# vector_line_draw

vector_line_draw, clock distribution:
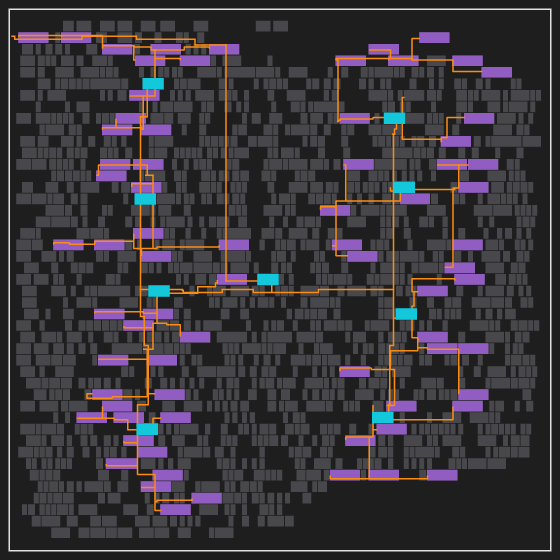

File: config.mk
export PLATFORM = sky130hd
export DESIGN_NAME = vector_line_draw
export DESIGN_NICKNAME = d
export VERILOG_FILES = /design/src/rtl/vector_pkg.sv /design/src/rtl/vector_line_setup.sv /design/src/rtl/vector_line_draw.sv
export SDC_FILE = /design/constraint.sdc
export NUM_CORES = 1
export LEC_CHECK = 0
export ABC_AREA = 1
export CAP_MARGIN = 20
export CORE_MARGIN = 1
export CORE_UTILIZATION = 50
export CTS_BUF_LIST = sky130_fd_sc_hd__clkbuf_8
export DETAILED_ROUTE_END_ITERATION = 7
export GPL_ROUTABILITY_DRIVEN = 0
export GPL_TIMING_DRIVEN = 0
export PLACE_DENSITY = 0.7
export SKIP_CTS_REPAIR_TIMING = 1
export SKIP_LAST_GASP = 1
export SLEW_MARGIN = 20
export SYNTH_ARGS = -nofsm -noshare
export SYNTH_HDL_FRONTEND = slang
export SYNTH_HIERARCHICAL = 1
export SYNTH_SLANG_ARGS = --single-unit
File: constraint.sdc
create_clock -name clk -period 4.8 [get_ports clk]
set_input_delay 0.72 -clock clk [delete_from_list [all_inputs] [get_ports clk]]
set_output_delay 0.72 -clock clk [all_outputs]
set_load 0.05 [all_outputs]
File: src/rtl/vector_pkg.sv
// Shared types and helpers for the vector display line path.
// Holds the line FSM encoding, default widths and the frame test.
package vector_pkg;

    localparam int OUT_WIDTH_DEF  = 8;
    localparam int BRES_WIDTH_DEF = OUT_WIDTH_DEF + 1;

    typedef enum logic [1:0] {
        IDLE  = 2'd0,
        SETUP = 2'd1,
        DRAW  = 2'd2,
        DONE  = 2'd3
    } line_state_t;

    // Point lies inside 0..2^ow-1 on both axes.
    function automatic logic in_frame(
        input logic signed [31:0] x,
        input logic signed [31:0] y,
        input int                 ow
    );
        logic signed [31:0] top;
        top = (32'sd1 <<< ow) - 32'sd1;
        return (x >= 0) && (y >= 0) && (x <= top) && (y <= top);
    endfunction

endpackage

File: src/rtl/vector_line_setup.sv
// Combinational Bresenham setup: deltas, step directions, initial error.
// The parent registers these outputs while in SETUP.
module vector_line_setup
    import vector_pkg::*;
#(
    parameter int BRES_WIDTH = BRES_WIDTH_DEF
) (
    input  logic signed [BRES_WIDTH-1:0] sta_x,
    input  logic signed [BRES_WIDTH-1:0] sta_y,
    input  logic signed [BRES_WIDTH-1:0] end_x,
    input  logic signed [BRES_WIDTH-1:0] end_y,
    output logic signed [BRES_WIDTH+1:0] dx,
    output logic signed [BRES_WIDTH+1:0] dy,
    output logic signed [BRES_WIDTH+1:0] err,
    output logic                         sx_neg,
    output logic                         sy_neg
);

    localparam int EW = BRES_WIDTH + 2;

    logic signed [EW-1:0] diff_x;
    logic signed [EW-1:0] diff_y;

    always_comb begin
        diff_x = {{2{end_x[BRES_WIDTH-1]}}, end_x}
               - {{2{sta_x[BRES_WIDTH-1]}}, sta_x};
        diff_y = {{2{end_y[BRES_WIDTH-1]}}, end_y}
               - {{2{sta_y[BRES_WIDTH-1]}}, sta_y};
        sx_neg = diff_x[EW-1];
        sy_neg = diff_y[EW-1];
        dx     = sx_neg ? -diff_x : diff_x;
        // dy is kept as the negated magnitude
        dy     = sy_neg ? diff_y : -diff_y;
        err    = dx + dy;
    end

endmodule

File: src/rtl/vector_line_draw.sv
// All-octant Bresenham line rasteriser with a valid/ready pixel stream.
// Out-of-frame points are walked silently, one per cycle.
module vector_line_draw
    import vector_pkg::*;
#(
    parameter int OUT_WIDTH  = OUT_WIDTH_DEF,
    parameter int BRES_WIDTH = OUT_WIDTH + 1
) (
    input  logic                         clk,
    input  logic                         rst,
    input  logic                         go,
    input  logic signed [BRES_WIDTH-1:0] stax,
    input  logic signed [BRES_WIDTH-1:0] stay,
    input  logic signed [BRES_WIDTH-1:0] endx,
    input  logic signed [BRES_WIDTH-1:0] endy,
    output logic                         busy,
    output logic                         done,
    output logic                         plot,
    output logic [OUT_WIDTH-1:0]         x_out,
    output logic [OUT_WIDTH-1:0]         y_out,
    input  logic                         ready
);

    localparam int EW = BRES_WIDTH + 2;

    line_state_t state_q, state_d;

    logic signed [BRES_WIDTH-1:0] cur_x_q, cur_x_d;
    logic signed [BRES_WIDTH-1:0] cur_y_q, cur_y_d;
    logic signed [BRES_WIDTH-1:0] end_x_q, end_x_d;
    logic signed [BRES_WIDTH-1:0] end_y_q, end_y_d;
    logic signed [EW-1:0]         dx_q, dx_d;
    logic signed [EW-1:0]         dy_q, dy_d;
    logic signed [EW-1:0]         err_q, err_d;
    logic                         sx_neg_q, sx_neg_d;
    logic                         sy_neg_q, sy_neg_d;

    logic signed [EW-1:0] su_dx, su_dy, su_err;
    logic                 su_sx_neg, su_sy_neg;

    logic signed [EW:0] e2, dx_e, dy_e;
    logic               in_fr;
    logic               retire;
    logic               at_end;
    logic               step_x;
    logic               step_y;

    // Start point already sits in cur_* when SETUP runs.
    vector_line_setup #(
        .BRES_WIDTH(BRES_WIDTH)
    ) u_setup (
        .sta_x  (cur_x_q),
        .sta_y  (cur_y_q),
        .end_x  (end_x_q),
        .end_y  (end_y_q),
        .dx     (su_dx),
        .dy     (su_dy),
        .err    (su_err),
        .sx_neg (su_sx_neg),
        .sy_neg (su_sy_neg)
    );

    always_comb begin
        state_d  = state_q;
        cur_x_d  = cur_x_q;
        cur_y_d  = cur_y_q;
        end_x_d  = end_x_q;
        end_y_d  = end_y_q;
        dx_d     = dx_q;
        dy_d     = dy_q;
        err_d    = err_q;
        sx_neg_d = sx_neg_q;
        sy_neg_d = sy_neg_q;

        in_fr  = in_frame(32'(cur_x_q), 32'(cur_y_q), OUT_WIDTH);
        retire = in_fr ? ready : 1'b1;
        at_end = (cur_x_q == end_x_q) && (cur_y_q == end_y_q);
        e2     = {err_q, 1'b0};
        dx_e   = {dx_q[EW-1], dx_q};
        dy_e   = {dy_q[EW-1], dy_q};
        step_x = (e2 >= dy_e);
        step_y = (e2 <= dx_e);

        unique case (state_q)
            IDLE: begin
                if (go) begin
                    cur_x_d = stax;
                    cur_y_d = stay;
                    end_x_d = endx;
                    end_y_d = endy;
                    state_d = SETUP;
                end
            end
            SETUP: begin
                dx_d     = su_dx;
                dy_d     = su_dy;
                err_d    = su_err;
                sx_neg_d = su_sx_neg;
                sy_neg_d = su_sy_neg;
                state_d  = DRAW;
            end
            DRAW: begin
                if (retire) begin
                    if (at_end) begin
                        state_d = DONE;
                    end else begin
                        // Both axis updates see the pre-update error.
                        if (step_x) begin
                            err_d   = err_d + dy_q;
                            cur_x_d = sx_neg_q
                                ? cur_x_q - BRES_WIDTH'(1)
                                : cur_x_q + BRES_WIDTH'(1);
                        end
                        if (step_y) begin
                            err_d   = err_d + dx_q;
                            cur_y_d = sy_neg_q
                                ? cur_y_q - BRES_WIDTH'(1)
                                : cur_y_q + BRES_WIDTH'(1);
                        end
                    end
                end
            end
            DONE: begin
                state_d = IDLE;
            end
            default: begin
                state_d = IDLE;
            end
        endcase
    end

    always_ff @(posedge clk) begin
        if (rst) begin
            state_q  <= IDLE;
            cur_x_q  <= '0;
            cur_y_q  <= '0;
            end_x_q  <= '0;
            end_y_q  <= '0;
            dx_q     <= '0;
            dy_q     <= '0;
            err_q    <= '0;
            sx_neg_q <= 1'b0;
            sy_neg_q <= 1'b0;
        end else begin
            state_q  <= state_d;
            cur_x_q  <= cur_x_d;
            cur_y_q  <= cur_y_d;
            end_x_q  <= end_x_d;
            end_y_q  <= end_y_d;
            dx_q     <= dx_d;
            dy_q     <= dy_d;
            err_q    <= err_d;
            sx_neg_q <= sx_neg_d;
            sy_neg_q <= sy_neg_d;
        end
    end

    assign busy  = (state_q == SETUP) || (state_q == DRAW);
    assign done  = (state_q == DONE);
    assign plot  = (state_q == DRAW) && in_fr;
    assign x_out = cur_x_q[OUT_WIDTH-1:0];
    assign y_out = cur_y_q[OUT_WIDTH-1:0];

endmodule

# airbag_deploy_sequencer

===== config.mk =====
export PLATFORM = sky130hd
export DESIGN_NAME = airbag_deploy_sequencer
export DESIGN_NICKNAME = d
export VERILOG_FILES = /design/src/rtl/airbag_pkg.sv /design/src/rtl/airbag_timer.sv /design/src/rtl/airbag_deploy_sequencer.sv
export SDC_FILE = /design/constraint.sdc
export NUM_CORES = 1
export LEC_CHECK = 0
export ABC_CLOCK_PERIOD_IN_PS = 1950
export CAP_MARGIN = 20
export CORE_MARGIN = 3
export CORE_UTILIZATION = 50
export CTS_BUF_LIST = sky130_fd_sc_hd__clkbuf_8
export CTS_CLUSTER_SIZE = 14
export DETAILED_ROUTE_END_ITERATION = 16
export PLACE_DENSITY = 0.9
export SYNTH_ARGS = -nofsm -noshare
export SYNTH_HDL_FRONTEND = slang
export SYNTH_SLANG_ARGS = --single-unit

===== constraint.sdc =====
create_clock -name clk -period 1.95 [get_ports clk]
set_input_delay 0.39 -clock clk [delete_from_list [all_inputs] [get_ports clk]]
set_output_delay 0.39 -clock clk [all_outputs]
set_load 0.005 [all_outputs]

===== src/rtl/airbag_pkg.sv =====
// Shared types and constants for the airbag deployment sequencer.
// The state encoding is visible on the debug port, so the values are fixed.
package airbag_pkg;

    typedef enum logic [2:0] {
        ST_IDLE    = 3'd0,
        ST_ARMED   = 3'd1,
        ST_CONFIRM = 3'd2,
        ST_FIRE1   = 3'd3,
        ST_GAP     = 3'd4,
        ST_FIRE2   = 3'd5,
        ST_LOCKOUT = 3'd6
    } state_e;

    localparam int DEF_DEBOUNCE_CYCLES = 4;
    localparam int DEF_FIRE_CYCLES     = 3;
    localparam int DEF_STAGE2_DELAY    = 5;
    localparam int DEF_CNT_W           = 8;

    localparam int                  ABORT_W   = 4;
    localparam logic [ABORT_W-1:0]  ABORT_MAX = 4'd15;

    // Saturating abort count; a same-cycle clear takes priority over an increment.
    function automatic logic [ABORT_W-1:0] abort_next(
        input logic [ABORT_W-1:0] cnt,
        input logic               inc,
        input logic               clr
    );
        logic [ABORT_W-1:0] res;
        res = cnt;
        if (clr) begin
            res = '0;
        end else if (inc && (cnt != ABORT_MAX)) begin
            res = cnt + 1'b1;
        end
        return res;
    endfunction

endpackage


===== src/rtl/airbag_timer.sv =====
// Shared phase timer: loadable, incrementing counter with an equality compare
// against a terminal value chosen by the sequencer for the current phase.
module airbag_timer #(
    parameter int CNT_W = 8
) (
    input  logic             clk,
    input  logic             rst_n,
    input  logic             load_i,
    input  logic             inc_i,
    input  logic [CNT_W-1:0] load_val_i,
    input  logic [CNT_W-1:0] term_val_i,
    output logic             at_term_o
);

    logic [CNT_W-1:0] count_q;

    always_ff @(posedge clk or negedge rst_n) begin
        if (!rst_n) begin
            count_q <= '0;
        end else if (load_i) begin
            count_q <= load_val_i;
        end else if (inc_i) begin
            count_q <= count_q + 1'b1;
        end
    end

    assign at_term_o = (count_q == term_val_i);

endmodule


===== src/rtl/airbag_deploy_sequencer.sv =====
// Airbag deployment sequencer: armed/debounced trigger qualification, then a
// non-abortable two-stage squib sequence ending in a latched lockout.
module airbag_deploy_sequencer
    import airbag_pkg::*;
#(
    parameter int DEBOUNCE_CYCLES = DEF_DEBOUNCE_CYCLES,
    parameter int FIRE_CYCLES     = DEF_FIRE_CYCLES,
    parameter int STAGE2_DELAY    = DEF_STAGE2_DELAY,
    parameter int CNT_W           = DEF_CNT_W
) (
    input  logic               clk,
    input  logic               rst_n,
    input  logic               sensor,
    input  logic               seatbelt,
    input  logic               brake,
    input  logic               arm_en,
    input  logic               clear,
    output logic               fire_stage1,
    output logic               fire_stage2,
    output logic               deployed,
    output logic [2:0]         state,
    output logic [ABORT_W-1:0] abort_cnt
);

    localparam logic [CNT_W-1:0] TERM_CONFIRM = CNT_W'(DEBOUNCE_CYCLES - 1);
    localparam logic [CNT_W-1:0] TERM_FIRE    = CNT_W'(FIRE_CYCLES);
    localparam logic [CNT_W-1:0] TERM_GAP     = CNT_W'(STAGE2_DELAY);
    localparam logic [CNT_W-1:0] TMR_START    = CNT_W'(1);

    state_e             state_q;
    logic               fire1_q;
    logic               fire2_q;
    logic               deployed_q;
    logic [ABORT_W-1:0] abort_q;

    logic               trig;
    logic               abort_evt;
    logic               tmr_load;
    logic               tmr_inc;
    logic               tmr_done;
    logic [CNT_W-1:0]   tmr_term;

    assign trig = sensor & seatbelt & brake;

    // Terminal value depends only on the current state, never on the timer itself.
    always_comb begin
        tmr_term = TERM_FIRE;
        if (state_q == ST_CONFIRM) begin
            tmr_term = TERM_CONFIRM;
        end else if (state_q == ST_GAP) begin
            tmr_term = TERM_GAP;
        end
    end

    always_comb begin
        tmr_load  = 1'b0;
        tmr_inc   = 1'b0;
        abort_evt = 1'b0;
        case (state_q)
            ST_ARMED: begin
                tmr_load = arm_en & trig;
            end
            ST_CONFIRM: begin
                if (!trig) begin
                    abort_evt = 1'b1;
                end else if (arm_en) begin
                    tmr_load = tmr_done;
                    tmr_inc  = ~tmr_done;
                end
            end
            ST_FIRE1, ST_GAP, ST_FIRE2: begin
                tmr_load = tmr_done;
                tmr_inc  = ~tmr_done;
            end
            default: begin
                tmr_load = 1'b0;
            end
        endcase
    end

    airbag_timer #(
        .CNT_W (CNT_W)
    ) u_timer (
        .clk        (clk),
        .rst_n      (rst_n),
        .load_i     (tmr_load),
        .inc_i      (tmr_inc),
        .load_val_i (TMR_START),
        .term_val_i (tmr_term),
        .at_term_o  (tmr_done)
    );

    // Output flags default low each cycle and are raised by the branch entering
    // or holding the matching state, so they always track the registered state.
    always_ff @(posedge clk or negedge rst_n) begin
        if (!rst_n) begin
            state_q    <= ST_IDLE;
            fire1_q    <= 1'b0;
            fire2_q    <= 1'b0;
            deployed_q <= 1'b0;
        end else begin
            fire1_q    <= 1'b0;
            fire2_q    <= 1'b0;
            deployed_q <= 1'b0;
            case (state_q)
                ST_IDLE: begin
                    if (arm_en) begin
                        state_q <= ST_ARMED;
                    end
                end
                ST_ARMED: begin
                    if (!arm_en) begin
                        state_q <= ST_IDLE;
                    end else if (trig) begin
                        state_q <= ST_CONFIRM;
                    end
                end
                ST_CONFIRM: begin
                    if (!trig) begin
                        state_q <= ST_ARMED;
                    end else if (!arm_en) begin
                        state_q <= ST_IDLE;
                    end else if (tmr_done) begin
                        state_q <= ST_FIRE1;
                        fire1_q <= 1'b1;
                    end
                end
                ST_FIRE1: begin
                    if (tmr_done) begin
                        state_q <= ST_GAP;
                    end else begin
                        fire1_q <= 1'b1;
                    end
                end
                ST_GAP: begin
                    if (tmr_done) begin
                        if (seatbelt) begin
                            state_q <= ST_FIRE2;
                            fire2_q <= 1'b1;
                        end else begin
                            state_q    <= ST_LOCKOUT;
                            deployed_q <= 1'b1;
                        end
                    end
                end
                ST_FIRE2: begin
                    if (tmr_done) begin
                        state_q    <= ST_LOCKOUT;
                        deployed_q <= 1'b1;
                    end else begin
                        fire2_q <= 1'b1;
                    end
                end
                ST_LOCKOUT: begin
                    if (clear && !arm_en) begin
                        state_q <= ST_IDLE;
                    end else begin
                        deployed_q <= 1'b1;
                    end
                end
                default: begin
                    // Unreachable encoding: fail safe into a deployed lockout.
                    state_q    <= ST_LOCKOUT;
                    deployed_q <= 1'b1;
                end
            endcase
        end
    end

    always_ff @(posedge clk or negedge rst_n) begin
        if (!rst_n) begin
            abort_q <= '0;
        end else begin
            abort_q <= abort_next(abort_q, abort_evt, clear);
        end
    end

    assign fire_stage1 = fire1_q;
    assign fire_stage2 = fire2_q;
    assign deployed    = deployed_q;
    assign state       = state_q;
    assign abort_cnt   = abort_q;

endmodule


vector_line_draw, port wiring:
The bar under the picture is 50 um long.
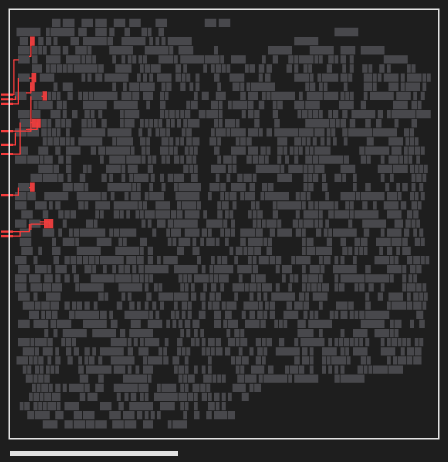
stay: marked red, direction input, end cells 9, wire 97.5 um.

## Picture notes: 'clock distribution' of vector_line_draw
clock wires: marked orange, length 1110 um. flip-flops: marked purple, count 73. cells driving clock nets: marked cyan, count 9.
There are 10 routed clock nets. Position of the flops: spread over the die.
clk ins delay skew pair: 370 ps

==> deck_impl_summary.md, vector_line_draw <==
Implementation Results

Finish
  – Final clock-cell share: 0.0203
  – Non-clk invs: 204
  – ANT cells: 0
  – Most numerous logic cell after layout: nand2_1

Global route
  – Vias in the first global route: 7275
  – Met1 Use GR: 0.314
  – GR Layer Usage met2: 0.494
  – Met3 GRT Util: 0.0343

Run status
  – Outcome: complete, no violations

Critical path
  – CP max stage cell: dfxtp_1
  – WP depth: 26
  – Cell family contributing the most delay on the critical path: simple AND/OR/NAND/NOR gates
  – Buf/Inv on CP: 3

Final timing
  – Maximum clock frequency: 0.232 GHz

Route
  – Routed wire per std cell: 13.5 um

Place
  – Post-DP Area: 8730 um2
airbag_deploy_sequencer, sequential cells grouped by signal name:
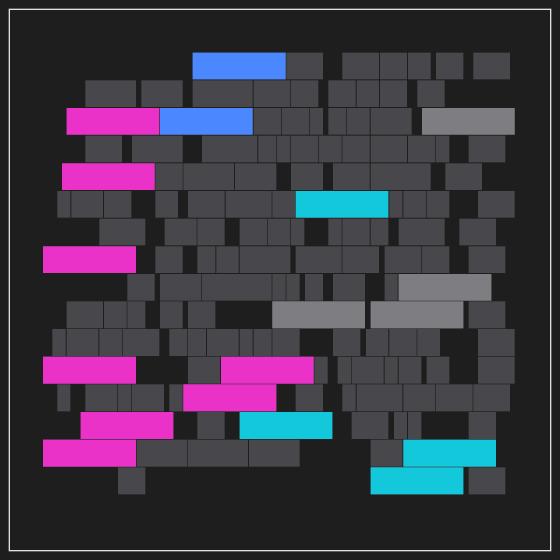
u_timer.count_q: marked magenta, placed flops 8. abort_cnt: marked cyan, placed flops 4. state: marked blue, placed flops 2.

==> deck_impl_summary.md, airbag_deploy_sequencer <==
Implementation Results

Run status
  – Outcome: complete, but fails checks
  – Violated checks: negative setup slack

Yosys
  – Post-synth top area cell: dfrtp_1
  – Biggest area cells: dfrtp_1 41%, nor2_1 5.7%, xor2_1 5.5%
  – Post-synth seq share: 0.406
  – Yosys stat cell total: 110
  – Synth top cells by count: 18 x dfrtp_1, 17 x nor2_1, 7 x xor2_1

Final timing
  – Setup Total Neg Slack: -11.3 ps
  – RSZ-0062 raised after global routing: true
  – PnR worst setup slack: -11.3 ps
  – Final setup viols: 1

Finish
  – Non-clk invs: 0
  – Share of final layout cell area taken by non-clock buffers: 0.214
  – ANT cells: 0
  – Comb area share: 0.434
  – Final clock-cell share: 0.0359

Critical path
  – Buf/Inv on CP: 1
  – CP Max Fanout: 2
  – Setup crit start kind: input port
  – Beginning of the worst register-to-register path: u_timer.count_q[5]$_DFFE_PN0P_
  – WP depth: 6
  – R2R Path End: deployed$_DFF_PN0_

Die
  – Core area: 2020 um2
  – IO Count: 17
  – Chip width: 53.1 um

Clock tree
  – CTS buffer count: 3
  – H-tree levels: 1

Route
  – Vias: between 900 and 1000

Global route
  – Met3 GRT Util: 0.0451

## Gallery

M1 wires.
Plate I
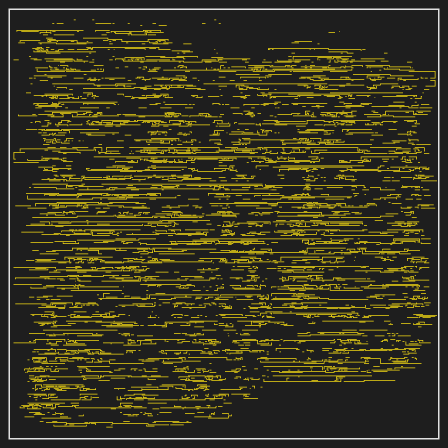
Plate II
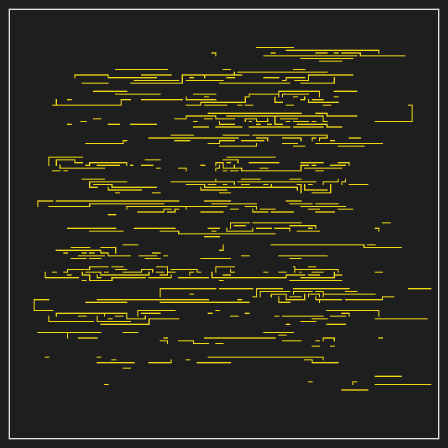
airbag_deploy_sequencer -> Plate II
vector_line_draw -> Plate I

Key to Plate II:
The layer holds 41% of the routed length. The wires run mostly horizontal. 141 nets have wire on it. The longest straight run is 15.2 um. The layer carries 1100 um of wire.


# lea_round_unit

lea_round_unit, port wiring:
The bar under the picture is 100 um long.
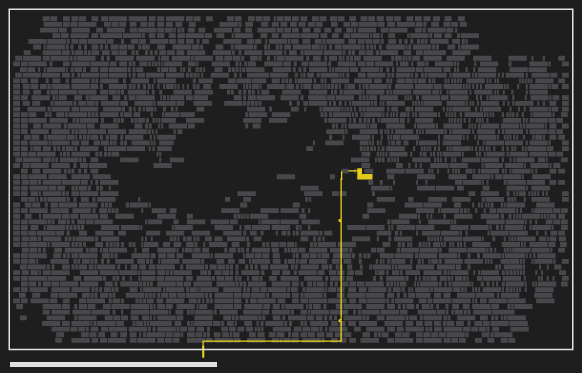

**src/rtl/lea_round_unit.sv**
```systemverilog
// One LEA-128 encryption round on a single time-shared 32-bit ripple-carry adder.
// Latency 4 cycles from START to DONE; START is ignored while BUSY, inputs are captured at START.
module lea_round_unit #(
    parameter int ROT0 = 9,
    parameter int ROT1 = 5,
    parameter int ROT2 = 3
) (
    input  logic         CLK,
    input  logic         RST,
    input  logic         START,
    input  logic [127:0] X_IN,
    input  logic [191:0] RK,
    output logic [127:0] X_OUT,
    output logic         BUSY,
    output logic         DONE
);

    localparam int R0 = ROT0 % 32;
    localparam int R1 = ROT1 % 32;
    localparam int R2 = ROT2 % 32;

    localparam logic [1:0] S_IDLE = 2'd0;
    localparam logic [1:0] S_ADD0 = 2'd1;
    localparam logic [1:0] S_ADD1 = 2'd2;
    localparam logic [1:0] S_ADD2 = 2'd3;

    logic [1:0]   state_q, state_d;
    logic [127:0] x_cap_q, x_cap_d;
    logic [191:0] rk_cap_q, rk_cap_d;
    logic [31:0]  y0_q, y0_d;
    logic [31:0]  y1_q, y1_d;
    logic [127:0] x_out_q, x_out_d;
    logic         done_q, done_d;

    logic [31:0]  add_a, add_b, add_sum;
    logic         carry;

    // A shift by 32 yields zero, so an amount of 0 falls out as the identity.
    function automatic logic [31:0] rol32(input logic [31:0] v, input int n);
        return (v << n) | (v >> (32 - n));
    endfunction

    function automatic logic [31:0] ror32(input logic [31:0] v, input int n);
        return (v >> n) | (v << (32 - n));
    endfunction

    always_comb begin
        add_a = 32'h0;
        add_b = 32'h0;
        case (state_q)
            S_ADD0: begin
                add_a = x_cap_q[31:0]  ^ rk_cap_q[31:0];
                add_b = x_cap_q[63:32] ^ rk_cap_q[63:32];
            end
            S_ADD1: begin
                add_a = x_cap_q[63:32] ^ rk_cap_q[95:64];
                add_b = x_cap_q[95:64] ^ rk_cap_q[127:96];
            end
            S_ADD2: begin
                add_a = x_cap_q[95:64]  ^ rk_cap_q[159:128];
                add_b = x_cap_q[127:96] ^ rk_cap_q[191:160];
            end
            default: ;
        endcase
    end

    // Full-adder chain, carry-in 0; the final carry-out is dropped (mod 2^32).
    always_comb begin
        carry   = 1'b0;
        add_sum = 32'h0;
        for (int i = 0; i < 32; i++) begin
            add_sum[i] = add_a[i] ^ add_b[i] ^ carry;
            carry      = (add_a[i] & add_b[i]) | (carry & (add_a[i] ^ add_b[i]));
        end
    end

    always_comb begin
        state_d  = state_q;
        x_cap_d  = x_cap_q;
        rk_cap_d = rk_cap_q;
        y0_d     = y0_q;
        y1_d     = y1_q;
        x_out_d  = x_out_q;
        done_d   = 1'b0;
        case (state_q)
            S_IDLE: begin
                if (START) begin
                    x_cap_d  = X_IN;
                    rk_cap_d = RK;
                    state_d  = S_ADD0;
                end
            end
            S_ADD0: begin
                y0_d    = rol32(add_sum, R0);
                state_d = S_ADD1;
            end
            S_ADD1: begin
                y1_d    = ror32(add_sum, R1);
                state_d = S_ADD2;
            end
            S_ADD2: begin
                x_out_d = {x_cap_q[31:0], ror32(add_sum, R2), y1_q, y0_q};
                done_d  = 1'b1;
                state_d = S_IDLE;
            end
            default: state_d = S_IDLE;
        endcase
    end

    always_ff @(posedge CLK or posedge RST) begin
        if (RST) begin
            state_q  <= S_IDLE;
            x_cap_q  <= 128'h0;
            rk_cap_q <= 192'h0;
            y0_q     <= 32'h0;
            y1_q     <= 32'h0;
            x_out_q  <= 128'h0;
            done_q   <= 1'b0;
        end else begin
            state_q  <= state_d;
            x_cap_q  <= x_cap_d;
            rk_cap_q <= rk_cap_d;
            y0_q     <= y0_d;
            y1_q     <= y1_d;
            x_out_q  <= x_out_d;
            done_q   <= done_d;
        end
    end

    assign X_OUT = x_out_q;
    assign BUSY  = (state_q != S_IDLE);
    assign DONE  = done_q;

endmodule

```
**config.mk**
```make
export PLATFORM = sky130hd
export DESIGN_NAME = lea_round_unit
export DESIGN_NICKNAME = d
export VERILOG_FILES = /design/src/rtl/lea_round_unit.sv
export SDC_FILE = /design/constraint.sdc
export NUM_CORES = 1
export LEC_CHECK = 0
export ABC_AREA = 1
export CAP_MARGIN = 10
export CORE_ASPECT_RATIO = 0.6
export CORE_UTILIZATION = 52
export CTS_BUF_LIST = sky130_fd_sc_hd__clkbuf_16
export DETAILED_ROUTE_END_ITERATION = 10
export MAX_ROUTING_LAYER = met4
export PLACE_DENSITY = 0.89
export SYNTH_ARGS = -nofsm -noshare
export SYNTH_HDL_FRONTEND = slang
export SYNTH_SLANG_ARGS = --single-unit
```
**constraint.sdc**
```tcl
create_clock -name CLK -period 24.9 [get_ports CLK]
set_input_delay 7.47 -clock CLK [delete_from_list [all_inputs] [get_ports CLK]]
set_output_delay 7.47 -clock CLK [all_outputs]
set_load 0.1 [all_outputs]
```
# div_unit

--- src/rtl/div_unit.sv ---
// div_unit: multi-cycle restoring divider for the MIPS DIV instruction.
// LO receives the quotient and HI the remainder (truncating signed division).
// Optional build macro DIV_UNSIGNED_EN adds the div_unsigned input (DIVU).
module div_unit #(
  parameter int unsigned WIDTH = 32
) (
  input  logic             clk,
  input  logic             reset,
  input  logic             start,
  input  logic [WIDTH-1:0] dividend,
  input  logic [WIDTH-1:0] divisor,
`ifdef DIV_UNSIGNED_EN
  input  logic             div_unsigned,
`endif
  output logic             busy,
  output logic             done,
  output logic             div_zero,
  output logic [WIDTH-1:0] lo_out,
  output logic [WIDTH-1:0] hi_out
);

  localparam int unsigned CW = (WIDTH > 1) ? $clog2(WIDTH) : 1;
  localparam int unsigned RW = WIDTH + 1;

  typedef enum logic [1:0] {
    S_IDLE = 2'd0,
    S_RUN  = 2'd1,
    S_FIX  = 2'd2,
    S_DONE = 2'd3
  } state_t;

  state_t r_state;
  state_t w_state_nx;

  // Iteration datapath
  logic [WIDTH-1:0] r_quo;
  logic [WIDTH-1:0] r_rem;
  logic [RW-1:0]    r_dvs;
  logic [CW-1:0]    r_cnt;
  logic             r_neg_q;
  logic             r_neg_r;

  logic [WIDTH-1:0] w_quo_nx;
  logic [WIDTH-1:0] w_rem_nx;
  logic [RW-1:0]    w_dvs_nx;
  logic [CW-1:0]    w_cnt_nx;
  logic             w_neg_q_nx;
  logic             w_neg_r_nx;

  // Registered outputs
  logic             r_busy;
  logic             r_done;
  logic             r_dz;
  logic [WIDTH-1:0] r_lo;
  logic [WIDTH-1:0] r_hi;

  logic             w_busy_nx;
  logic             w_done_nx;
  logic             w_dz_nx;
  logic [WIDTH-1:0] w_lo_nx;
  logic [WIDTH-1:0] w_hi_nx;

  // Operand conditioning and trial subtraction
  logic             w_signed;
  logic             w_sgn_a;
  logic             w_sgn_b;
  logic             w_zero_dvs;
  logic [WIDTH-1:0] w_mag_a;
  logic [RW-1:0]    w_mag_b;
  logic [RW-1:0]    w_shift;
  logic             w_fit;

`ifdef DIV_UNSIGNED_EN
  assign w_signed = ~div_unsigned;
`else
  assign w_signed = 1'b1;
`endif

  assign w_sgn_a    = w_signed & dividend[WIDTH-1];
  assign w_sgn_b    = w_signed & divisor[WIDTH-1];
  assign w_zero_dvs = (divisor == '0);

  // Dividend magnitude: two's complement negation is exact when read as unsigned,
  // so the most negative value maps to 2^(WIDTH-1) without overflow.
  assign w_mag_a = w_sgn_a ? (~dividend + WIDTH'(1)) : dividend;
  // Divisor magnitude formed in WIDTH+1 bits from the sign-extended operand.
  assign w_mag_b = w_sgn_b ? (~{divisor[WIDTH-1], divisor} + RW'(1)) : {1'b0, divisor};

  // Shift the next dividend bit into the partial remainder and test against divisor.
  assign w_shift = {r_rem, r_quo[WIDTH-1]};
  assign w_fit   = (w_shift >= r_dvs);

  // State register
  always_ff @(posedge clk or posedge reset) begin
    if (reset) begin
      r_state <= S_IDLE;
    end else begin
      r_state <= w_state_nx;
    end
  end

  // Next-state logic
  always_comb begin
    w_state_nx = r_state;
    case (r_state)
      S_IDLE: begin
        if (start) begin
          w_state_nx = w_zero_dvs ? S_DONE : S_RUN;
        end
      end
      S_RUN: begin
        if (r_cnt == '0) begin
          w_state_nx = S_FIX;
        end
      end
      S_FIX:   w_state_nx = S_DONE;
      S_DONE:  w_state_nx = S_IDLE;
      default: w_state_nx = S_IDLE;
    endcase
  end

  // Output and datapath next-value logic
  always_comb begin
    w_quo_nx   = r_quo;
    w_rem_nx   = r_rem;
    w_dvs_nx   = r_dvs;
    w_cnt_nx   = r_cnt;
    w_neg_q_nx = r_neg_q;
    w_neg_r_nx = r_neg_r;
    w_dz_nx    = r_dz;
    w_lo_nx    = r_lo;
    w_hi_nx    = r_hi;
    w_busy_nx  = (w_state_nx != S_IDLE);
    w_done_nx  = (r_state == S_DONE);
    case (r_state)
      S_IDLE: begin
        if (start) begin
          w_neg_q_nx = w_sgn_a ^ w_sgn_b;
          w_neg_r_nx = w_sgn_a;
          if (w_zero_dvs) begin
            w_dz_nx = 1'b1;
            w_lo_nx = '0;
            w_hi_nx = '0;
          end else begin
            w_quo_nx = w_mag_a;
            w_rem_nx = '0;
            w_dvs_nx = w_mag_b;
            w_cnt_nx = CW'(WIDTH - 1);
          end
        end
      end
      S_RUN: begin
        w_quo_nx = {r_quo[WIDTH-2:0], w_fit};
        w_rem_nx = w_fit ? WIDTH'(w_shift - r_dvs) : w_shift[WIDTH-1:0];
        if (r_cnt != '0) begin
          w_cnt_nx = r_cnt - CW'(1);
        end
      end
      S_FIX: begin
        w_lo_nx = r_neg_q ? (~r_quo + WIDTH'(1)) : r_quo;
        w_hi_nx = r_neg_r ? (~r_rem + WIDTH'(1)) : r_rem;
        w_dz_nx = 1'b0;
      end
      default: begin
      end
    endcase
  end

  // Datapath and output registers
  always_ff @(posedge clk or posedge reset) begin
    if (reset) begin
      r_quo   <= '0;
      r_rem   <= '0;
      r_dvs   <= '0;
      r_cnt   <= '0;
      r_neg_q <= 1'b0;
      r_neg_r <= 1'b0;
      r_busy  <= 1'b0;
      r_done  <= 1'b0;
      r_dz    <= 1'b0;
      r_lo    <= '0;
      r_hi    <= '0;
    end else begin
      r_quo   <= w_quo_nx;
      r_rem   <= w_rem_nx;
      r_dvs   <= w_dvs_nx;
      r_cnt   <= w_cnt_nx;
      r_neg_q <= w_neg_q_nx;
      r_neg_r <= w_neg_r_nx;
      r_busy  <= w_busy_nx;
      r_done  <= w_done_nx;
      r_dz    <= w_dz_nx;
      r_lo    <= w_lo_nx;
      r_hi    <= w_hi_nx;
    end
  end

  assign busy     = r_busy;
  assign done     = r_done;
  assign div_zero = r_dz;
  assign lo_out   = r_lo;
  assign hi_out   = r_hi;

endmodule

--- config.mk ---
export PLATFORM = sky130hd
export DESIGN_NAME = div_unit
export DESIGN_NICKNAME = d
export VERILOG_FILES = /design/src/rtl/div_unit.sv
export SDC_FILE = /design/constraint.sdc
export NUM_CORES = 1
export LEC_CHECK = 0
export CORE_UTILIZATION = 40
export DETAILED_ROUTE_END_ITERATION = 16
export MAX_ROUTING_LAYER = met4
export SLEW_MARGIN = 20
export SYNTH_ARGS = -nofsm -noshare
export SYNTH_HDL_FRONTEND = slang
export SYNTH_SLANG_ARGS = --single-unit
--- constraint.sdc ---
create_clock -name clk -period 6.3 [get_ports clk]
set_input_delay 1.575 -clock clk [delete_from_list [all_inputs] [get_ports clk]]
set_output_delay 1.575 -clock clk [all_outputs]
set_load 0.03 [all_outputs]
# hus_mixer

[src/rtl/hus_mixer.sv]
// HUS stereo mixer: accumulates per-channel products into a frame mix, saturates
// to 16 bits, double-buffers it and shifts it out to a left-justified stereo DAC.
module hus_mixer #(
    parameter int BCLK_DIV = 4,
    parameter int ACC_W    = 28
) (
    input  logic               clk,
    input  logic               reset,
    input  logic               au_stb,
    input  logic               mix_start,
    input  logic               mix_vld,
    input  logic signed [15:0] mix_smp,
    input  logic [5:0]         mix_vol_l,
    input  logic [5:0]         mix_vol_r,
    input  logic               mix_end,
    output logic               dac_bclk,
    output logic               dac_lrck,
    output logic               dac_dat,
    output logic               busy,
    output logic               ovf,
    output logic               urun,
    input  logic               flg_clr
);

    localparam int PH_W = (2 * BCLK_DIV > 2) ? $clog2(2 * BCLK_DIV) : 1;
    localparam logic [PH_W-1:0] PH_LAST = PH_W'(2 * BCLK_DIV - 1);
    localparam logic [PH_W-1:0] PH_RISE = PH_W'(BCLK_DIV - 1);
    localparam logic signed [ACC_W-1:0] SAT_MAX = ACC_W'(32767);
    localparam logic signed [ACC_W-1:0] SAT_MIN = ACC_W'(-32768);

    typedef enum logic {IDLE, SHIFT} state_t;

    state_t                    state;
    logic signed [ACC_W-1:0]   acc_l, acc_r;
    logic signed [ACC_W-1:0]   acc_nxt_l, acc_nxt_r;
    logic signed [22:0]        prod_l, prod_r;
    logic signed [ACC_W-1:0]   prod_ext_l, prod_ext_r;
    logic signed [15:0]        pending_l, pending_r;
    logic                      pending_vld;
    logic signed [15:0]        hold_l, hold_r;
    logic [31:0]               load_word;
    logic [31:0]               sreg;
    logic [PH_W-1:0]           phase;
    logic [4:0]                bit_cnt;
    logic [4:0]                bit_nxt;
    logic                      consume;
    logic                      clip_any;

    function automatic logic signed [15:0] sat16(input logic signed [ACC_W-1:0] v);
        logic signed [ACC_W-1:0] s;
        s = v >>> 6;
        if (s > SAT_MAX)
            return 16'sh7FFF;
        else if (s < SAT_MIN)
            return 16'sh8000;
        else
            return s[15:0];
    endfunction

    function automatic logic clips(input logic signed [ACC_W-1:0] v);
        logic signed [ACC_W-1:0] s;
        s = v >>> 6;
        return (s > SAT_MAX) || (s < SAT_MIN);
    endfunction

    // Volume is zero-extended so 63 stays positive in the signed multiply.
    assign prod_l = $signed({{7{mix_smp[15]}}, mix_smp}) * $signed({17'b0, mix_vol_l});
    assign prod_r = $signed({{7{mix_smp[15]}}, mix_smp}) * $signed({17'b0, mix_vol_r});
    assign prod_ext_l = {{(ACC_W-23){prod_l[22]}}, prod_l};
    assign prod_ext_r = {{(ACC_W-23){prod_r[22]}}, prod_r};

    always_comb begin
        acc_nxt_l = mix_start ? '0 : acc_l;
        acc_nxt_r = mix_start ? '0 : acc_r;
        if (mix_vld) begin
            acc_nxt_l = acc_nxt_l + prod_ext_l;
            acc_nxt_r = acc_nxt_r + prod_ext_r;
        end
    end

    assign clip_any  = clips(acc_nxt_l) || clips(acc_nxt_r);
    assign consume   = (state == IDLE) && au_stb && pending_vld;
    assign load_word = pending_vld ? {pending_l, pending_r} : {hold_l, hold_r};
    assign bit_nxt   = bit_cnt + 5'd1;

    // Mix accumulation and pending buffer; a fresh mix_end beats a same-cycle consume.
    always_ff @(posedge clk or posedge reset) begin
        if (reset) begin
            acc_l       <= '0;
            acc_r       <= '0;
            pending_l   <= '0;
            pending_r   <= '0;
            pending_vld <= 1'b0;
        end else begin
            acc_l <= acc_nxt_l;
            acc_r <= acc_nxt_r;
            if (mix_end) begin
                pending_l   <= sat16(acc_nxt_l);
                pending_r   <= sat16(acc_nxt_r);
                pending_vld <= 1'b1;
            end else if (consume) begin
                pending_vld <= 1'b0;
            end
        end
    end

    always_ff @(posedge clk or posedge reset) begin
        if (reset) begin
            ovf  <= 1'b0;
            urun <= 1'b0;
        end else begin
            if (flg_clr)
                ovf <= 1'b0;
            else if (mix_end && clip_any)
                ovf <= 1'b1;
            if (flg_clr)
                urun <= 1'b0;
            else if (au_stb && state == SHIFT)
                urun <= 1'b1;
        end
    end

    // Serialiser: outputs are registered one cycle ahead of the bit they describe.
    always_ff @(posedge clk or posedge reset) begin
        if (reset) begin
            state    <= IDLE;
            hold_l   <= '0;
            hold_r   <= '0;
            sreg     <= '0;
            phase    <= '0;
            bit_cnt  <= '0;
            dac_bclk <= 1'b0;
            dac_lrck <= 1'b0;
            dac_dat  <= 1'b0;
            busy     <= 1'b0;
        end else begin
            case (state)
                IDLE: begin
                    if (au_stb) begin
                        if (pending_vld) begin
                            hold_l <= pending_l;
                            hold_r <= pending_r;
                        end
                        sreg     <= load_word;
                        dac_dat  <= load_word[31];
                        dac_lrck <= 1'b0;
                        dac_bclk <= 1'b0;
                        busy     <= 1'b1;
                        phase    <= '0;
                        bit_cnt  <= '0;
                        state    <= SHIFT;
                    end
                end
                SHIFT: begin
                    if (phase == PH_LAST) begin
                        phase    <= '0;
                        dac_bclk <= 1'b0;
                        if (bit_cnt == 5'd31) begin
                            dac_dat  <= 1'b0;
                            dac_lrck <= 1'b0;
                            busy     <= 1'b0;
                            state    <= IDLE;
                        end else begin
                            bit_cnt  <= bit_nxt;
                            sreg     <= {sreg[30:0], 1'b0};
                            dac_dat  <= sreg[30];
                            dac_lrck <= bit_nxt[4];
                        end
                    end else begin
                        phase <= phase + PH_W'(1);
                        if (phase == PH_RISE)
                            dac_bclk <= 1'b1;
                    end
                end
                default: state <= IDLE;
            endcase
        end
    end

endmodule
[config.mk]
export PLATFORM = sky130hd
export DESIGN_NAME = hus_mixer
export DESIGN_NICKNAME = d
export VERILOG_FILES = /design/src/rtl/hus_mixer.sv
export SDC_FILE = /design/constraint.sdc
export NUM_CORES = 1
export LEC_CHECK = 0
export CAP_MARGIN = 30
export CORE_ASPECT_RATIO = 0.9
export CORE_MARGIN = 10
export CORE_UTILIZATION = 64
export DETAILED_ROUTE_END_ITERATION = 10
export PLACE_DENSITY = 0.91
export SLEW_MARGIN = 20
export SYNTH_ARGS = -nofsm -noshare
export SYNTH_HDL_FRONTEND = slang
export SYNTH_SLANG_ARGS = --single-unit
[constraint.sdc]
create_clock -name clk -period 6.7 [get_ports clk]
set_clock_uncertainty 0.15 [all_clocks]
set_input_delay 0.67 -clock clk [delete_from_list [all_inputs] [get_ports clk]]
set_output_delay 0.67 -clock clk [all_outputs]
set_load 0.02 [all_outputs]
# rr_grant_arbiter

`src/rtl/rr_grant_arbiter.sv`:
```
// rtl/rr_grant_arbiter.sv - round-robin arbiter with registered one-hot grant and hold limit
//
// Purpose: shares one resource between N requesters. The owner keeps the grant
// while it holds req; after MAX_HOLD contended cycles the grant is forced to
// rotate to the next waiting requester. MAX_HOLD=0 disables the limit.
//
// Ports:
//   clk         rising-edge clock
//   rst         asynchronous active-high reset
//   req         per-requester request level [N]
//   grant       one-hot grant, zero when idle [N]
//   grant_idx   binary owner index, 0 when idle [$clog2(N)]
//   grant_valid high when any grant is asserted
//   hold_cnt    cycles the current owner has held the grant
module rr_grant_arbiter #(
    parameter  int N        = 4,
    parameter  int MAX_HOLD = 16,
    localparam int IW       = $clog2(N),
    localparam int HW       = (MAX_HOLD == 0) ? 1 : $clog2(MAX_HOLD + 1)
) (
    input  logic          clk,
    input  logic          rst,
    input  logic [N-1:0]  req,
    output logic [N-1:0]  grant,
    output logic [IW-1:0] grant_idx,
    output logic          grant_valid,
    output logic [HW-1:0] hold_cnt
);

    localparam logic [0:0] ST_IDLE  = 1'b0;
    localparam logic [0:0] ST_GRANT = 1'b1;

    // Counter value on which a contended owner is preempted, and the value the
    // counter saturates at (1 when the limit is disabled).
    localparam logic [HW-1:0] HOLD_LAST = HW'((MAX_HOLD == 0) ? 0 : MAX_HOLD - 1);
    localparam logic [HW-1:0] HOLD_SAT  = HW'((MAX_HOLD == 0) ? 1 : MAX_HOLD);

    logic [0:0]    state_q, state_d;
    logic [N-1:0]  grant_q, grant_d;
    logic [IW-1:0] idx_q, idx_d;
    logic          valid_q, valid_d;
    logic [HW-1:0] hold_q, hold_d;
    logic [IW-1:0] ptr_q, ptr_d;

    logic [N-1:0]  search_vec;
    logic [N-1:0]  others;
    logic [IW-1:0] winner;
    logic          do_arb;
    logic          owner_req;
    logic          hold_limit;

    // Rotate v right by p so v[p] lands at bit 0, take the lowest set bit,
    // then add p back modulo N to recover the absolute index.
    function automatic logic [IW-1:0] rr_pick(input logic [N-1:0] v, input logic [IW-1:0] p);
        logic [2*N-1:0] dbl;
        logic [N-1:0]   rot;
        logic [IW:0]    off;
        logic [IW:0]    sum;
        dbl = {v, v} >> p;
        rot = dbl[N-1:0];
        off = '0;
        for (int i = N - 1; i >= 0; i--) begin
            if (rot[i]) off = (IW + 1)'(i);
        end
        sum = off + {1'b0, p};
        if (sum >= (IW + 1)'(N)) sum = sum - (IW + 1)'(N);
        return sum[IW-1:0];
    endfunction

    assign others    = req & ~grant_q;
    assign owner_req = req[idx_q];
    // ">=" rather than "==" so an owner that saturated its counter while
    // uncontended is still preempted as soon as someone else starts waiting.
    assign hold_limit = (MAX_HOLD != 0) && (hold_q >= HOLD_LAST);
    assign winner     = rr_pick(search_vec, ptr_q);

    always_comb begin
        state_d    = state_q;
        grant_d    = grant_q;
        idx_d      = idx_q;
        valid_d    = valid_q;
        hold_d     = hold_q;
        ptr_d      = ptr_q;
        search_vec = req;
        do_arb     = 1'b0;

        case (state_q)
            ST_IDLE: begin
                if (|req) do_arb = 1'b1;
            end
            default: begin
                if (!owner_req) begin
                    // Release: the owner's bit is already low, so req itself
                    // is the set of remaining candidates.
                    if (|req) begin
                        do_arb = 1'b1;
                    end else begin
                        state_d = ST_IDLE;
                        grant_d = '0;
                        idx_d   = '0;
                        valid_d = 1'b0;
                        hold_d  = '0;
                    end
                end else if (hold_limit && (|others)) begin
                    search_vec = others;
                    do_arb     = 1'b1;
                end else if (hold_q != HOLD_SAT) begin
                    hold_d = hold_q + 1'b1;
                end
            end
        endcase

        if (do_arb) begin
            state_d = ST_GRANT;
            grant_d = {{(N - 1){1'b0}}, 1'b1} << winner;
            idx_d   = winner;
            valid_d = 1'b1;
            hold_d  = '0;
            ptr_d   = (winner == IW'(N - 1)) ? '0 : winner + 1'b1;
        end
    end

    always_ff @(posedge clk or posedge rst) begin
        if (rst) begin
            state_q <= ST_IDLE;
            grant_q <= '0;
            idx_q   <= '0;
            valid_q <= 1'b0;
            hold_q  <= '0;
            ptr_q   <= '0;
        end else begin
            state_q <= state_d;
            grant_q <= grant_d;
            idx_q   <= idx_d;
            valid_q <= valid_d;
            hold_q  <= hold_d;
            ptr_q   <= ptr_d;
        end
    end

    assign grant       = grant_q;
    assign grant_idx   = idx_q;
    assign grant_valid = valid_q;
    assign hold_cnt    = hold_q;

endmodule

```
`config.mk`:
```
export PLATFORM = sky130hd
export DESIGN_NAME = rr_grant_arbiter
export DESIGN_NICKNAME = d
export VERILOG_FILES = /design/src/rtl/rr_grant_arbiter.sv
export SDC_FILE = /design/constraint.sdc
export NUM_CORES = 1
export LEC_CHECK = 0
export CAP_MARGIN = 15
export CORE_MARGIN = 2
export CORE_UTILIZATION = 59
export CTS_BUF_LIST = sky130_fd_sc_hd__clkbuf_4 sky130_fd_sc_hd__clkbuf_8
export DETAILED_ROUTE_END_ITERATION = 6
export GPL_TIMING_DRIVEN = 0
export PLACE_DENSITY_LB_ADDON = 0.3
export RECOVER_POWER = 100
export REMOVE_ABC_BUFFERS = 1
export SLEW_MARGIN = 10
export SYNTH_ARGS = -nofsm -noshare
export SYNTH_HDL_FRONTEND = slang
export SYNTH_SLANG_ARGS = --single-unit
```
`constraint.sdc`:
```
create_clock -name clk -period 7.2 [get_ports clk]
set_input_delay 2.16 -clock clk [delete_from_list [all_inputs] [get_ports clk]]
set_output_delay 2.16 -clock clk [all_outputs]
set_load 0.01 [all_outputs]
```
hus_mixer, M1 wires:
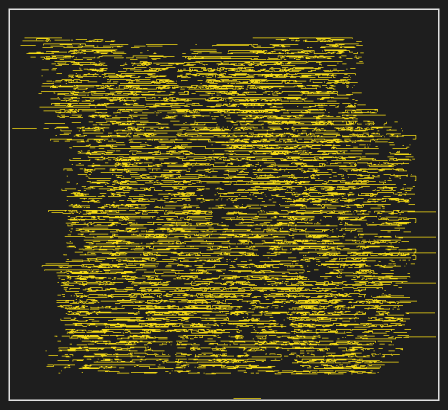
The layer holds 40% of the routed length. The longest straight run is 46.0 um. The wires run mostly horizontal. The layer carries 20000 um of wire. 2373 nets have wire on it.

==> deck_impl_summary.md, hus_mixer <==
Implementation Results

Finish
  – Comb gates: 1356
  – Most flops, register: sreg
  – Non-clk invs: 360

Yosys
  – Biggest area cells: dfrtp_1 23%, fa_1 23%, ha_1 8.2%
  – Simple share: 0.158
  – Syn_nets: 2327
  – Ao+oa area frac: 0.107
  – Syn_area_per_cell: 9.04 um2

Critical path
  – CP Class: in2reg
  – Crit. End Element: flip-flop
  – Required @ worst endpoint: 6930 ps
  – Cells on worst reg2reg path: 19

Final timing
  – Final setup viols: 1
  – Slew Viols, Final: 0
  – Max-Slew Margin vs Limit: 0.465
  – Period utilization: 1.01
  – PnR worst setup slack: -56.8 ps
  – Setup Total Neg Slack: -56.8 ps
  – Hold slack: 345 ps
  – Worst-margin pin slew: 802 ps

Flow run
  – Tool warnings: 33

Global route
  – GRT Total Usage: 0.284
  – Grt ovf: 0

Clock tree
  – Post-CTS Setup Bufs: 0

Run status
  – Violated checks: negative setup slack
  – Outcome: complete, but fails checks
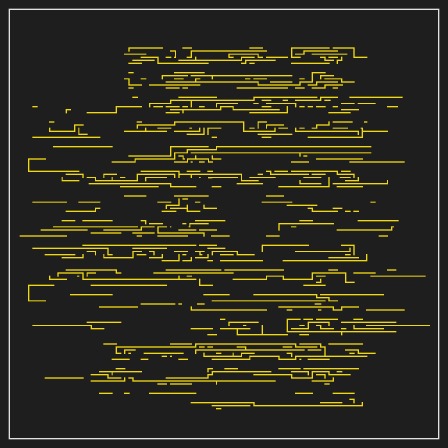
rr_grant_arbiter: M1 wires
The wires run mostly horizontal. 130 nets have wire on it.

==> deck_impl_summary.md, rr_grant_arbiter <==
Implementation Results

Run status
  – Outcome: complete, no violations

Clock tree
  – Post-CTS Setup Bufs: 0
  – H-tree levels: 1
  – CTS root buf: clkbuf_4

Finish
  – Comb area share: 0.508
  – Most numerous logic cell after layout: nand2_1
  – Fin nets: 149
  – Final Core Density: 0.741

Worst hold path
  – Hold Path End: grant_valid$_DFFE_PP0P_
  – Hold path start: grant_valid$_DFFE_PP0P_

Yosys
  – Main logic family after synthesis: AND-OR/OR-AND gates
  – Post-synth top area cell: dfrtp_1

Place
  – Placer congestion estimate: 0.829

Final timing
  – Setup Total Neg Slack: 0 ps
  – Slew Viols, Final: 0
  – Hold slack: approximately 500 ps

Critical path
  – Setup crit start kind: input port

Route
  – DR vias/cell: 6.52
lea_round_unit, sequential cells grouped by signal name:
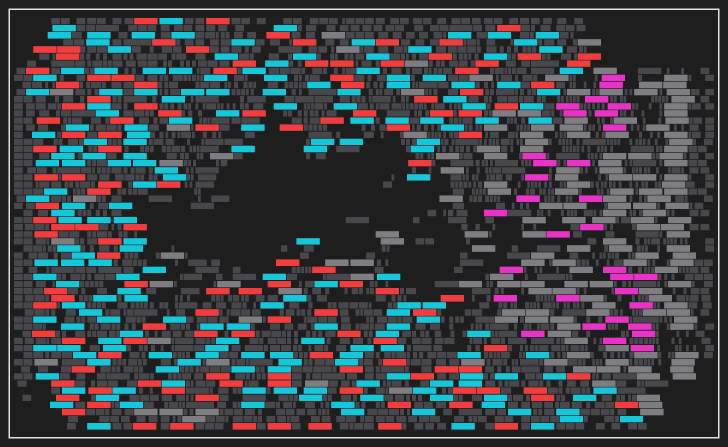
y0_q: marked magenta, placed flops 32. x_cap_q: marked red, placed flops 128. rk_cap_q: marked cyan, placed flops 192, where spread over the die.

## Picture notes: 'port wiring' of lea_round_unit
START: marked yellow, direction input, end cells 2, wire 164 um.
number of port buffers: 452
IO Count: 453

==> deck_impl_summary.md, lea_round_unit <==
Implementation Results

Route
  – Uppermost layer routed: met4
  – Metal2 WL: 28600 um

Finish
  – Most numerous logic cell after layout: dfrtp_1
  – Share of final layout cell area taken by non-clock buffers: 0.161
  – Flip-flops: 515

Clock tree
  – Clock Tree Buf Depth: 3
  – Clk ins delay skew pair: 560 ps
  – Post-CTS Resized: 0

Critical path
  – R2R Path End: y0_q[8]$_DFFE_PP0P_
  – Cell family contributing the most delay on the critical path: adder cells
  – CP most frequent cell: fa_1

Yosys
  – Post-synth regs: 515
  – Simple share: 0.106
  – Synth top cell by count: dfrtp_1

Global route
  – Met1 Use GR: 0.397
  – GRT Total Usage: 0.294

Flow run
  – Tool warnings: 36
  – Max cap viols: 0

Run status
  – Outcome: complete, no violations

Die
  – Die height: 163 um

Final timing
  – Worst-margin pin slew: 1150 ps
  – Min cycle time layout: 13680 ps

Place
  – Post-DP Area: 27300 um2
  – Placer congestion estimate: 0.917
div_unit, congestion heat map:
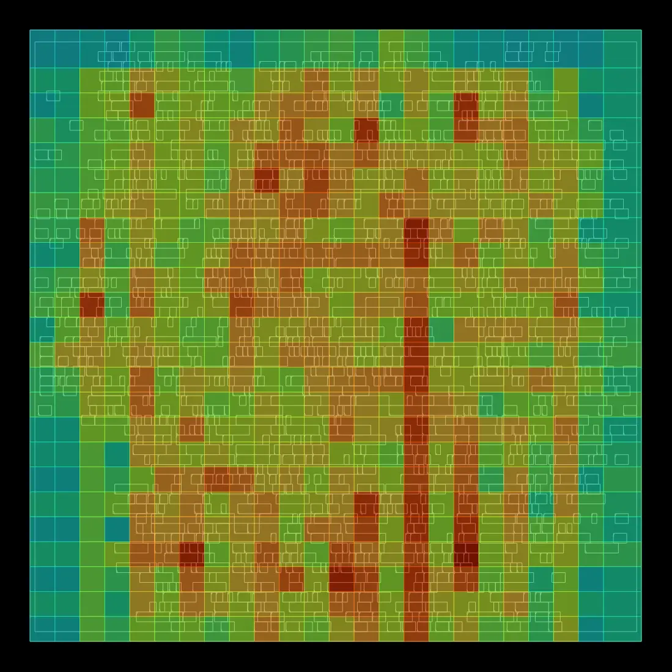
GR Layer Usage met2: 0.314
met1 Use GR: 0.329
GRT Total Usage: 0.220
Top Usage Layer GRT: met1

==> deck_impl_summary.md, div_unit <==
Implementation Results

Yosys
  – Adder-cell area share of the yosys netlist: 0.0443
  – Ao+oa area frac: 0.214
  – Synth top cells by count: 198 x nand2_1, 173 x dfrtp_1, 120 x o21ai_1
  – Post-synth seq share: 0.387

Finish
  – Comb gates: approximately 990
  – Finished Cell Area: 13400 um2
  – Most flops, register: r_dvs
  – Share of final layout cell area taken by non-clock buffers: 0.105
  – Flip-flops: 173

Die
  – Core area: about 27000 um2

Clock tree
  – Post-CTS Resized: 0
  – CTS root buf: clkbuf_16

Run status
  – Outcome: complete, no violations

Worst hold path
  – Hold path start: lo_out[12]$_DFFE_PP0P_
  – Hold Path Stages: 2

Critical path
  – Crit path to: r_quo[30]$_DFFE_PP0P_

Final timing
  – Worst-margin pin slew: 1010 ps
  – PnR worst setup slack: 1680 ps

Flow run
  – Max cap viols: 0

# ds_dac_host_regs

## src/rtl/ds_dac_pkg.sv

```systemverilog
// Shared types and constants for the delta-sigma DAC host register front end.
package ds_dac_pkg;

    typedef enum logic [1:0] {
        SLOT_SAMPLE = 2'd0,
        SLOT_CTRL   = 2'd1,
        SLOT_MODE   = 2'd2,
        SLOT_CMD    = 2'd3
    } slot_e;

    localparam int CMD_CLR   = 0;
    localparam int CMD_FLUSH = 1;
    localparam int CMD_LFSR  = 2;

    localparam logic [15:0] SAMPLE_RESET = 16'h8000;

    localparam int STAT_OVF     = 7;
    localparam int STAT_UNF     = 6;
    localparam int STAT_LVL_LSB = 0;

    typedef struct packed {
        logic       overflow;
        logic       underrun;
        logic [1:0] rsvd;
        logic [3:0] level;
    } status_t;

    // Level is reported in four bits; deeper FIFOs pin at 15.
    function automatic logic [3:0] sat_level(input logic [31:0] lvl);
        return (lvl > 32'd15) ? 4'hF : lvl[3:0];
    endfunction

endpackage

```

## src/rtl/ds_sample_fifo.sv

```systemverilog
// Per-channel sample FIFO with flush, sticky overflow/underrun flags and
// the registered sample output consumed by one modulator.
module ds_sample_fifo
    import ds_dac_pkg::*;
#(
    parameter int DEPTH = 4
) (
    input  logic                     clk,
    input  logic                     reset,
    input  logic                     push,
    input  logic [15:0]              push_data,
    input  logic                     pop,
    input  logic                     flush,
    input  logic                     clear,
    output logic [15:0]              sample,
    output logic [$clog2(DEPTH):0]   level,
    output logic                     overflow,
    output logic                     underrun
);

    localparam int PW = $clog2(DEPTH);
    localparam int LW = PW + 1;

    logic [15:0]   mem_reg [DEPTH];
    logic [PW-1:0] wr_ptr_reg, wr_ptr_next;
    logic [PW-1:0] rd_ptr_reg, rd_ptr_next;
    logic [PW-1:0] wr_addr;
    logic [LW-1:0] level_reg, level_next;
    logic          ovf_reg, ovf_next;
    logic          unf_reg, unf_next;
    logic [15:0]   sample_reg;
    logic          full, empty;
    logic          do_push, do_pop, ovf_set, unf_set;

    always_comb begin
        full        = (level_reg == LW'(DEPTH));
        empty       = (level_reg == '0);
        do_push     = 1'b0;
        do_pop      = 1'b0;
        ovf_set     = 1'b0;
        unf_set     = 1'b0;
        wr_addr     = wr_ptr_reg;
        rd_ptr_next = rd_ptr_reg;
        wr_ptr_next = wr_ptr_reg;
        level_next  = level_reg;
        if (flush) begin
            // Flush empties first; a concurrent push lands in the emptied FIFO.
            do_push     = push;
            wr_addr     = '0;
            rd_ptr_next = '0;
            wr_ptr_next = push ? PW'(1) : '0;
            level_next  = push ? LW'(1) : '0;
        end else begin
            do_pop      = pop & ~empty;
            unf_set     = pop & empty;
            do_push     = push & (~full | do_pop);
            ovf_set     = push & full & ~do_pop;
            rd_ptr_next = rd_ptr_reg + PW'(do_pop);
            wr_ptr_next = wr_ptr_reg + PW'(do_push);
            level_next  = level_reg + LW'(do_push) - LW'(do_pop);
        end
        ovf_next = ovf_set | (ovf_reg & ~clear);
        unf_next = unf_set | (unf_reg & ~clear);
    end

    always_ff @(posedge clk) begin
        if (reset) begin
            wr_ptr_reg <= '0;
            rd_ptr_reg <= '0;
            level_reg  <= '0;
            ovf_reg    <= 1'b0;
            unf_reg    <= 1'b0;
        end else begin
            wr_ptr_reg <= wr_ptr_next;
            rd_ptr_reg <= rd_ptr_next;
            level_reg  <= level_next;
            ovf_reg    <= ovf_next;
            unf_reg    <= unf_next;
        end
    end

    always_ff @(posedge clk) begin
        if (do_push) begin
            mem_reg[wr_addr] <= push_data;
        end
    end

    always_ff @(posedge clk) begin
        if (reset) begin
            sample_reg <= SAMPLE_RESET;
        end else if (do_pop) begin
            sample_reg <= mem_reg[rd_ptr_reg];
        end
    end

    assign sample   = sample_reg;
    assign level    = level_reg;
    assign overflow = ovf_reg;
    assign underrun = unf_reg;

endmodule

```

## src/rtl/ds_dac_host_regs.sv

```systemverilog
// Byte-serial host register front end for NUM_CH delta-sigma modulators.
// Define DS_DAC_HOST_BROADCAST_EN to let the all-ones channel code write every channel.
module ds_dac_host_regs
    import ds_dac_pkg::*;
#(
    parameter int          NUM_CH      = 2,
    parameter int          ADDR_BITS   = 4,
    parameter int          FIFO_DEPTH  = 4,
    parameter int          SYNC_STAGES = 2,
    parameter logic [15:0] CTRL_RESET  = 16'h0700
) (
    input  logic                   clk,
    input  logic                   reset,
    input  logic [7:0]             data_in,
    input  logic [ADDR_BITS-1:0]   addr_in,
    input  logic                   data_part_in,
    input  logic [NUM_CH-1:0]      sample_req,
    output logic [16*NUM_CH-1:0]   sample_out,
    output logic [16*NUM_CH-1:0]   ctrl_out,
    output logic [16*NUM_CH-1:0]   mode_out,
    output logic [NUM_CH-1:0]      lfsr_reset,
    output logic [NUM_CH-1:0]      pulse_toggle,
    output logic [7:0]             status_out
);

    localparam int CH_W  = ADDR_BITS - 2;
    localparam int LVL_W = $clog2(FIFO_DEPTH) + 1;

    logic [SYNC_STAGES:0] sync_reg;
    logic [7:0]           data_low_reg;
    logic                 dp, dp_last;
    logic                 wr_stb;
    logic [15:0]          word;
    logic [CH_W-1:0]      wr_ch;
    slot_e                wr_slot;
    logic                 is_bcast;
    logic [CH_W-1:0]      stat_ch;

    logic [LVL_W-1:0]     level_w [NUM_CH];
    logic [NUM_CH-1:0]    ovf_w;
    logic [NUM_CH-1:0]    unf_w;

    // Loaded with ones so leaving reset with the strobe high never looks like an edge.
    always_ff @(posedge clk) begin
        if (reset) begin
            sync_reg <= '1;
        end else begin
            sync_reg <= {sync_reg[SYNC_STAGES-1:0], data_part_in};
        end
    end

    assign dp      = sync_reg[SYNC_STAGES-1];
    assign dp_last = sync_reg[SYNC_STAGES];
    assign wr_stb  = dp & ~dp_last;

    always_ff @(posedge clk) begin
        if (reset) begin
            data_low_reg <= 8'h00;
        end else if (~dp & dp_last) begin
            data_low_reg <= data_in;
        end
    end

    assign word    = {data_in, data_low_reg};
    assign wr_ch   = addr_in[ADDR_BITS-1:2];
    assign wr_slot = slot_e'(addr_in[1:0]);

`ifdef DS_DAC_HOST_BROADCAST_EN
    localparam logic [CH_W-1:0] CH_BCAST = '1;
    assign is_bcast = (wr_ch == CH_BCAST);
    assign stat_ch  = is_bcast ? '0 : wr_ch;
`else
    assign is_bcast = 1'b0;
    assign stat_ch  = wr_ch;
`endif

    generate
        for (genvar gi = 0; gi < NUM_CH; gi++) begin : g_ch
            logic        hit;
            logic        cmd_hit;
            logic [15:0] ctrl_reg;
            logic [15:0] mode_reg;
            logic        lfsr_reg;
            logic        toggle_reg;

            assign hit     = wr_stb & ((wr_ch == CH_W'(gi)) | is_bcast);
            assign cmd_hit = hit & (wr_slot == SLOT_CMD);

            ds_sample_fifo #(
                .DEPTH(FIFO_DEPTH)
            ) u_fifo (
                .clk      (clk),
                .reset    (reset),
                .push     (hit & (wr_slot == SLOT_SAMPLE)),
                .push_data(word),
                .pop      (sample_req[gi]),
                .flush    (cmd_hit & word[CMD_FLUSH]),
                .clear    (cmd_hit & word[CMD_CLR]),
                .sample   (sample_out[16*gi +: 16]),
                .level    (level_w[gi]),
                .overflow (ovf_w[gi]),
                .underrun (unf_w[gi])
            );

            always_ff @(posedge clk) begin
                if (reset) begin
                    ctrl_reg   <= CTRL_RESET;
                    mode_reg   <= 16'h0000;
                    lfsr_reg   <= 1'b0;
                    toggle_reg <= 1'b0;
                end else begin
                    if (hit && wr_slot == SLOT_CTRL) begin
                        ctrl_reg <= word;
                    end
                    if (hit && wr_slot == SLOT_MODE) begin
                        mode_reg <= word;
                    end
                    lfsr_reg   <= cmd_hit & word[CMD_LFSR];
                    toggle_reg <= toggle_reg ^ sample_req[gi];
                end
            end

            assign ctrl_out[16*gi +: 16] = ctrl_reg;
            assign mode_out[16*gi +: 16] = mode_reg;
            assign lfsr_reset[gi]        = lfsr_reg;
            assign pulse_toggle[gi]      = toggle_reg;
        end
    endgenerate

    // Unmatched channel codes fall through to an all-zero status byte.
    always_comb begin
        status_t st;
        st = '0;
        for (int i = 0; i < NUM_CH; i++) begin
            if (stat_ch == CH_W'(i)) begin
                st.overflow = ovf_w[i];
                st.underrun = unf_w[i];
                st.level    = sat_level(32'(level_w[i]));
            end
        end
        status_out = st;
    end

endmodule
```

## config.mk

```make
export PLATFORM = sky130hd
export DESIGN_NAME = ds_dac_host_regs
export DESIGN_NICKNAME = d
export VERILOG_FILES = /design/src/rtl/ds_dac_pkg.sv /design/src/rtl/ds_sample_fifo.sv /design/src/rtl/ds_dac_host_regs.sv
export SDC_FILE = /design/constraint.sdc
export NUM_CORES = 1
export LEC_CHECK = 0
export ABC_AREA = 1
export CORE_MARGIN = 3
export CORE_UTILIZATION = 23
export DETAILED_ROUTE_END_ITERATION = 8
export GPL_TIMING_DRIVEN = 0
export HOLD_SLACK_MARGIN = 0.06
export SLEW_MARGIN = 20
export SYNTH_ARGS = -nofsm -noshare
export SYNTH_HDL_FRONTEND = slang
export SYNTH_SLANG_ARGS = --single-unit
export TNS_END_PERCENT = 1
```

## constraint.sdc

```tcl
create_clock -name clk -period 6.4 [get_ports clk]
set_input_delay 0.96 -clock clk [delete_from_list [all_inputs] [get_ports clk]]
set_output_delay 0.96 -clock clk [all_outputs]
set_load 0.01 [all_outputs]
```

# intersection_phase_scheduler

### config.mk
export PLATFORM = sky130hd
export DESIGN_NAME = intersection_phase_scheduler
export DESIGN_NICKNAME = d
export VERILOG_FILES = /design/src/rtl/traffic_scheduler_pkg.sv /design/src/rtl/intersection_phase_scheduler_phase_timer.sv /design/src/rtl/intersection_phase_scheduler.sv
export SDC_FILE = /design/constraint.sdc
export NUM_CORES = 1
export LEC_CHECK = 0
export CAP_MARGIN = 20
export CORE_AREA = 3 3 40 42
export CTS_BUF_LIST = sky130_fd_sc_hd__clkbuf_4
export CTS_CLUSTER_DIAMETER = 80
export DETAILED_ROUTE_END_ITERATION = 8
export DIE_AREA = 0 0 43 45
export SLEW_MARGIN = 20
export SYNTH_ARGS = -nofsm -noshare
export SYNTH_HDL_FRONTEND = slang
export SYNTH_HIERARCHICAL = 1
export SYNTH_SLANG_ARGS = --single-unit
### constraint.sdc
create_clock -name clock_signal -period 2.8 [get_ports clock_signal]
set_input_delay 0.56 -clock clock_signal [delete_from_list [all_inputs] [get_ports clock_signal]]
set_output_delay 0.56 -clock clock_signal [all_outputs]
set_load 0.05 [all_outputs]
### src/rtl/traffic_scheduler_pkg.sv
// Shared definitions for the intersection phase scheduler.
//
// Contents:
//   phase_t          - encoded phase of the scheduler state register
//   DEFAULT_*        - default phase lengths in clock cycles
//   maxLen()         - largest of the five phase lengths, sizes the phase timer
//   isGreenPhase()   - true for the two vehicle green phases
//
// The walk phases are always part of the encoding. They are only reachable
// when the scheduler is built with PEDESTRIAN_WALK_EN defined.
package traffic_scheduler_pkg;

    typedef enum logic [2:0] {
        NS_GREEN  = 3'd0,
        NS_YELLOW = 3'd1,
        ALL_RED_A = 3'd2,
        WALK_A    = 3'd3,
        EW_GREEN  = 3'd4,
        EW_YELLOW = 3'd5,
        ALL_RED_B = 3'd6,
        WALK_B    = 3'd7
    } phase_t;

    localparam int DEFAULT_GREEN_CYCLES     = 8;
    localparam int DEFAULT_MIN_GREEN_CYCLES = 3;
    localparam int DEFAULT_YELLOW_CYCLES    = 2;
    localparam int DEFAULT_ALL_RED_CYCLES   = 1;
    localparam int DEFAULT_WALK_CYCLES      = 4;

    function automatic int maxLen(input int a, input int b, input int c,
                                  input int d, input int e);
        int m;
        m = a;
        if (b > m) m = b;
        if (c > m) m = c;
        if (d > m) m = d;
        if (e > m) m = e;
        return m;
    endfunction

    function automatic logic isGreenPhase(input phase_t p);
        return (p == NS_GREEN) || (p == EW_GREEN);
    endfunction

endpackage

### src/rtl/intersection_phase_scheduler_phase_timer.sv
// Phase timer for the intersection scheduler.
//
// Counts 0, 1, 2, ... from the cycle a phase is entered. tc_o flags the
// last cycle of the phase, when the count equals last_i.
//
// Ports:
//   clk_i    - clock, rising edge
//   reset_i  - synchronous active-high reset, count returns to 0
//   load_i   - restart the count at 0 on this edge (phase transition)
//   last_i   - final count value of the current phase (length - 1)
//   count_o  - cycles already spent in the current phase
//   tc_o     - terminal count, current cycle is the last of the phase
import traffic_scheduler_pkg::*;

module phase_timer #(
    parameter int CW = 4
) (
    input  logic          clk_i,
    input  logic          reset_i,
    input  logic          load_i,
    input  logic [CW-1:0] last_i,
    output logic [CW-1:0] count_o,
    output logic          tc_o
);

    logic [CW-1:0] count_q;
    logic [CW-1:0] count_d;

    // The count restarts on every phase change, including an early green end,
    // so the owner decides when to load rather than relying on tc_o alone.
    always_comb begin
        count_d = count_q + CW'(1);
        if (load_i) begin
            count_d = '0;
        end
    end

    // Count register with synchronous reset.
    always_ff @(posedge clk_i) begin
        if (reset_i) begin
            count_q <= '0;
        end else begin
            count_q <= count_d;
        end
    end

    assign count_o = count_q;
    assign tc_o    = (count_q == last_i);

endmodule

### src/rtl/intersection_phase_scheduler.sv
// Two-road intersection phase scheduler.
//
// Cycles NS_GREEN -> NS_YELLOW -> ALL_RED_A -> EW_GREEN -> EW_YELLOW ->
// ALL_RED_B -> NS_GREEN. Every lamp and walk output is decoded from the
// state register only.
//
// Build option PEDESTRIAN_WALK_EN: a crossing request is latched. A green
// that has lasted at least MIN_GREEN_CYCLES then ends early. The next
// all-red exit then enters a walk phase with every lamp red. Without the
// macro the buttons are ignored and walk_active stays 0.
//
// Ports:
//   clock_signal                  - clock, all state changes on rising edge
//   reset_signal                  - synchronous active-high reset to ALL_RED_B
//   ns_pedestrian_button_pressed  - north-south crossing request (level)
//   ew_pedestrian_button_pressed  - east-west crossing request (level)
//   ns_*_light_active             - north-south red/yellow/green lamps
//   ew_*_light_active             - east-west red/yellow/green lamps
//   walk_active                   - pedestrian walk indication
//   current_phase                 - encoded phase_t of the state register
import traffic_scheduler_pkg::*;

module intersection_phase_scheduler #(
    parameter int GREEN_CYCLES     = DEFAULT_GREEN_CYCLES,
    parameter int MIN_GREEN_CYCLES = DEFAULT_MIN_GREEN_CYCLES,
    parameter int YELLOW_CYCLES    = DEFAULT_YELLOW_CYCLES,
    parameter int ALL_RED_CYCLES   = DEFAULT_ALL_RED_CYCLES,
    parameter int WALK_CYCLES      = DEFAULT_WALK_CYCLES
) (
    input  logic       clock_signal,
    input  logic       reset_signal,
    input  logic       ns_pedestrian_button_pressed,
    input  logic       ew_pedestrian_button_pressed,
    output logic       ns_red_light_active,
    output logic       ns_yellow_light_active,
    output logic       ns_green_light_active,
    output logic       ew_red_light_active,
    output logic       ew_yellow_light_active,
    output logic       ew_green_light_active,
    output logic       walk_active,
    output logic [2:0] current_phase
);

    localparam int MAX_LEN = maxLen(GREEN_CYCLES, MIN_GREEN_CYCLES, YELLOW_CYCLES,
                                    ALL_RED_CYCLES, WALK_CYCLES);
    localparam int CW      = $clog2(MAX_LEN + 1);

    localparam logic [CW-1:0] GREEN_LAST     = CW'(GREEN_CYCLES - 1);
    localparam logic [CW-1:0] MIN_GREEN_LAST = CW'(MIN_GREEN_CYCLES - 1);
    localparam logic [CW-1:0] YELLOW_LAST    = CW'(YELLOW_CYCLES - 1);
    localparam logic [CW-1:0] ALL_RED_LAST   = CW'(ALL_RED_CYCLES - 1);
    localparam logic [CW-1:0] WALK_LAST      = CW'(WALK_CYCLES - 1);

    phase_t        state_q;
    phase_t        state_d;
    logic          advance;
    logic          earlyEnd;
    logic          walkRequest;
    logic [CW-1:0] phaseLast;
    logic [CW-1:0] timerCount;
    logic          timerTc;

    phase_timer #(
        .CW(CW)
    ) uPhaseTimer (
        .clk_i   (clock_signal),
        .reset_i (reset_signal),
        .load_i  (advance),
        .last_i  (phaseLast),
        .count_o (timerCount),
        .tc_o    (timerTc)
    );

    // Final count value of the phase currently held in the state register.
    always_comb begin
        phaseLast = ALL_RED_LAST;
        case (state_q)
            NS_GREEN, EW_GREEN:   phaseLast = GREEN_LAST;
            NS_YELLOW, EW_YELLOW: phaseLast = YELLOW_LAST;
            WALK_A, WALK_B:       phaseLast = WALK_LAST;
            default:              phaseLast = ALL_RED_LAST;
        endcase
    end

    // Next-state logic. A phase ends at its terminal count. A green can also
    // end early on a pedestrian request, so advance also drives the timer
    // reload.
    always_comb begin
        state_d = state_q;
        advance = timerTc | earlyEnd;
        if (advance) begin
            case (state_q)
                NS_GREEN:  state_d = NS_YELLOW;
                NS_YELLOW: state_d = ALL_RED_A;
                ALL_RED_A: state_d = walkRequest ? WALK_A : EW_GREEN;
                WALK_A:    state_d = EW_GREEN;
                EW_GREEN:  state_d = EW_YELLOW;
                EW_YELLOW: state_d = ALL_RED_B;
                ALL_RED_B: state_d = walkRequest ? WALK_B : NS_GREEN;
                WALK_B:    state_d = NS_GREEN;
                default:   state_d = ALL_RED_B;
            endcase
        end
    end

    // State register. Reset lands in the clearance phase before NS_GREEN, so
    // the first green follows one full all-red interval.
    always_ff @(posedge clock_signal) begin
        if (reset_signal) begin
            state_q <= ALL_RED_B;
        end else begin
            state_q <= state_d;
        end
    end

`ifdef PEDESTRIAN_WALK_EN
    logic pending_q;
    logic pending_d;
    logic inWalk;
    logic enterWalk;

    assign inWalk    = (state_q == WALK_A) || (state_q == WALK_B);
    assign enterWalk = advance && ((state_d == WALK_A) || (state_d == WALK_B));

    // Request latch. Presses during a walk are not recorded. The clear on walk
    // entry overrides a press on the same edge, so that press counts as
    // served by the walk being entered.
    always_comb begin
        pending_d = pending_q;
        if (!inWalk) begin
            pending_d = pending_q | ns_pedestrian_button_pressed
                                  | ew_pedestrian_button_pressed;
        end
        if (enterWalk) begin
            pending_d = 1'b0;
        end
    end

    // Pending-request register with synchronous reset.
    always_ff @(posedge clock_signal) begin
        if (reset_signal) begin
            pending_q <= 1'b0;
        end else begin
            pending_q <= pending_d;
        end
    end

    assign walkRequest = pending_q;
    assign earlyEnd    = isGreenPhase(state_q) && pending_q && (timerCount >= MIN_GREEN_LAST);
    assign walk_active = inWalk;
`else
    logic unusedInputs;

    assign walkRequest  = 1'b0;
    assign earlyEnd     = 1'b0;
    assign walk_active  = 1'b0;
    assign unusedInputs = ^{ns_pedestrian_button_pressed, ew_pedestrian_button_pressed,
                            timerCount, MIN_GREEN_LAST};
`endif

    // Moore lamp decode. Both roads show red by default, which also covers
    // the all-red and walk phases.
    always_comb begin
        ns_red_light_active    = 1'b1;
        ns_yellow_light_active = 1'b0;
        ns_green_light_active  = 1'b0;
        ew_red_light_active    = 1'b1;
        ew_yellow_light_active = 1'b0;
        ew_green_light_active  = 1'b0;
        case (state_q)
            NS_GREEN: begin
                ns_red_light_active   = 1'b0;
                ns_green_light_active = 1'b1;
            end
            NS_YELLOW: begin
                ns_red_light_active    = 1'b0;
                ns_yellow_light_active = 1'b1;
            end
            EW_GREEN: begin
                ew_red_light_active   = 1'b0;
                ew_green_light_active = 1'b1;
            end
            EW_YELLOW: begin
                ew_red_light_active    = 1'b0;
                ew_yellow_light_active = 1'b1;
            end
            default: begin
                ns_red_light_active = 1'b1;
                ew_red_light_active = 1'b1;
            end
        endcase
    end

    assign current_phase = state_q;

endmodule

# plab4_net_router_input_buf_dual

### src/rtl/plab4_net_router_input_buf_dual.sv
// Two-domain router input buffer: steers each incoming message into a private
// per-domain FIFO by its domain tag and exposes both queue heads to the arbiter.
module plab4_net_router_input_buf_dual #(
  parameter int unsigned p_router_id   = 0,
  parameter int unsigned p_num_routers = 8,
  parameter int unsigned p_msg_nbits   = 44,
  parameter int unsigned p_num_entries = 2,

  localparam int unsigned c_dest_nbits = $clog2(p_num_routers),
  localparam int unsigned c_ptr_nbits  = $clog2(p_num_entries),
  localparam int unsigned c_cnt_nbits  = c_ptr_nbits + 1
) (
  input  logic                    clk,
  input  logic                    reset,

  input  logic                    in_val,
  output logic                    in_rdy,
  input  logic [p_msg_nbits-1:0]  in_msg,
  input  logic                    in_domain,

  output logic                    deq_val_d1,
  input  logic                    deq_rdy_d1,
  output logic [p_msg_nbits-1:0]  deq_msg_d1,
  output logic [c_dest_nbits-1:0] dest_d1,
  output logic [c_cnt_nbits-1:0]  num_free_d1,

  output logic                    deq_val_d2,
  input  logic                    deq_rdy_d2,
  output logic [p_msg_nbits-1:0]  deq_msg_d2,
  output logic [c_dest_nbits-1:0] dest_d2,
  output logic [c_cnt_nbits-1:0]  num_free_d2
);

  localparam logic [c_cnt_nbits-1:0] c_full = c_cnt_nbits'(p_num_entries);

  // Pointers wrap naturally, so the depth must be a power of two.
  if ((p_num_entries < 2) || ((p_num_entries & (p_num_entries - 1)) != 0) ||
      (p_router_id >= p_num_routers)) begin : g_param_check
    $fatal(1, "plab4_net_router_input_buf_dual: illegal parameter set");
  end

  logic [1:0]             deq_rdy_w;
  logic [1:0]             not_full;
  logic [1:0]             enq_go;
  logic [1:0]             deq_go;
  logic [1:0]             val_w;
  logic [p_msg_nbits-1:0] head_w [2];
  logic [c_cnt_nbits-1:0] free_w [2];

  assign deq_rdy_w = {deq_rdy_d2, deq_rdy_d1};

  // Acceptance looks only at the tagged queue's occupancy: no pop-to-push bypass.
  assign in_rdy = not_full[in_domain];

  for (genvar d = 0; d < 2; d++) begin : g_dom
    logic [c_ptr_nbits-1:0] enq_ptr_q, enq_ptr_d;
    logic [c_ptr_nbits-1:0] deq_ptr_q, deq_ptr_d;
    logic [c_cnt_nbits-1:0] cnt_q, cnt_d;
    logic [p_msg_nbits-1:0] mem_q [p_num_entries];

    assign not_full[d] = (cnt_q != c_full);
    assign val_w[d]    = (cnt_q != '0);
    assign enq_go[d]   = in_val && not_full[d] && (in_domain == 1'(d));
    assign deq_go[d]   = val_w[d] && deq_rdy_w[d];

    always_comb begin
      enq_ptr_d = enq_ptr_q;
      deq_ptr_d = deq_ptr_q;
      cnt_d     = cnt_q;
      if (enq_go[d]) enq_ptr_d = enq_ptr_q + 1'b1;
      if (deq_go[d]) deq_ptr_d = deq_ptr_q + 1'b1;
      unique case ({enq_go[d], deq_go[d]})
        2'b10:   cnt_d = cnt_q + 1'b1;
        2'b01:   cnt_d = cnt_q - 1'b1;
        default: cnt_d = cnt_q;
      endcase
    end

    always_ff @(posedge clk or posedge reset) begin
      if (reset) begin
        enq_ptr_q <= '0;
        deq_ptr_q <= '0;
        cnt_q     <= '0;
      end else begin
        enq_ptr_q <= enq_ptr_d;
        deq_ptr_q <= deq_ptr_d;
        cnt_q     <= cnt_d;
      end
    end

    // Storage is deliberately not reset; a cleared count hides stale entries.
    always_ff @(posedge clk) begin
      if (enq_go[d]) mem_q[enq_ptr_q] <= in_msg;
    end

    assign head_w[d] = mem_q[deq_ptr_q];
    assign free_w[d] = c_full - cnt_q;
  end

  assign deq_val_d1  = val_w[0];
  assign deq_msg_d1  = head_w[0];
  assign dest_d1     = head_w[0][p_msg_nbits-1 -: c_dest_nbits];
  assign num_free_d1 = free_w[0];

  assign deq_val_d2  = val_w[1];
  assign deq_msg_d2  = head_w[1];
  assign dest_d2     = head_w[1][p_msg_nbits-1 -: c_dest_nbits];
  assign num_free_d2 = free_w[1];

endmodule

### config.mk
export PLATFORM = sky130hd
export DESIGN_NAME = plab4_net_router_input_buf_dual
export DESIGN_NICKNAME = d
export VERILOG_FILES = /design/src/rtl/plab4_net_router_input_buf_dual.sv
export SDC_FILE = /design/constraint.sdc
export NUM_CORES = 1
export LEC_CHECK = 0
export CAP_MARGIN = 15
export CORE_AREA = 5 5 111 154
export CTS_BUF_LIST = sky130_fd_sc_hd__clkbuf_2 sky130_fd_sc_hd__clkbuf_4 sky130_fd_sc_hd__clkbuf_8
export CTS_CLUSTER_SIZE = 16
export DETAILED_ROUTE_END_ITERATION = 6
export DIE_AREA = 0 0 116 159
export GPL_TIMING_DRIVEN = 0
export PLACE_DENSITY_LB_ADDON = 0.1
export SYNTH_ARGS = -nofsm -noshare
export SYNTH_HDL_FRONTEND = slang
export SYNTH_SLANG_ARGS = --single-unit
### constraint.sdc
create_clock -name clk -period 3.5 [get_ports clk]
set_clock_uncertainty 0.1 [all_clocks]
set_input_delay 0.7 -clock clk [delete_from_list [all_inputs] [get_ports clk]]
set_output_delay 0.7 -clock clk [all_outputs]
set_load 0.05 [all_outputs]

## Gallery

M1 wires.
shot_01.png
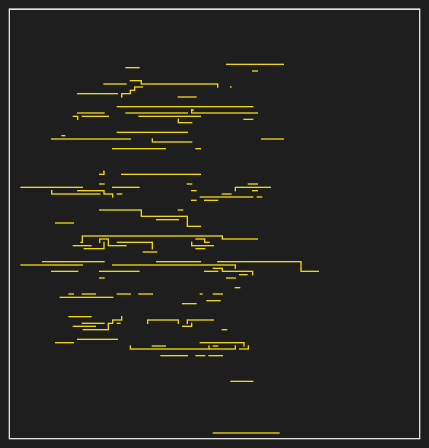
shot_02.png
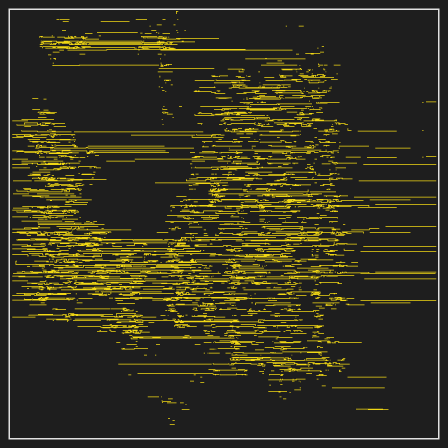
shot_03.png
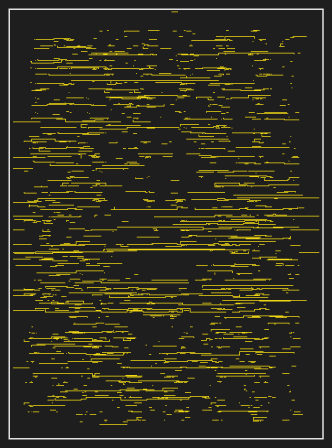
shot_02.png is ds_dac_host_regs.
shot_01.png is intersection_phase_scheduler.
shot_03.png is plab4_net_router_input_buf_dual.

Key to shot_02.png:
The wires run mostly horizontal. 1157 nets have wire on it.

intersection_phase_scheduler, port wiring:
The bar under the picture is 10 um long.
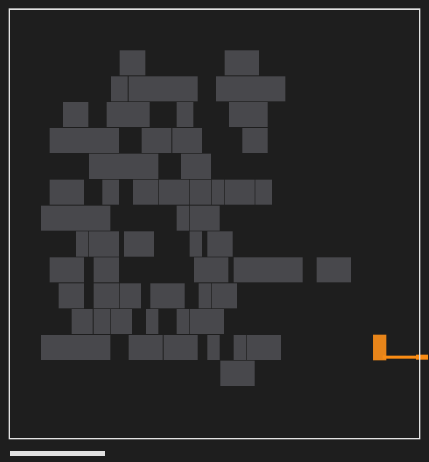
walk_active: marked orange, direction output, end cells 1, wire 3.60 um.
IO Count: 14
number of port buffers: 10

==> deck_impl_summary.md, intersection_phase_scheduler <==
Implementation Results

Yosys
  – YS chip area: between 300 and 400 um2
  – Most common reg cell: dfxtp_1
  – Simple share: 0.269
  – Synth top cell by count: dfxtp_1
  – Main logic family after synthesis: simple AND/OR/NAND/NOR gates

Critical path
  – Cell family contributing the most delay on the critical path: buffers and inverters
  – CP max stage delay: 800 ps
  – CP Class: reg2out
  – Critical path arrival: around 1900 ps

Clock tree
  – Clock Tree Buf Depth: 2

Finish
  – Proportion of layout cells with a drive suffix above 1: 0.107
  – Share of final layout cell area taken by non-clock buffers: 0.208
  – Non-filler cells, final: 71
  – Most numerous logic cell after layout: clkdlybuf4s50_1

Worst hold path
  – Hold Path Stages: 1

Global route
  – Vias in the first global route: 324
  – First-pass GRT wire length: 1280 um

Final timing
  – Hold slack: approximately 520 ps

Run status
  – Outcome: complete, no violations

Route
  – Metal2 WL: between 300 and 400 um
  – Final ANT Viol Nets: 0

Die
  – Die height: around 45 um

Power
  – Seq power: about 0.17 mW
  – VDD IR max: 0.000513 V
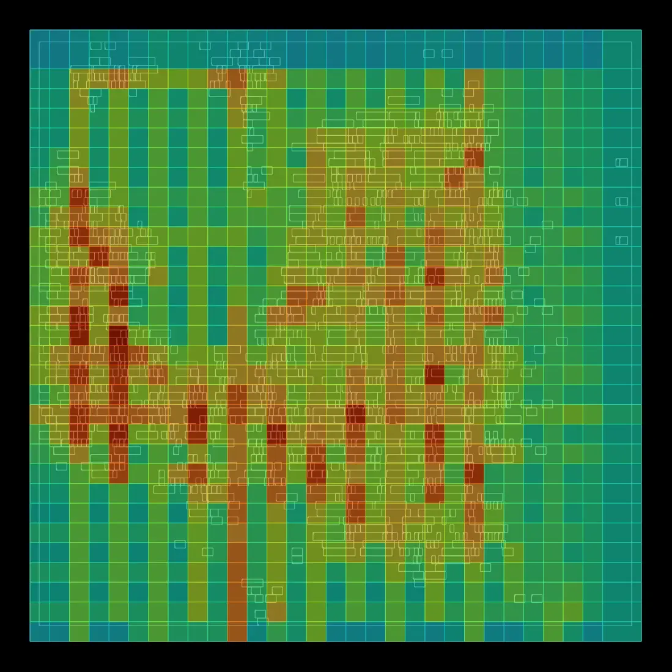
ds_dac_host_regs: congestion heat map
met3 GRT Util: 0.0233
Routed wire per std cell: 16.7 um
met1 Use GR: 0.169
GR Layer Usage met2: 0.209

==> deck_impl_summary.md, ds_dac_host_regs <==
Implementation Results

Run status
  – Outcome: complete, no violations

Die
  – # Taps: 539
  – Core Util at FP: 0.235
  – IO Count: 125

Yosys
  – Syn Std Cell Area: roughly 10000 um2
  – Ao+oa area frac: 0.0867
  – Mux share: 0

Worst hold path
  – Hold Path Stages: 1
  – Hold Path End: sync_reg[1]$_SDFF_PP1_
  – Hold path start: sync_reg[0]$_SDFF_PP1_

Critical path
  – R2R Path End: g_ch[0].u_fifo.mem_reg[2][11]$_DFFE_PP_
  – Critical path arrival: 2620 ps
  – Worst setup startpoint: addr_in[2]
  – CP Max Fanout: 4
  – CP max stage cell: clkdlybuf4s50_1
  – Cells on worst reg2reg path: 7
  – R2R Setup Slk: 3930 ps

Place
  – Post-DP Area: 11900 um2

Global route
  – Largest net degree at the start of global routing: 16
  – Top Usage Layer GRT: met2

Route
  – DR DRC count: 0

Finish
  – Finished Cell Area: 12900 um2
  – ANT cells: 0
  – Layout fillers: 4382

Clock tree
  – Post-CTS Resized: 0

Flow run
  – Tool warnings: 26

Final timing
  – Slew Viols, Final: 0
plab4_net_router_input_buf_dual, sequential cells grouped by signal name:
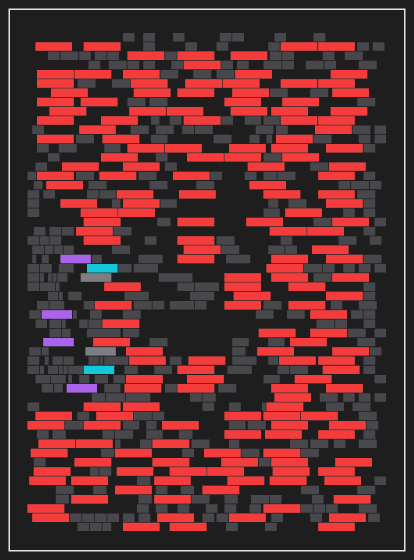
g_dom.cnt_q: marked purple, placed flops 4, where left middle. g_dom.mem_q: marked red, placed flops 176, where spread over the die. g_dom.deq_ptr_q: marked cyan, placed flops 2.
Another 2 sequential cells are not colored.
Seq power: 2.84 mW
flop share of the area: 0.576

==> deck_impl_summary.md, plab4_net_router_input_buf_dual <==
Implementation Results

Die
  – Die Size: roughly 18000 um2
  – Chip width: 116 um
  – Row count: 54
  – Core Util at FP: 0.468
  – # Taps: 196

Run status
  – Outcome: complete, no violations

Route
  – Initial DRC Count: 128
  – Final ANT Viol Nets: 0

Yosys
  – Post-synth seq share: 0.754
  – Main logic family after synthesis: multiplexers
  – Syn_nets: ~380
  – Ao+oa area frac: 0
  – Yosys stat cell total: approximately 330

Finish
  – ANT cells: 0
  – Non-filler cells, final: 711
  – Non-Clock Buffer Count: 173

Clock tree
  – Clk ins delay skew pair: 440 ps
  – CTS root buf: clkbuf_8

Global route
  – Initial antenna violation count: 1
  – First-pass GRT wire length: 20600 um

Final timing
  – RSZ-0062 raised after global routing: false

Flow run
  – Max cap viols: 0
  – Tool warnings: 28

Place
  – DPL Wire Length: approximately 9100 um

Critical path
  – Crit. End Element: output port

# ps2_receiver_flat

ps2_receiver_flat, congestion heat map:
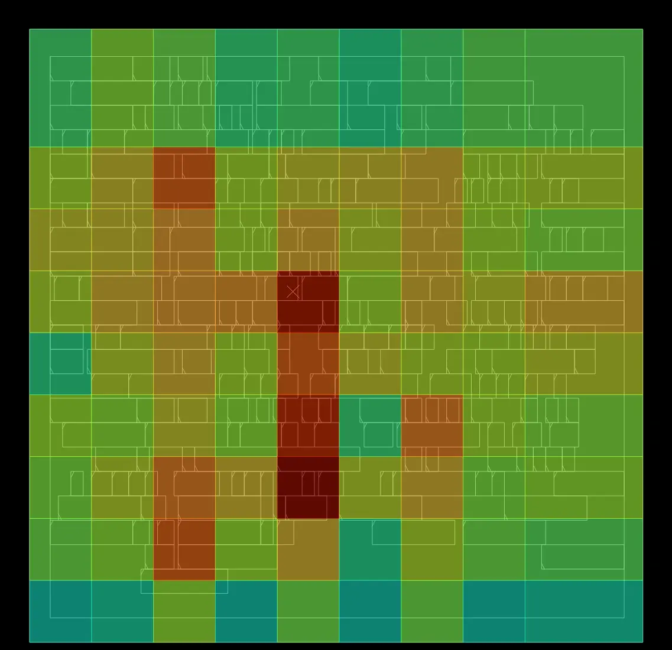

**src/rtl/ps2_receiver_if.sv**
```systemverilog
// ps2_receiver_if: PS/2 pin inputs and decoded scan-code outputs of the receiver.
interface ps2_receiver_if;
    logic       ps2_clk;
    logic       ps2_data;
    logic [7:0] code_o;
    logic       code_valid_o;
    logic       break_o;
    logic       ext_o;
    logic       err_o;
    modport master (output ps2_clk, ps2_data, input code_o, code_valid_o, break_o, ext_o, err_o);
    modport slave (input ps2_clk, ps2_data, output code_o, code_valid_o, break_o, ext_o, err_o);
endinterface

```
**src/rtl/ps2_receiver.sv**
```systemverilog
// ps2_receiver: synchronizes and filters a PS/2 device clock, deframes 11-bit frames
// and reports scan codes with F0 (break) and E0 (extended) prefixes folded into flags.
module ps2_receiver #(
    parameter int FILTER_LEN  = 8,
    parameter int TIMEOUT_CYC = 14780
) (
    input logic           clk_i,
    input logic           reset,
    ps2_receiver_if.slave bus
);
    localparam int FW = $clog2(FILTER_LEN + 1);
    localparam int TW = $clog2(TIMEOUT_CYC + 1);
    localparam logic [1:0] IDLE  = 2'd0;
    localparam logic [1:0] RECV  = 2'd1;
    localparam logic [1:0] CHECK = 2'd2;

    logic [1:0]    clk_s, dat_s;
    logic          filt, filt_d;
    logic [FW-1:0] fcnt;
    logic [1:0]    state;
    logic [3:0]    bcnt;
    logic [8:0]    sh;
    logic [TW-1:0] tcnt;
    logic          brk_p, ext_p;
    logic          stb, dat, good;

    assign stb  = filt_d & ~filt;
    assign dat  = dat_s[1];
    assign good = (^sh) & dat;

    always_ff @(posedge clk_i or posedge reset) begin
        if (reset) begin
            clk_s  <= 2'b11;
            dat_s  <= 2'b11;
            filt   <= 1'b1;
            filt_d <= 1'b1;
            fcnt   <= '0;
        end else begin
            clk_s  <= {clk_s[0], bus.ps2_clk};
            dat_s  <= {dat_s[0], bus.ps2_data};
            filt_d <= filt;
            if (clk_s[1] == filt)
                fcnt <= '0;
            else if (fcnt == FW'(FILTER_LEN - 1)) begin
                filt <= clk_s[1];
                fcnt <= '0;
            end else
                fcnt <= fcnt + 1'b1;
        end
    end

    // Frame verdict is taken on the stop-bit strobe so registered outputs land in the CHECK cycle.
    always_ff @(posedge clk_i or posedge reset) begin
        if (reset) begin
            state            <= IDLE;
            bcnt             <= '0;
            sh               <= '0;
            tcnt             <= '0;
            brk_p            <= 1'b0;
            ext_p            <= 1'b0;
            bus.code_o       <= 8'h00;
            bus.code_valid_o <= 1'b0;
            bus.break_o      <= 1'b0;
            bus.ext_o        <= 1'b0;
            bus.err_o        <= 1'b0;
        end else begin
            bus.code_valid_o <= 1'b0;
            bus.err_o        <= 1'b0;
            case (state)
                IDLE: begin
                    tcnt <= '0;
                    if (stb && !dat) begin
                        state <= RECV;
                        bcnt  <= '0;
                    end
                end
                RECV: begin
                    if (stb) begin
                        tcnt <= '0;
                        sh   <= {dat, sh[8:1]};
                        bcnt <= bcnt + 1'b1;
                        if (bcnt == 4'd9) begin
                            state <= CHECK;
                            if (!good) begin
                                bus.err_o <= 1'b1;
                                brk_p     <= 1'b0;
                                ext_p     <= 1'b0;
                            end else if (sh[7:0] == 8'hF0)
                                brk_p <= 1'b1;
                            else if (sh[7:0] == 8'hE0)
                                ext_p <= 1'b1;
                            else begin
                                bus.code_o       <= sh[7:0];
                                bus.break_o      <= brk_p;
                                bus.ext_o        <= ext_p;
                                bus.code_valid_o <= 1'b1;
                                brk_p            <= 1'b0;
                                ext_p            <= 1'b0;
                            end
                        end
                    // err_o is registered, so fire one cycle early to land TIMEOUT_CYC after the strobe.
                    end else if (tcnt == TW'(TIMEOUT_CYC - 2)) begin
                        state     <= IDLE;
                        tcnt      <= '0;
                        bus.err_o <= 1'b1;
                        brk_p     <= 1'b0;
                        ext_p     <= 1'b0;
                    end else
                        tcnt <= tcnt + 1'b1;
                end
                default: begin
                    state <= IDLE;
                    bcnt  <= '0;
                end
            endcase
        end
    end
endmodule

```
**src/flat_wrapper.sv**
```systemverilog
// flat-port wrapper written by rule: the top's interface ports become plain ports
module ps2_receiver_flat 
#(
    parameter int FILTER_LEN  = 8,
    parameter int TIMEOUT_CYC = 14780
)
  (clk_i, reset, bus_ps2_clk, bus_ps2_data, bus_code_o, bus_code_valid_o, bus_break_o, bus_ext_o, bus_err_o);
  ps2_receiver_if bus_i ();
  input logic clk_i;
  input logic reset;
  input wire logic [$bits(bus_i.ps2_clk)-1:0] bus_ps2_clk;
  input wire logic [$bits(bus_i.ps2_data)-1:0] bus_ps2_data;
  output wire logic [$bits(bus_i.code_o)-1:0] bus_code_o;
  output wire logic [$bits(bus_i.code_valid_o)-1:0] bus_code_valid_o;
  output wire logic [$bits(bus_i.break_o)-1:0] bus_break_o;
  output wire logic [$bits(bus_i.ext_o)-1:0] bus_ext_o;
  output wire logic [$bits(bus_i.err_o)-1:0] bus_err_o;
  assign bus_i.ps2_clk = bus_ps2_clk;
  assign bus_i.ps2_data = bus_ps2_data;
  assign bus_code_o = bus_i.code_o;
  assign bus_code_valid_o = bus_i.code_valid_o;
  assign bus_break_o = bus_i.break_o;
  assign bus_ext_o = bus_i.ext_o;
  assign bus_err_o = bus_i.err_o;
  ps2_receiver #(.FILTER_LEN(FILTER_LEN), .TIMEOUT_CYC(TIMEOUT_CYC)) u_core (.clk_i(clk_i), .reset(reset), .bus(bus_i));
endmodule
```
**config.mk**
```make
export PLATFORM = sky130hd
export DESIGN_NAME = ps2_receiver_flat
export DESIGN_NICKNAME = d
export VERILOG_FILES = /design/src/rtl/ps2_receiver_if.sv /design/src/rtl/ps2_receiver.sv /design/src/flat_wrapper.sv
export SDC_FILE = /design/constraint.sdc
export NUM_CORES = 1
export LEC_CHECK = 0
export CORE_MARGIN = 2
export CORE_UTILIZATION = 60
export CTS_BUF_LIST = sky130_fd_sc_hd__clkbuf_2 sky130_fd_sc_hd__clkbuf_4 sky130_fd_sc_hd__clkbuf_8
export DETAILED_ROUTE_END_ITERATION = 6
export PLACE_DENSITY = 0.93
export SLEW_MARGIN = 20
export SYNTH_ARGS = -nofsm -noshare
export SYNTH_HDL_FRONTEND = slang
export SYNTH_SLANG_ARGS = --single-unit
```
**constraint.sdc**
```tcl
create_clock -name clk_i -period 2.6 [get_ports clk_i]
set_input_delay 0.39 -clock clk_i [delete_from_list [all_inputs] [get_ports clk_i]]
set_output_delay 0.39 -clock clk_i [all_outputs]
set_load 0.1 [all_outputs]
```
# adder_share_ctrl

File: src/rtl/adder_share_ctrl_pkg.sv
// Shared types and constants for the shared-adder controller and its arbiter.
package adder_share_ctrl_pkg;

    localparam int ADD_W   = 8;
    // Widest requester index supported (NREQ up to 8).
    localparam int MAX_IDW = 3;

    // One operand beat as presented by a requester.
    typedef struct packed {
        logic [ADD_W-1:0] a;
        logic [ADD_W-1:0] b;
        logic             last;
    } beat_t;

    // One registered result on the response channel.
    typedef struct packed {
        logic [ADD_W-1:0]   sum;
        logic               cout;
        logic [MAX_IDW-1:0] id;
        logic               last;
    } rsp_t;

endpackage

File: src/rtl/adder_share_ctrl_rr_arbiter.sv
// Round-robin arbiter with lock override: while a chained transaction is in
// flight the owner keeps the grant even if its valid drops.
module adder_rr_arbiter
    import adder_share_ctrl_pkg::*;
#(
    parameter int NREQ = 2,
    parameter int IDW  = 1
) (
    input  logic            clk,
    input  logic            rst,
    input  logic [NREQ-1:0] req_valid_i,
    input  logic            lock_i,
    input  logic [IDW-1:0]  owner_i,
    input  logic            advance_i,
    input  logic [IDW-1:0]  adv_idx_i,
    output logic [NREQ-1:0] grant_o,
    output logic            gnt_any_o,
    output logic [IDW-1:0]  gnt_idx_o
);

    logic [IDW-1:0] ptr_q;
    logic [IDW-1:0] ptr_d;

    // Pointer moves just past the requester that completed a transaction.
    always_comb begin
        int nxt;
        nxt   = int'(adv_idx_i) + 1;
        ptr_d = ptr_q;
        if (nxt >= NREQ) begin
            nxt = 0;
        end
        if (advance_i) begin
            ptr_d = IDW'(nxt);
        end
    end

    // Round-robin pointer register.
    always_ff @(posedge clk or posedge rst) begin
        if (rst) begin
            ptr_q <= '0;
        end else begin
            ptr_q <= ptr_d;
        end
    end

    // Grant: owner when locked, else first valid at or above the pointer with wrap.
    always_comb begin
        int c;
        c         = 0;
        gnt_any_o = 1'b0;
        gnt_idx_o = '0;
        if (lock_i) begin
            gnt_any_o = 1'b1;
            gnt_idx_o = owner_i;
        end else begin
            for (int k = 0; k < NREQ; k++) begin
                c = int'(ptr_q) + k;
                if (c >= NREQ) begin
                    c = c - NREQ;
                end
                if (!gnt_any_o && req_valid_i[c]) begin
                    gnt_any_o = 1'b1;
                    gnt_idx_o = IDW'(c);
                end
            end
        end
        grant_o = gnt_any_o ? (NREQ'(1) << gnt_idx_o) : '0;
    end

endmodule

File: src/rtl/adder_share_ctrl.sv
// Shares one external 8-bit adder among NREQ requesters, chaining carry across
// the beats of a multi-byte transaction and registering each beat's result.
module adder_share_ctrl
    import adder_share_ctrl_pkg::*;
#(
    parameter int NREQ = 2,
    parameter int IDW  = 1
) (
    input  logic                  clk,
    input  logic                  rst,
    input  logic [NREQ-1:0]       req_valid,
    input  logic [NREQ-1:0]       req_last,
    input  logic [ADD_W*NREQ-1:0] req_a,
    input  logic [ADD_W*NREQ-1:0] req_b,
    output logic [NREQ-1:0]       req_ready,
    output logic [ADD_W-1:0]      add_a,
    output logic [ADD_W-1:0]      add_b,
    output logic                  add_cin,
    input  logic [ADD_W-1:0]      add_s,
    input  logic                  add_cout,
    output logic                  rsp_valid,
    input  logic                  rsp_ready,
    output logic [ADD_W-1:0]      rsp_sum,
    output logic                  rsp_cout,
    output logic [IDW-1:0]        rsp_id,
    output logic                  rsp_last
);

    beat_t           beats [NREQ];
    beat_t           sel;
    logic [NREQ-1:0] grant;
    logic            gnt_any;
    logic [IDW-1:0]  gnt_idx;
    logic            accept;

    logic            lock_q,      lock_d;
    logic [IDW-1:0]  owner_q,     owner_d;
    logic            carry_q,     carry_d;
    logic            rsp_valid_q, rsp_valid_d;
    rsp_t            rsp_q,       rsp_d;

    adder_rr_arbiter #(
        .NREQ (NREQ),
        .IDW  (IDW)
    ) u_arb (
        .clk         (clk),
        .rst         (rst),
        .req_valid_i (req_valid),
        .lock_i      (lock_q),
        .owner_i     (owner_q),
        .advance_i   (accept && sel.last),
        .adv_idx_i   (gnt_idx),
        .grant_o     (grant),
        .gnt_any_o   (gnt_any),
        .gnt_idx_o   (gnt_idx)
    );

    // Unpack requester buses and steer the granted beat onto the adder.
    always_comb begin
        for (int i = 0; i < NREQ; i++) begin
            beats[i].a    = req_a[ADD_W*i +: ADD_W];
            beats[i].b    = req_b[ADD_W*i +: ADD_W];
            beats[i].last = req_last[i];
        end
        sel       = gnt_any ? beats[gnt_idx] : '0;
        add_a     = sel.a;
        add_b     = sel.b;
        add_cin   = lock_q ? carry_q : 1'b0;
        req_ready = grant & {NREQ{!rst && (!rsp_valid_q || rsp_ready)}};
        accept    = |(req_valid & req_ready);
    end

    // Next state: drain, capture, carry chaining and lock/unlock.
    always_comb begin
        lock_d      = lock_q;
        owner_d     = owner_q;
        carry_d     = carry_q;
        rsp_d       = rsp_q;
        rsp_valid_d = rsp_valid_q;
        if (rsp_valid_q && rsp_ready) begin
            rsp_valid_d = 1'b0;
        end
        if (accept) begin
            rsp_valid_d = 1'b1;
            rsp_d.sum   = add_s;
            rsp_d.cout  = add_cout;
            rsp_d.id    = MAX_IDW'(gnt_idx);
            rsp_d.last  = sel.last;
            carry_d     = add_cout;
            if (sel.last) begin
                lock_d = 1'b0;
            end else begin
                lock_d  = 1'b1;
                owner_d = gnt_idx;
            end
        end
    end

    // Control and response registers; reset aborts any chain in flight.
    always_ff @(posedge clk or posedge rst) begin
        if (rst) begin
            lock_q      <= 1'b0;
            owner_q     <= '0;
            carry_q     <= 1'b0;
            rsp_valid_q <= 1'b0;
            rsp_q       <= '0;
        end else begin
            lock_q      <= lock_d;
            owner_q     <= owner_d;
            carry_q     <= carry_d;
            rsp_valid_q <= rsp_valid_d;
            rsp_q       <= rsp_d;
        end
    end

    assign rsp_valid = rsp_valid_q;
    assign rsp_sum   = rsp_q.sum;
    assign rsp_cout  = rsp_q.cout;
    assign rsp_id    = rsp_q.id[IDW-1:0];
    assign rsp_last  = rsp_q.last;

    if (IDW < MAX_IDW) begin : g_id_trim
        logic unused_id_hi;
        assign unused_id_hi = |rsp_q.id[MAX_IDW-1:IDW];
    end

endmodule

File: config.mk
export PLATFORM = sky130hd
export DESIGN_NAME = adder_share_ctrl
export DESIGN_NICKNAME = d
export VERILOG_FILES = /design/src/rtl/adder_share_ctrl_pkg.sv /design/src/rtl/adder_share_ctrl_rr_arbiter.sv /design/src/rtl/adder_share_ctrl.sv
export SDC_FILE = /design/constraint.sdc
export NUM_CORES = 1
export LEC_CHECK = 0
export CORE_ASPECT_RATIO = 1.4
export CORE_MARGIN = 2
export CORE_UTILIZATION = 34
export CTS_BUF_LIST = sky130_fd_sc_hd__clkbuf_4
export DETAILED_ROUTE_END_ITERATION = 16
export GPL_ROUTABILITY_DRIVEN = 0
export HOLD_SLACK_MARGIN = 0.12
export PLACE_DENSITY_LB_ADDON = 0.12
export SYNTH_ARGS = -nofsm -noshare
export SYNTH_HDL_FRONTEND = slang
export SYNTH_SLANG_ARGS = --single-unit
File: constraint.sdc
create_clock -name clk -period 1.8 [get_ports clk]
set_input_delay 0.18 -clock clk [delete_from_list [all_inputs] [get_ports clk]]
set_output_delay 0.18 -clock clk [all_outputs]
set_load 0.05 [all_outputs]

==> layout pictures side by side <==
Port wiring.
(a)
The bar under the picture is 20 um long.
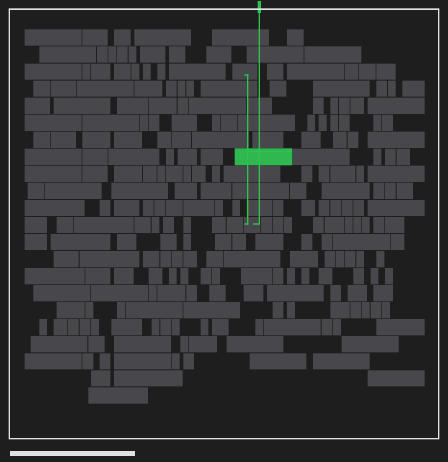
(b)
The bar under the picture is 10 um long.
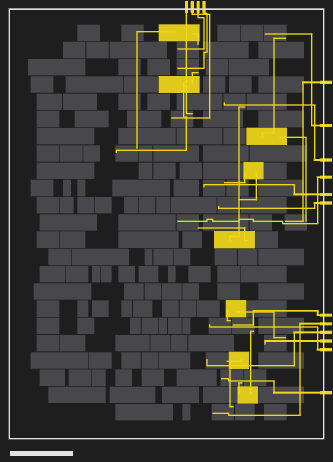
- (b) = adder_share_ctrl
- (a) = ps2_receiver_flat

Key to (b):
req_a: marked yellow, direction input, end cells 8, wire 504 um.

ps2_receiver_flat, sequential cells grouped by signal name:
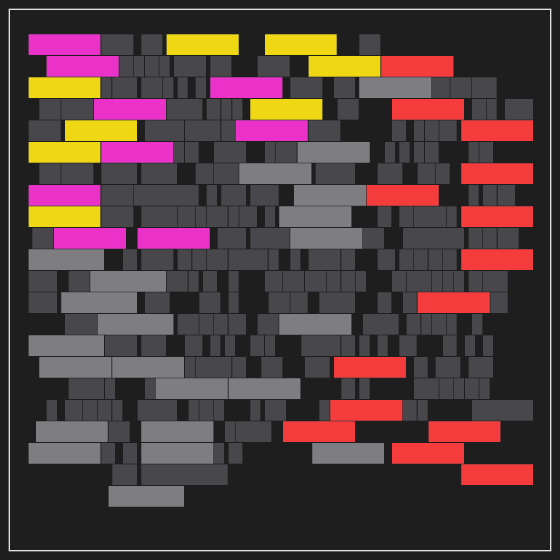
u_core.tcnt: marked red, placed flops 14. u_core.sh: marked magenta, placed flops 9, where top left. u_core.bus.code_o: marked yellow, placed flops 8.
flop share of the area: 0.476
register area: 1330 um2
Seq power: 1.01 mW
Final Core Density: 0.700

ps2_receiver_flat, clock distribution:
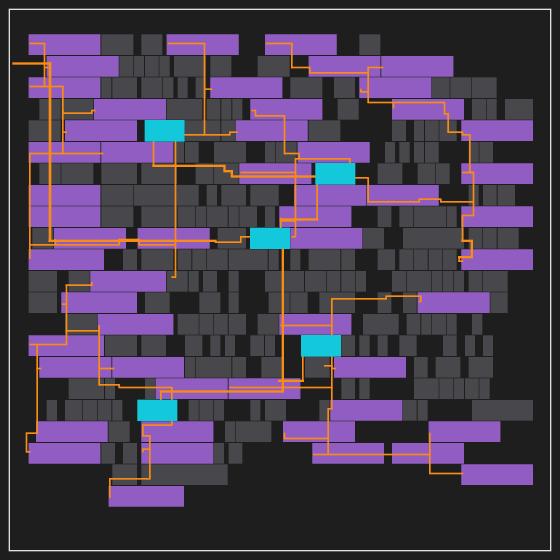
flip-flops: marked purple, count 53. clock wires: marked orange, length 540 um. cells driving clock nets: marked cyan, count 5.
Position of the flops: spread over the die.

Notes on 'congestion heat map' of ps2_receiver_flat above:
Top Usage Layer GRT: met2
GRT Total Usage: 0.219

==> deck_impl_summary.md, ps2_receiver_flat <==
Implementation Results

Run status
  – Outcome: complete, but fails checks
  – Violated checks: design-rule violations

Final timing
  – Slew Viols, Final: 0
  – Period utilization: 0.869

Critical path
  – R2R Setup Slk: 340 ps
  – Cell family contributing the most delay on the critical path: XOR/XNOR gates

Yosys
  – Yosys stat cell total: between 200 and 250
  – Synth Warn #: 0

Finish
  – Comb area: 1070 um2
  – Layout clock buffer count: 6
  – Finished Cell Area: 2800 um2
  – Most flops, register: u_core.tcnt

Power
  – Clk pwr share: 0.285

Route
  – DR DRC count: 1

Clock tree
  – Post-CTS Resized: 0
adder_share_ctrl, clock distribution:
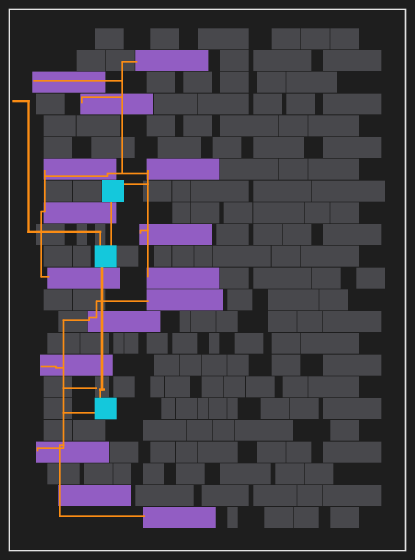
cells driving clock nets: marked cyan, count 3. clock wires: marked orange, length 204 um. flip-flops: marked purple, count 15.
There are 4 routed clock nets.
clk ins delay skew pair: 290 ps
clock group power: 0.194 mW
skew final: 8.63 ps

==> deck_impl_summary.md, adder_share_ctrl <==
Implementation Results

Yosys
  – Most common reg cell: dfrtp_1
  – Post-synth regs: 15
  – Library cells used by synthesis: 23
  – Synth Warn #: 0

Finish
  – Register area: 377 um2
  – Final Core Density: 0.762
  – Layout fillers: just under 200
  – Finished Cell Area: between 2000 and 2500 um2

Power
  – Sequential share of power: 0.135
  – Comb pwr share: 0.821
  – Leakage: between 0.9 and 1 nW
  – Switching share of power: 0.476

Global route
  – GRT Total Usage: 0.197

Run status
  – Outcome: complete, no violations

Place
  – Number of port buffers: 78

Die
  – Chip width: 49.4 um
  – Die height: 67.5 um

Clock tree
  – Post-CTS Resized: 9

Flow run
  – Max cap viols: 0

# fetch_sequencer

fetch_sequencer, M1 wires:
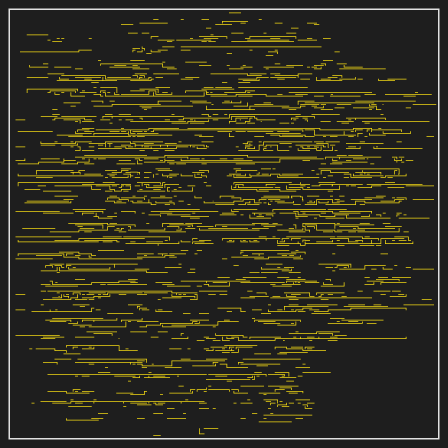
fetch_sequencer, clock distribution:
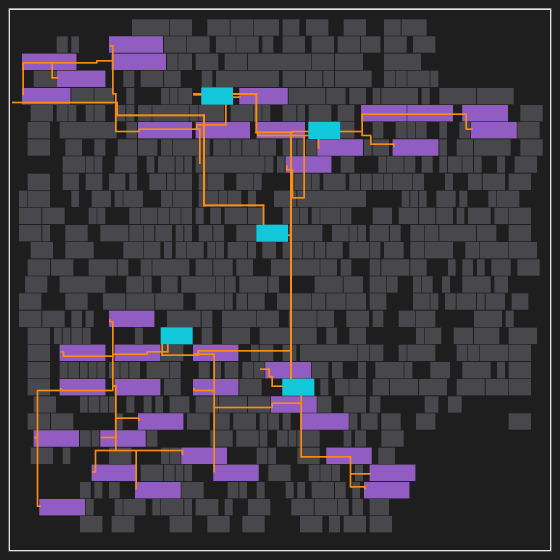
File: src/rtl/wisc_pkg.sv
// rtl/wisc_pkg.sv - shared opcode, condition-code, FSM-state and flag-index definitions
package wisc_pkg;

  localparam logic [3:0] OP_ADD    = 4'h0;
  localparam logic [3:0] OP_PADDSB = 4'h1;
  localparam logic [3:0] OP_SUB    = 4'h2;
  localparam logic [3:0] OP_XOR    = 4'h3;
  localparam logic [3:0] OP_SLL    = 4'h4;
  localparam logic [3:0] OP_SRA    = 4'h5;
  localparam logic [3:0] OP_ROR    = 4'h6;
  localparam logic [3:0] OP_LW     = 4'h8;
  localparam logic [3:0] OP_SW     = 4'h9;
  localparam logic [3:0] OP_LLB    = 4'hA;
  localparam logic [3:0] OP_LHB    = 4'hB;
  localparam logic [3:0] OP_B      = 4'hC;
  localparam logic [3:0] OP_BR     = 4'hD;
  localparam logic [3:0] OP_PCS    = 4'hE;
  localparam logic [3:0] OP_HLT    = 4'hF;

  localparam logic [2:0] CC_NE     = 3'b000;
  localparam logic [2:0] CC_EQ     = 3'b001;
  localparam logic [2:0] CC_GT     = 3'b010;
  localparam logic [2:0] CC_LT     = 3'b011;
  localparam logic [2:0] CC_GE     = 3'b100;
  localparam logic [2:0] CC_LE     = 3'b101;
  localparam logic [2:0] CC_OVF    = 3'b110;
  localparam logic [2:0] CC_UNCOND = 3'b111;

  localparam logic [1:0] ST_FETCH  = 2'd0;
  localparam logic [1:0] ST_EXEC   = 2'd1;
  localparam logic [1:0] ST_HALT   = 2'd2;

  localparam int FLAG_Z = 2;
  localparam int FLAG_V = 1;
  localparam int FLAG_N = 0;

  // Field order matches the FLAG_* indices so the struct can be used as a plain 3-bit vector.
  typedef struct packed {
    logic z;
    logic v;
    logic n;
  } flags_t;

endpackage

File: src/rtl/branch_cond.sv
// rtl/branch_cond.sv - evaluates a 3-bit branch condition code against the {Z,V,N} flags
module branch_cond
  import wisc_pkg::*;
(
  input  logic [2:0] cond,
  input  logic [2:0] flags,
  output logic       taken
);

  logic z;
  logic v;
  logic n;

  assign z = flags[FLAG_Z];
  assign v = flags[FLAG_V];
  assign n = flags[FLAG_N];

  always_comb begin
    taken = 1'b0;
    case (cond)
      CC_NE:     taken = !z;
      CC_EQ:     taken = z;
      CC_GT:     taken = !z && !n;
      CC_LT:     taken = n;
      CC_GE:     taken = z || !n;
      CC_LE:     taken = n || z;
      CC_OVF:    taken = v;
      CC_UNCOND: taken = 1'b1;
      default:   taken = 1'b0;
    endcase
  end

endmodule

File: src/rtl/fetch_sequencer.sv
// rtl/fetch_sequencer.sv - PC/IR/flag holder that fetches over a ready handshake and sequences FETCH/EXEC/HALT
module fetch_sequencer
  import wisc_pkg::*;
#(
  parameter int            AW       = 16,
  parameter int            IW       = 16,
  parameter logic [AW-1:0] RESET_PC = '0
) (
  input  logic          clk,
  input  logic          rst,
  output logic          imem_re,
  output logic [AW-1:0] imem_addr,
  input  logic          imem_rdy,
  input  logic [IW-1:0] imem_data,
  output logic [IW-1:0] instr,
  output logic          instr_vld,
  input  logic          branch,
  input  logic          call,
  input  logic          ret,
  input  logic          halt,
  input  logic          set_zero,
  input  logic          set_over,
  input  logic          alu_zr,
  input  logic          alu_ov,
  input  logic          alu_neg,
  input  logic [AW-1:0] ret_addr,
  output logic [AW-1:0] link_addr,
  input  logic          stall,
  output logic [2:0]    flags,
  output logic          halted
);

  logic [1:0]    state;
  logic [AW-1:0] pc;
  logic [IW-1:0] ir;
  flags_t        flg;

  logic [AW-1:0] pc_inc;
  logic [AW-1:0] br_off;
  logic [AW-1:0] call_off;
  logic [AW-1:0] pc_next;
  logic          taken;

  assign pc_inc   = pc + AW'(1);
  assign br_off   = {{(AW-9){ir[8]}}, ir[8:0]};
  assign call_off = {{(AW-12){ir[11]}}, ir[11:0]};

  // Condition is judged on the flags held before this instruction writes them.
  branch_cond u_branch_cond (
    .cond  (ir[11:9]),
    .flags (flg),
    .taken (taken)
  );

  always_comb begin
    pc_next = pc_inc;
    if (halt) begin
      pc_next = pc;
    end else if (ret) begin
      pc_next = ret_addr;
    end else if (call) begin
      pc_next = pc_inc + call_off;
    end else if (branch && taken) begin
      pc_next = pc_inc + br_off;
    end
  end

  always_ff @(posedge clk) begin
    if (rst) begin
      state <= ST_FETCH;
      pc    <= RESET_PC;
      ir    <= '0;
      flg   <= '0;
    end else begin
      case (state)
        ST_FETCH: begin
          if (imem_rdy) begin
            ir    <= imem_data;
            state <= ST_EXEC;
          end
        end
        ST_EXEC: begin
          if (!stall) begin
            if (set_zero) begin
              flg.z <= alu_zr;
            end
            if (set_over) begin
              flg.v <= alu_ov;
              flg.n <= alu_neg;
            end
            pc    <= pc_next;
            state <= halt ? ST_HALT : ST_FETCH;
          end
        end
        ST_HALT: begin
          state <= ST_HALT;
        end
        default: begin
          state <= ST_FETCH;
        end
      endcase
    end
  end

  // Handshake outputs are forced quiet during reset so a stale FETCH never issues a request.
  assign imem_re   = !rst && (state == ST_FETCH);
  assign instr_vld = !rst && (state == ST_EXEC);
  assign halted    = (state == ST_HALT);
  assign imem_addr = pc;
  assign instr     = ir;
  assign link_addr = pc_inc;
  assign flags     = flg;

endmodule
File: config.mk
export PLATFORM = sky130hd
export DESIGN_NAME = fetch_sequencer
export DESIGN_NICKNAME = d
export VERILOG_FILES = /design/src/rtl/wisc_pkg.sv /design/src/rtl/branch_cond.sv /design/src/rtl/fetch_sequencer.sv
export SDC_FILE = /design/constraint.sdc
export NUM_CORES = 1
export LEC_CHECK = 0
export CAP_MARGIN = 10
export CORE_UTILIZATION = 44
export CTS_BUF_LIST = sky130_fd_sc_hd__clkbuf_4 sky130_fd_sc_hd__clkbuf_8
export CTS_CLUSTER_SIZE = 10
export DETAILED_ROUTE_END_ITERATION = 10
export GPL_TIMING_DRIVEN = 0
export HOLD_SLACK_MARGIN = 0.02
export PLACE_DENSITY = 0.78
export SYNTH_ARGS = -nofsm -noshare
export SYNTH_HDL_FRONTEND = slang
export SYNTH_HIERARCHICAL = 1
export SYNTH_SLANG_ARGS = --single-unit
export TNS_END_PERCENT = 30
File: constraint.sdc
create_clock -name clk -period 3 [get_ports clk]
set_input_delay 0.6 -clock clk [delete_from_list [all_inputs] [get_ports clk]]
set_output_delay 0.6 -clock clk [all_outputs]
set_load 0.01 [all_outputs]
==> deck_impl_summary.md <==
Implementation Results

Run status
  – Outcome: complete, but fails checks
  – Violated checks: negative setup slack

Yosys
  – YS chip area: 3090 um2
  – Simple share: 0.265
  – Most common reg cell: dfxtp_1
  – Adder-cell area share of the yosys netlist: 0.108
  – Ao+oa area frac: 0.260

Finish
  – Comb gates: about 360
  – Non-Clock Buffer Count: ~120
  – Register area: 766 um2
  – Layout fillers: 561

Power
  – Comb pwr share: 0.267
  – Clk pwr share: 0.356

Critical path
  – Beginning of the worst register-to-register path: imem_addr[6]$_SDFFE_PP0P_

Route
  – Routed wire per std cell: 15.6 um
  – Initial DRC Count: 229
  – DRT Pass-1 Iters: 7

Final timing
  – Worst-margin pin slew: 752 ps
  – Final setup viols: 2
  – PnR worst setup slack: -22.7 ps
  – Hold slack: between 400 and 500 ps

Global route
  – Largest net degree at the start of global routing: 14

Clock tree
  – H-tree levels: 2
Notes on 'M1 wires' of fetch_sequencer above:
The wires run mostly horizontal. The longest straight run is 31.7 um.

Notes on 'clock distribution' of fetch_sequencer above:
flip-flops: marked purple, count 37. clock wires: marked orange, length 483 um. cells driving clock nets: marked cyan, count 5.
Position of the flops: spread over the die. There are 6 routed clock nets.
clock group power: 0.514 mW
skew final: 11.1 ps



==> gallery <==
Sequential cells grouped by signal name.
image #1
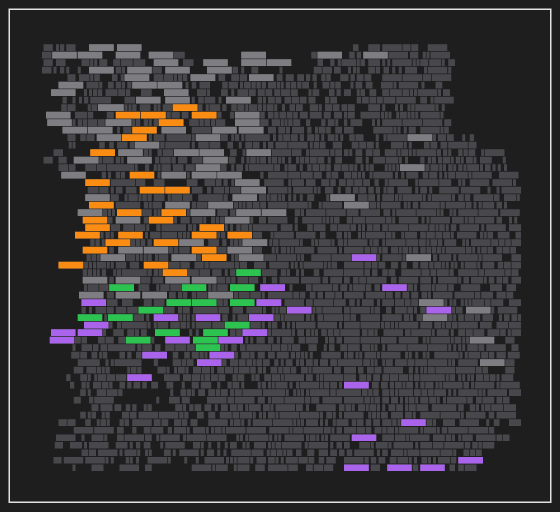
image #2
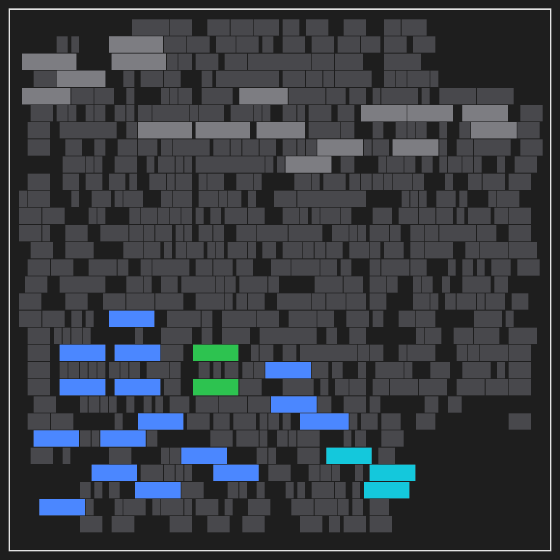
image #3
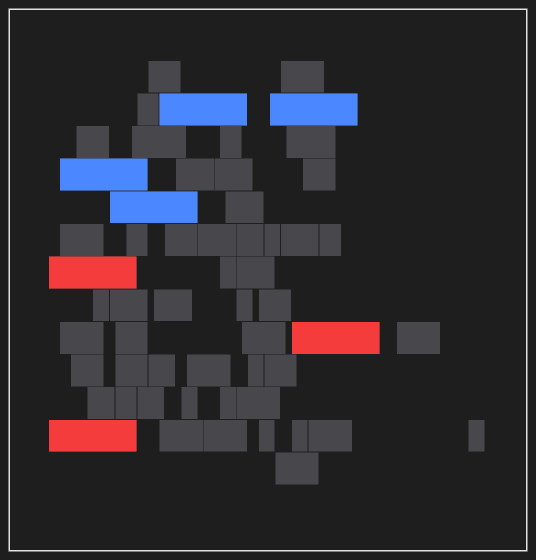
image #4
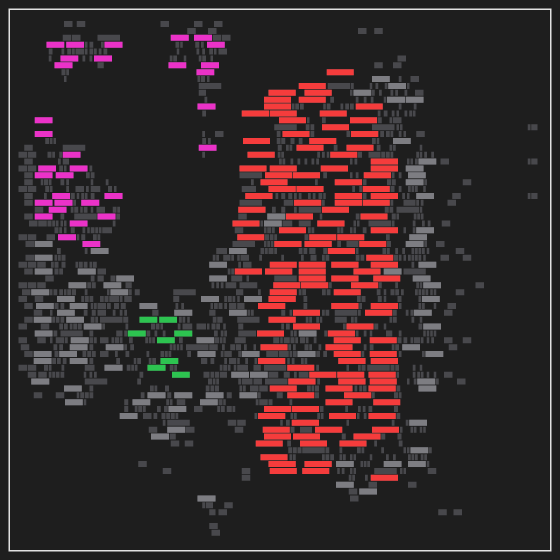
image #5
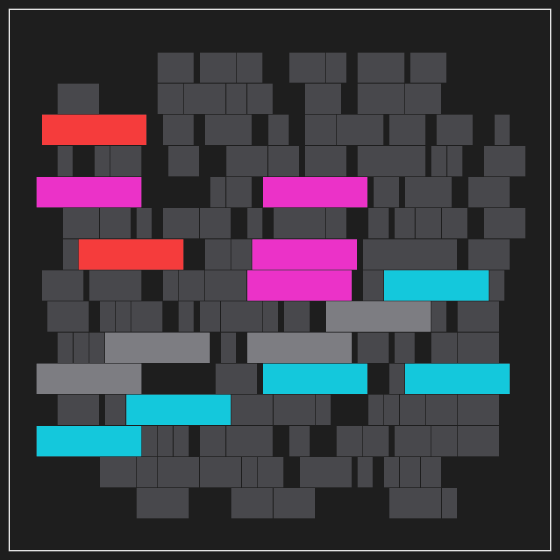
image #6
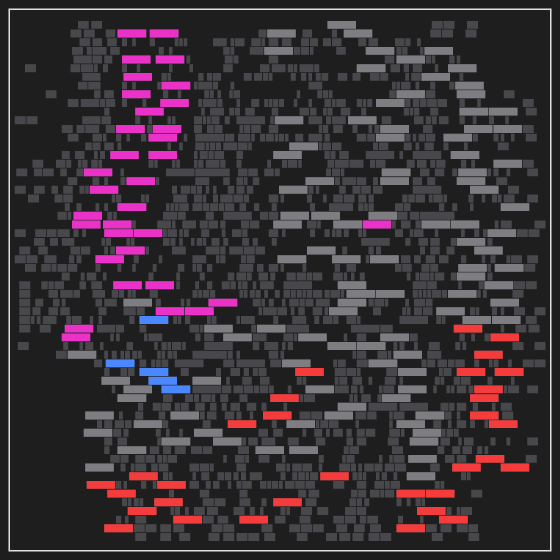
For rr_grant_arbiter, see image #5.
For hus_mixer, see image #1.
For fetch_sequencer, see image #2.
For ds_dac_host_regs, see image #4.
For div_unit, see image #6.
For intersection_phase_scheduler, see image #3.
- fewest cells: image #3
- most sequential cells: image #4

Key to image #5:
hold_cnt: marked cyan, placed flops 5. grant: marked magenta, placed flops 4, where middle. ptr_q: marked red, placed flops 2.
Another 4 sequential cells are not colored.


==> notes/layouts.md <==
Pictures saved along the way, in no particular order.

Clock distribution.
panel A
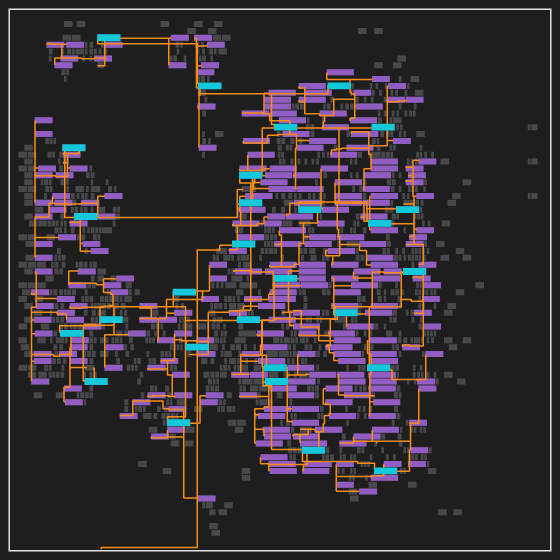
panel B
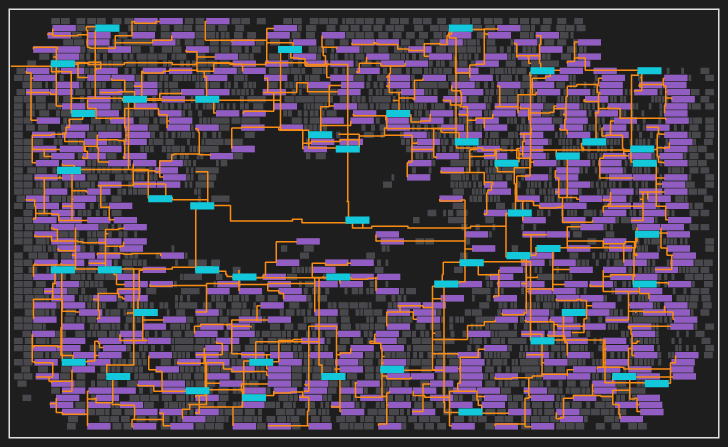
panel C
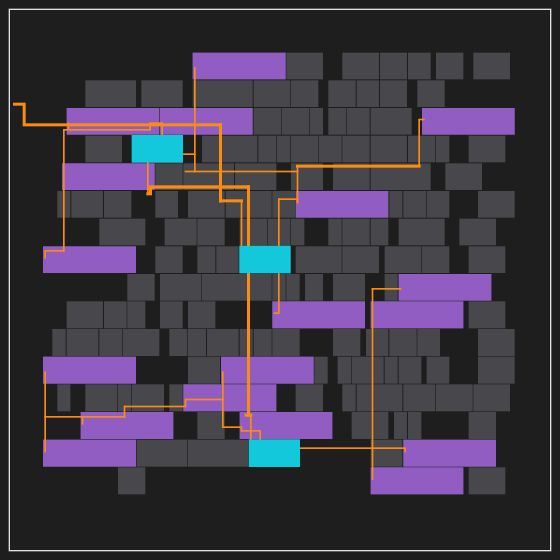
panel D
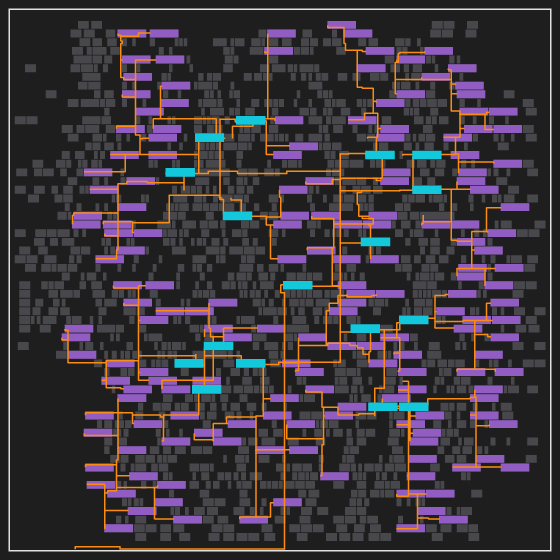
panel E
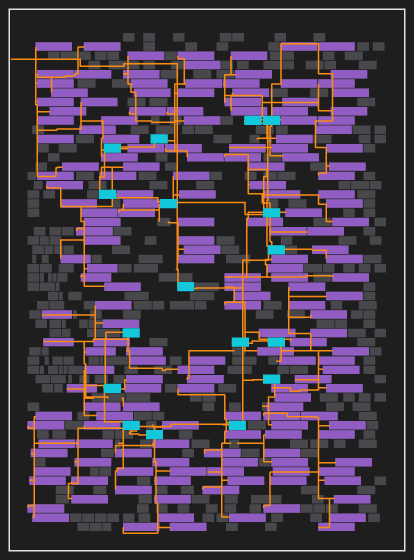
panel F
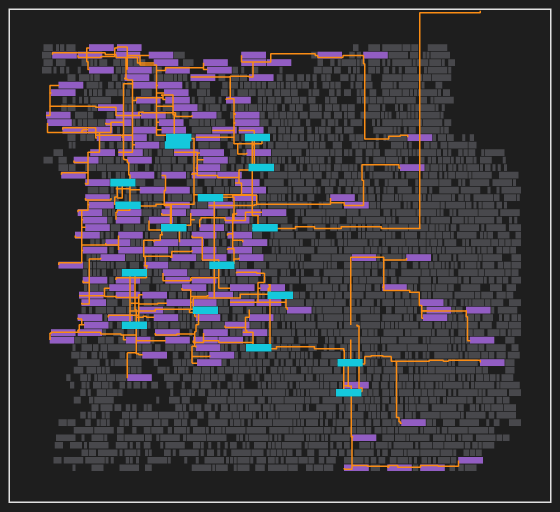
panel A -> ds_dac_host_regs
panel C -> airbag_deploy_sequencer
panel F -> hus_mixer
panel D -> div_unit
panel E -> plab4_net_router_input_buf_dual
panel B -> lea_round_unit
- fewest sequential cells: panel C

Key to panel B:
flip-flops: marked purple, count 515. cells driving clock nets: marked cyan, count 47. clock wires: marked orange, length 5960 um.
Position of the flops: spread over the die. There are 48 routed clock nets.

Power figures rest on the tool's default switching activity, not on a simulated workload.
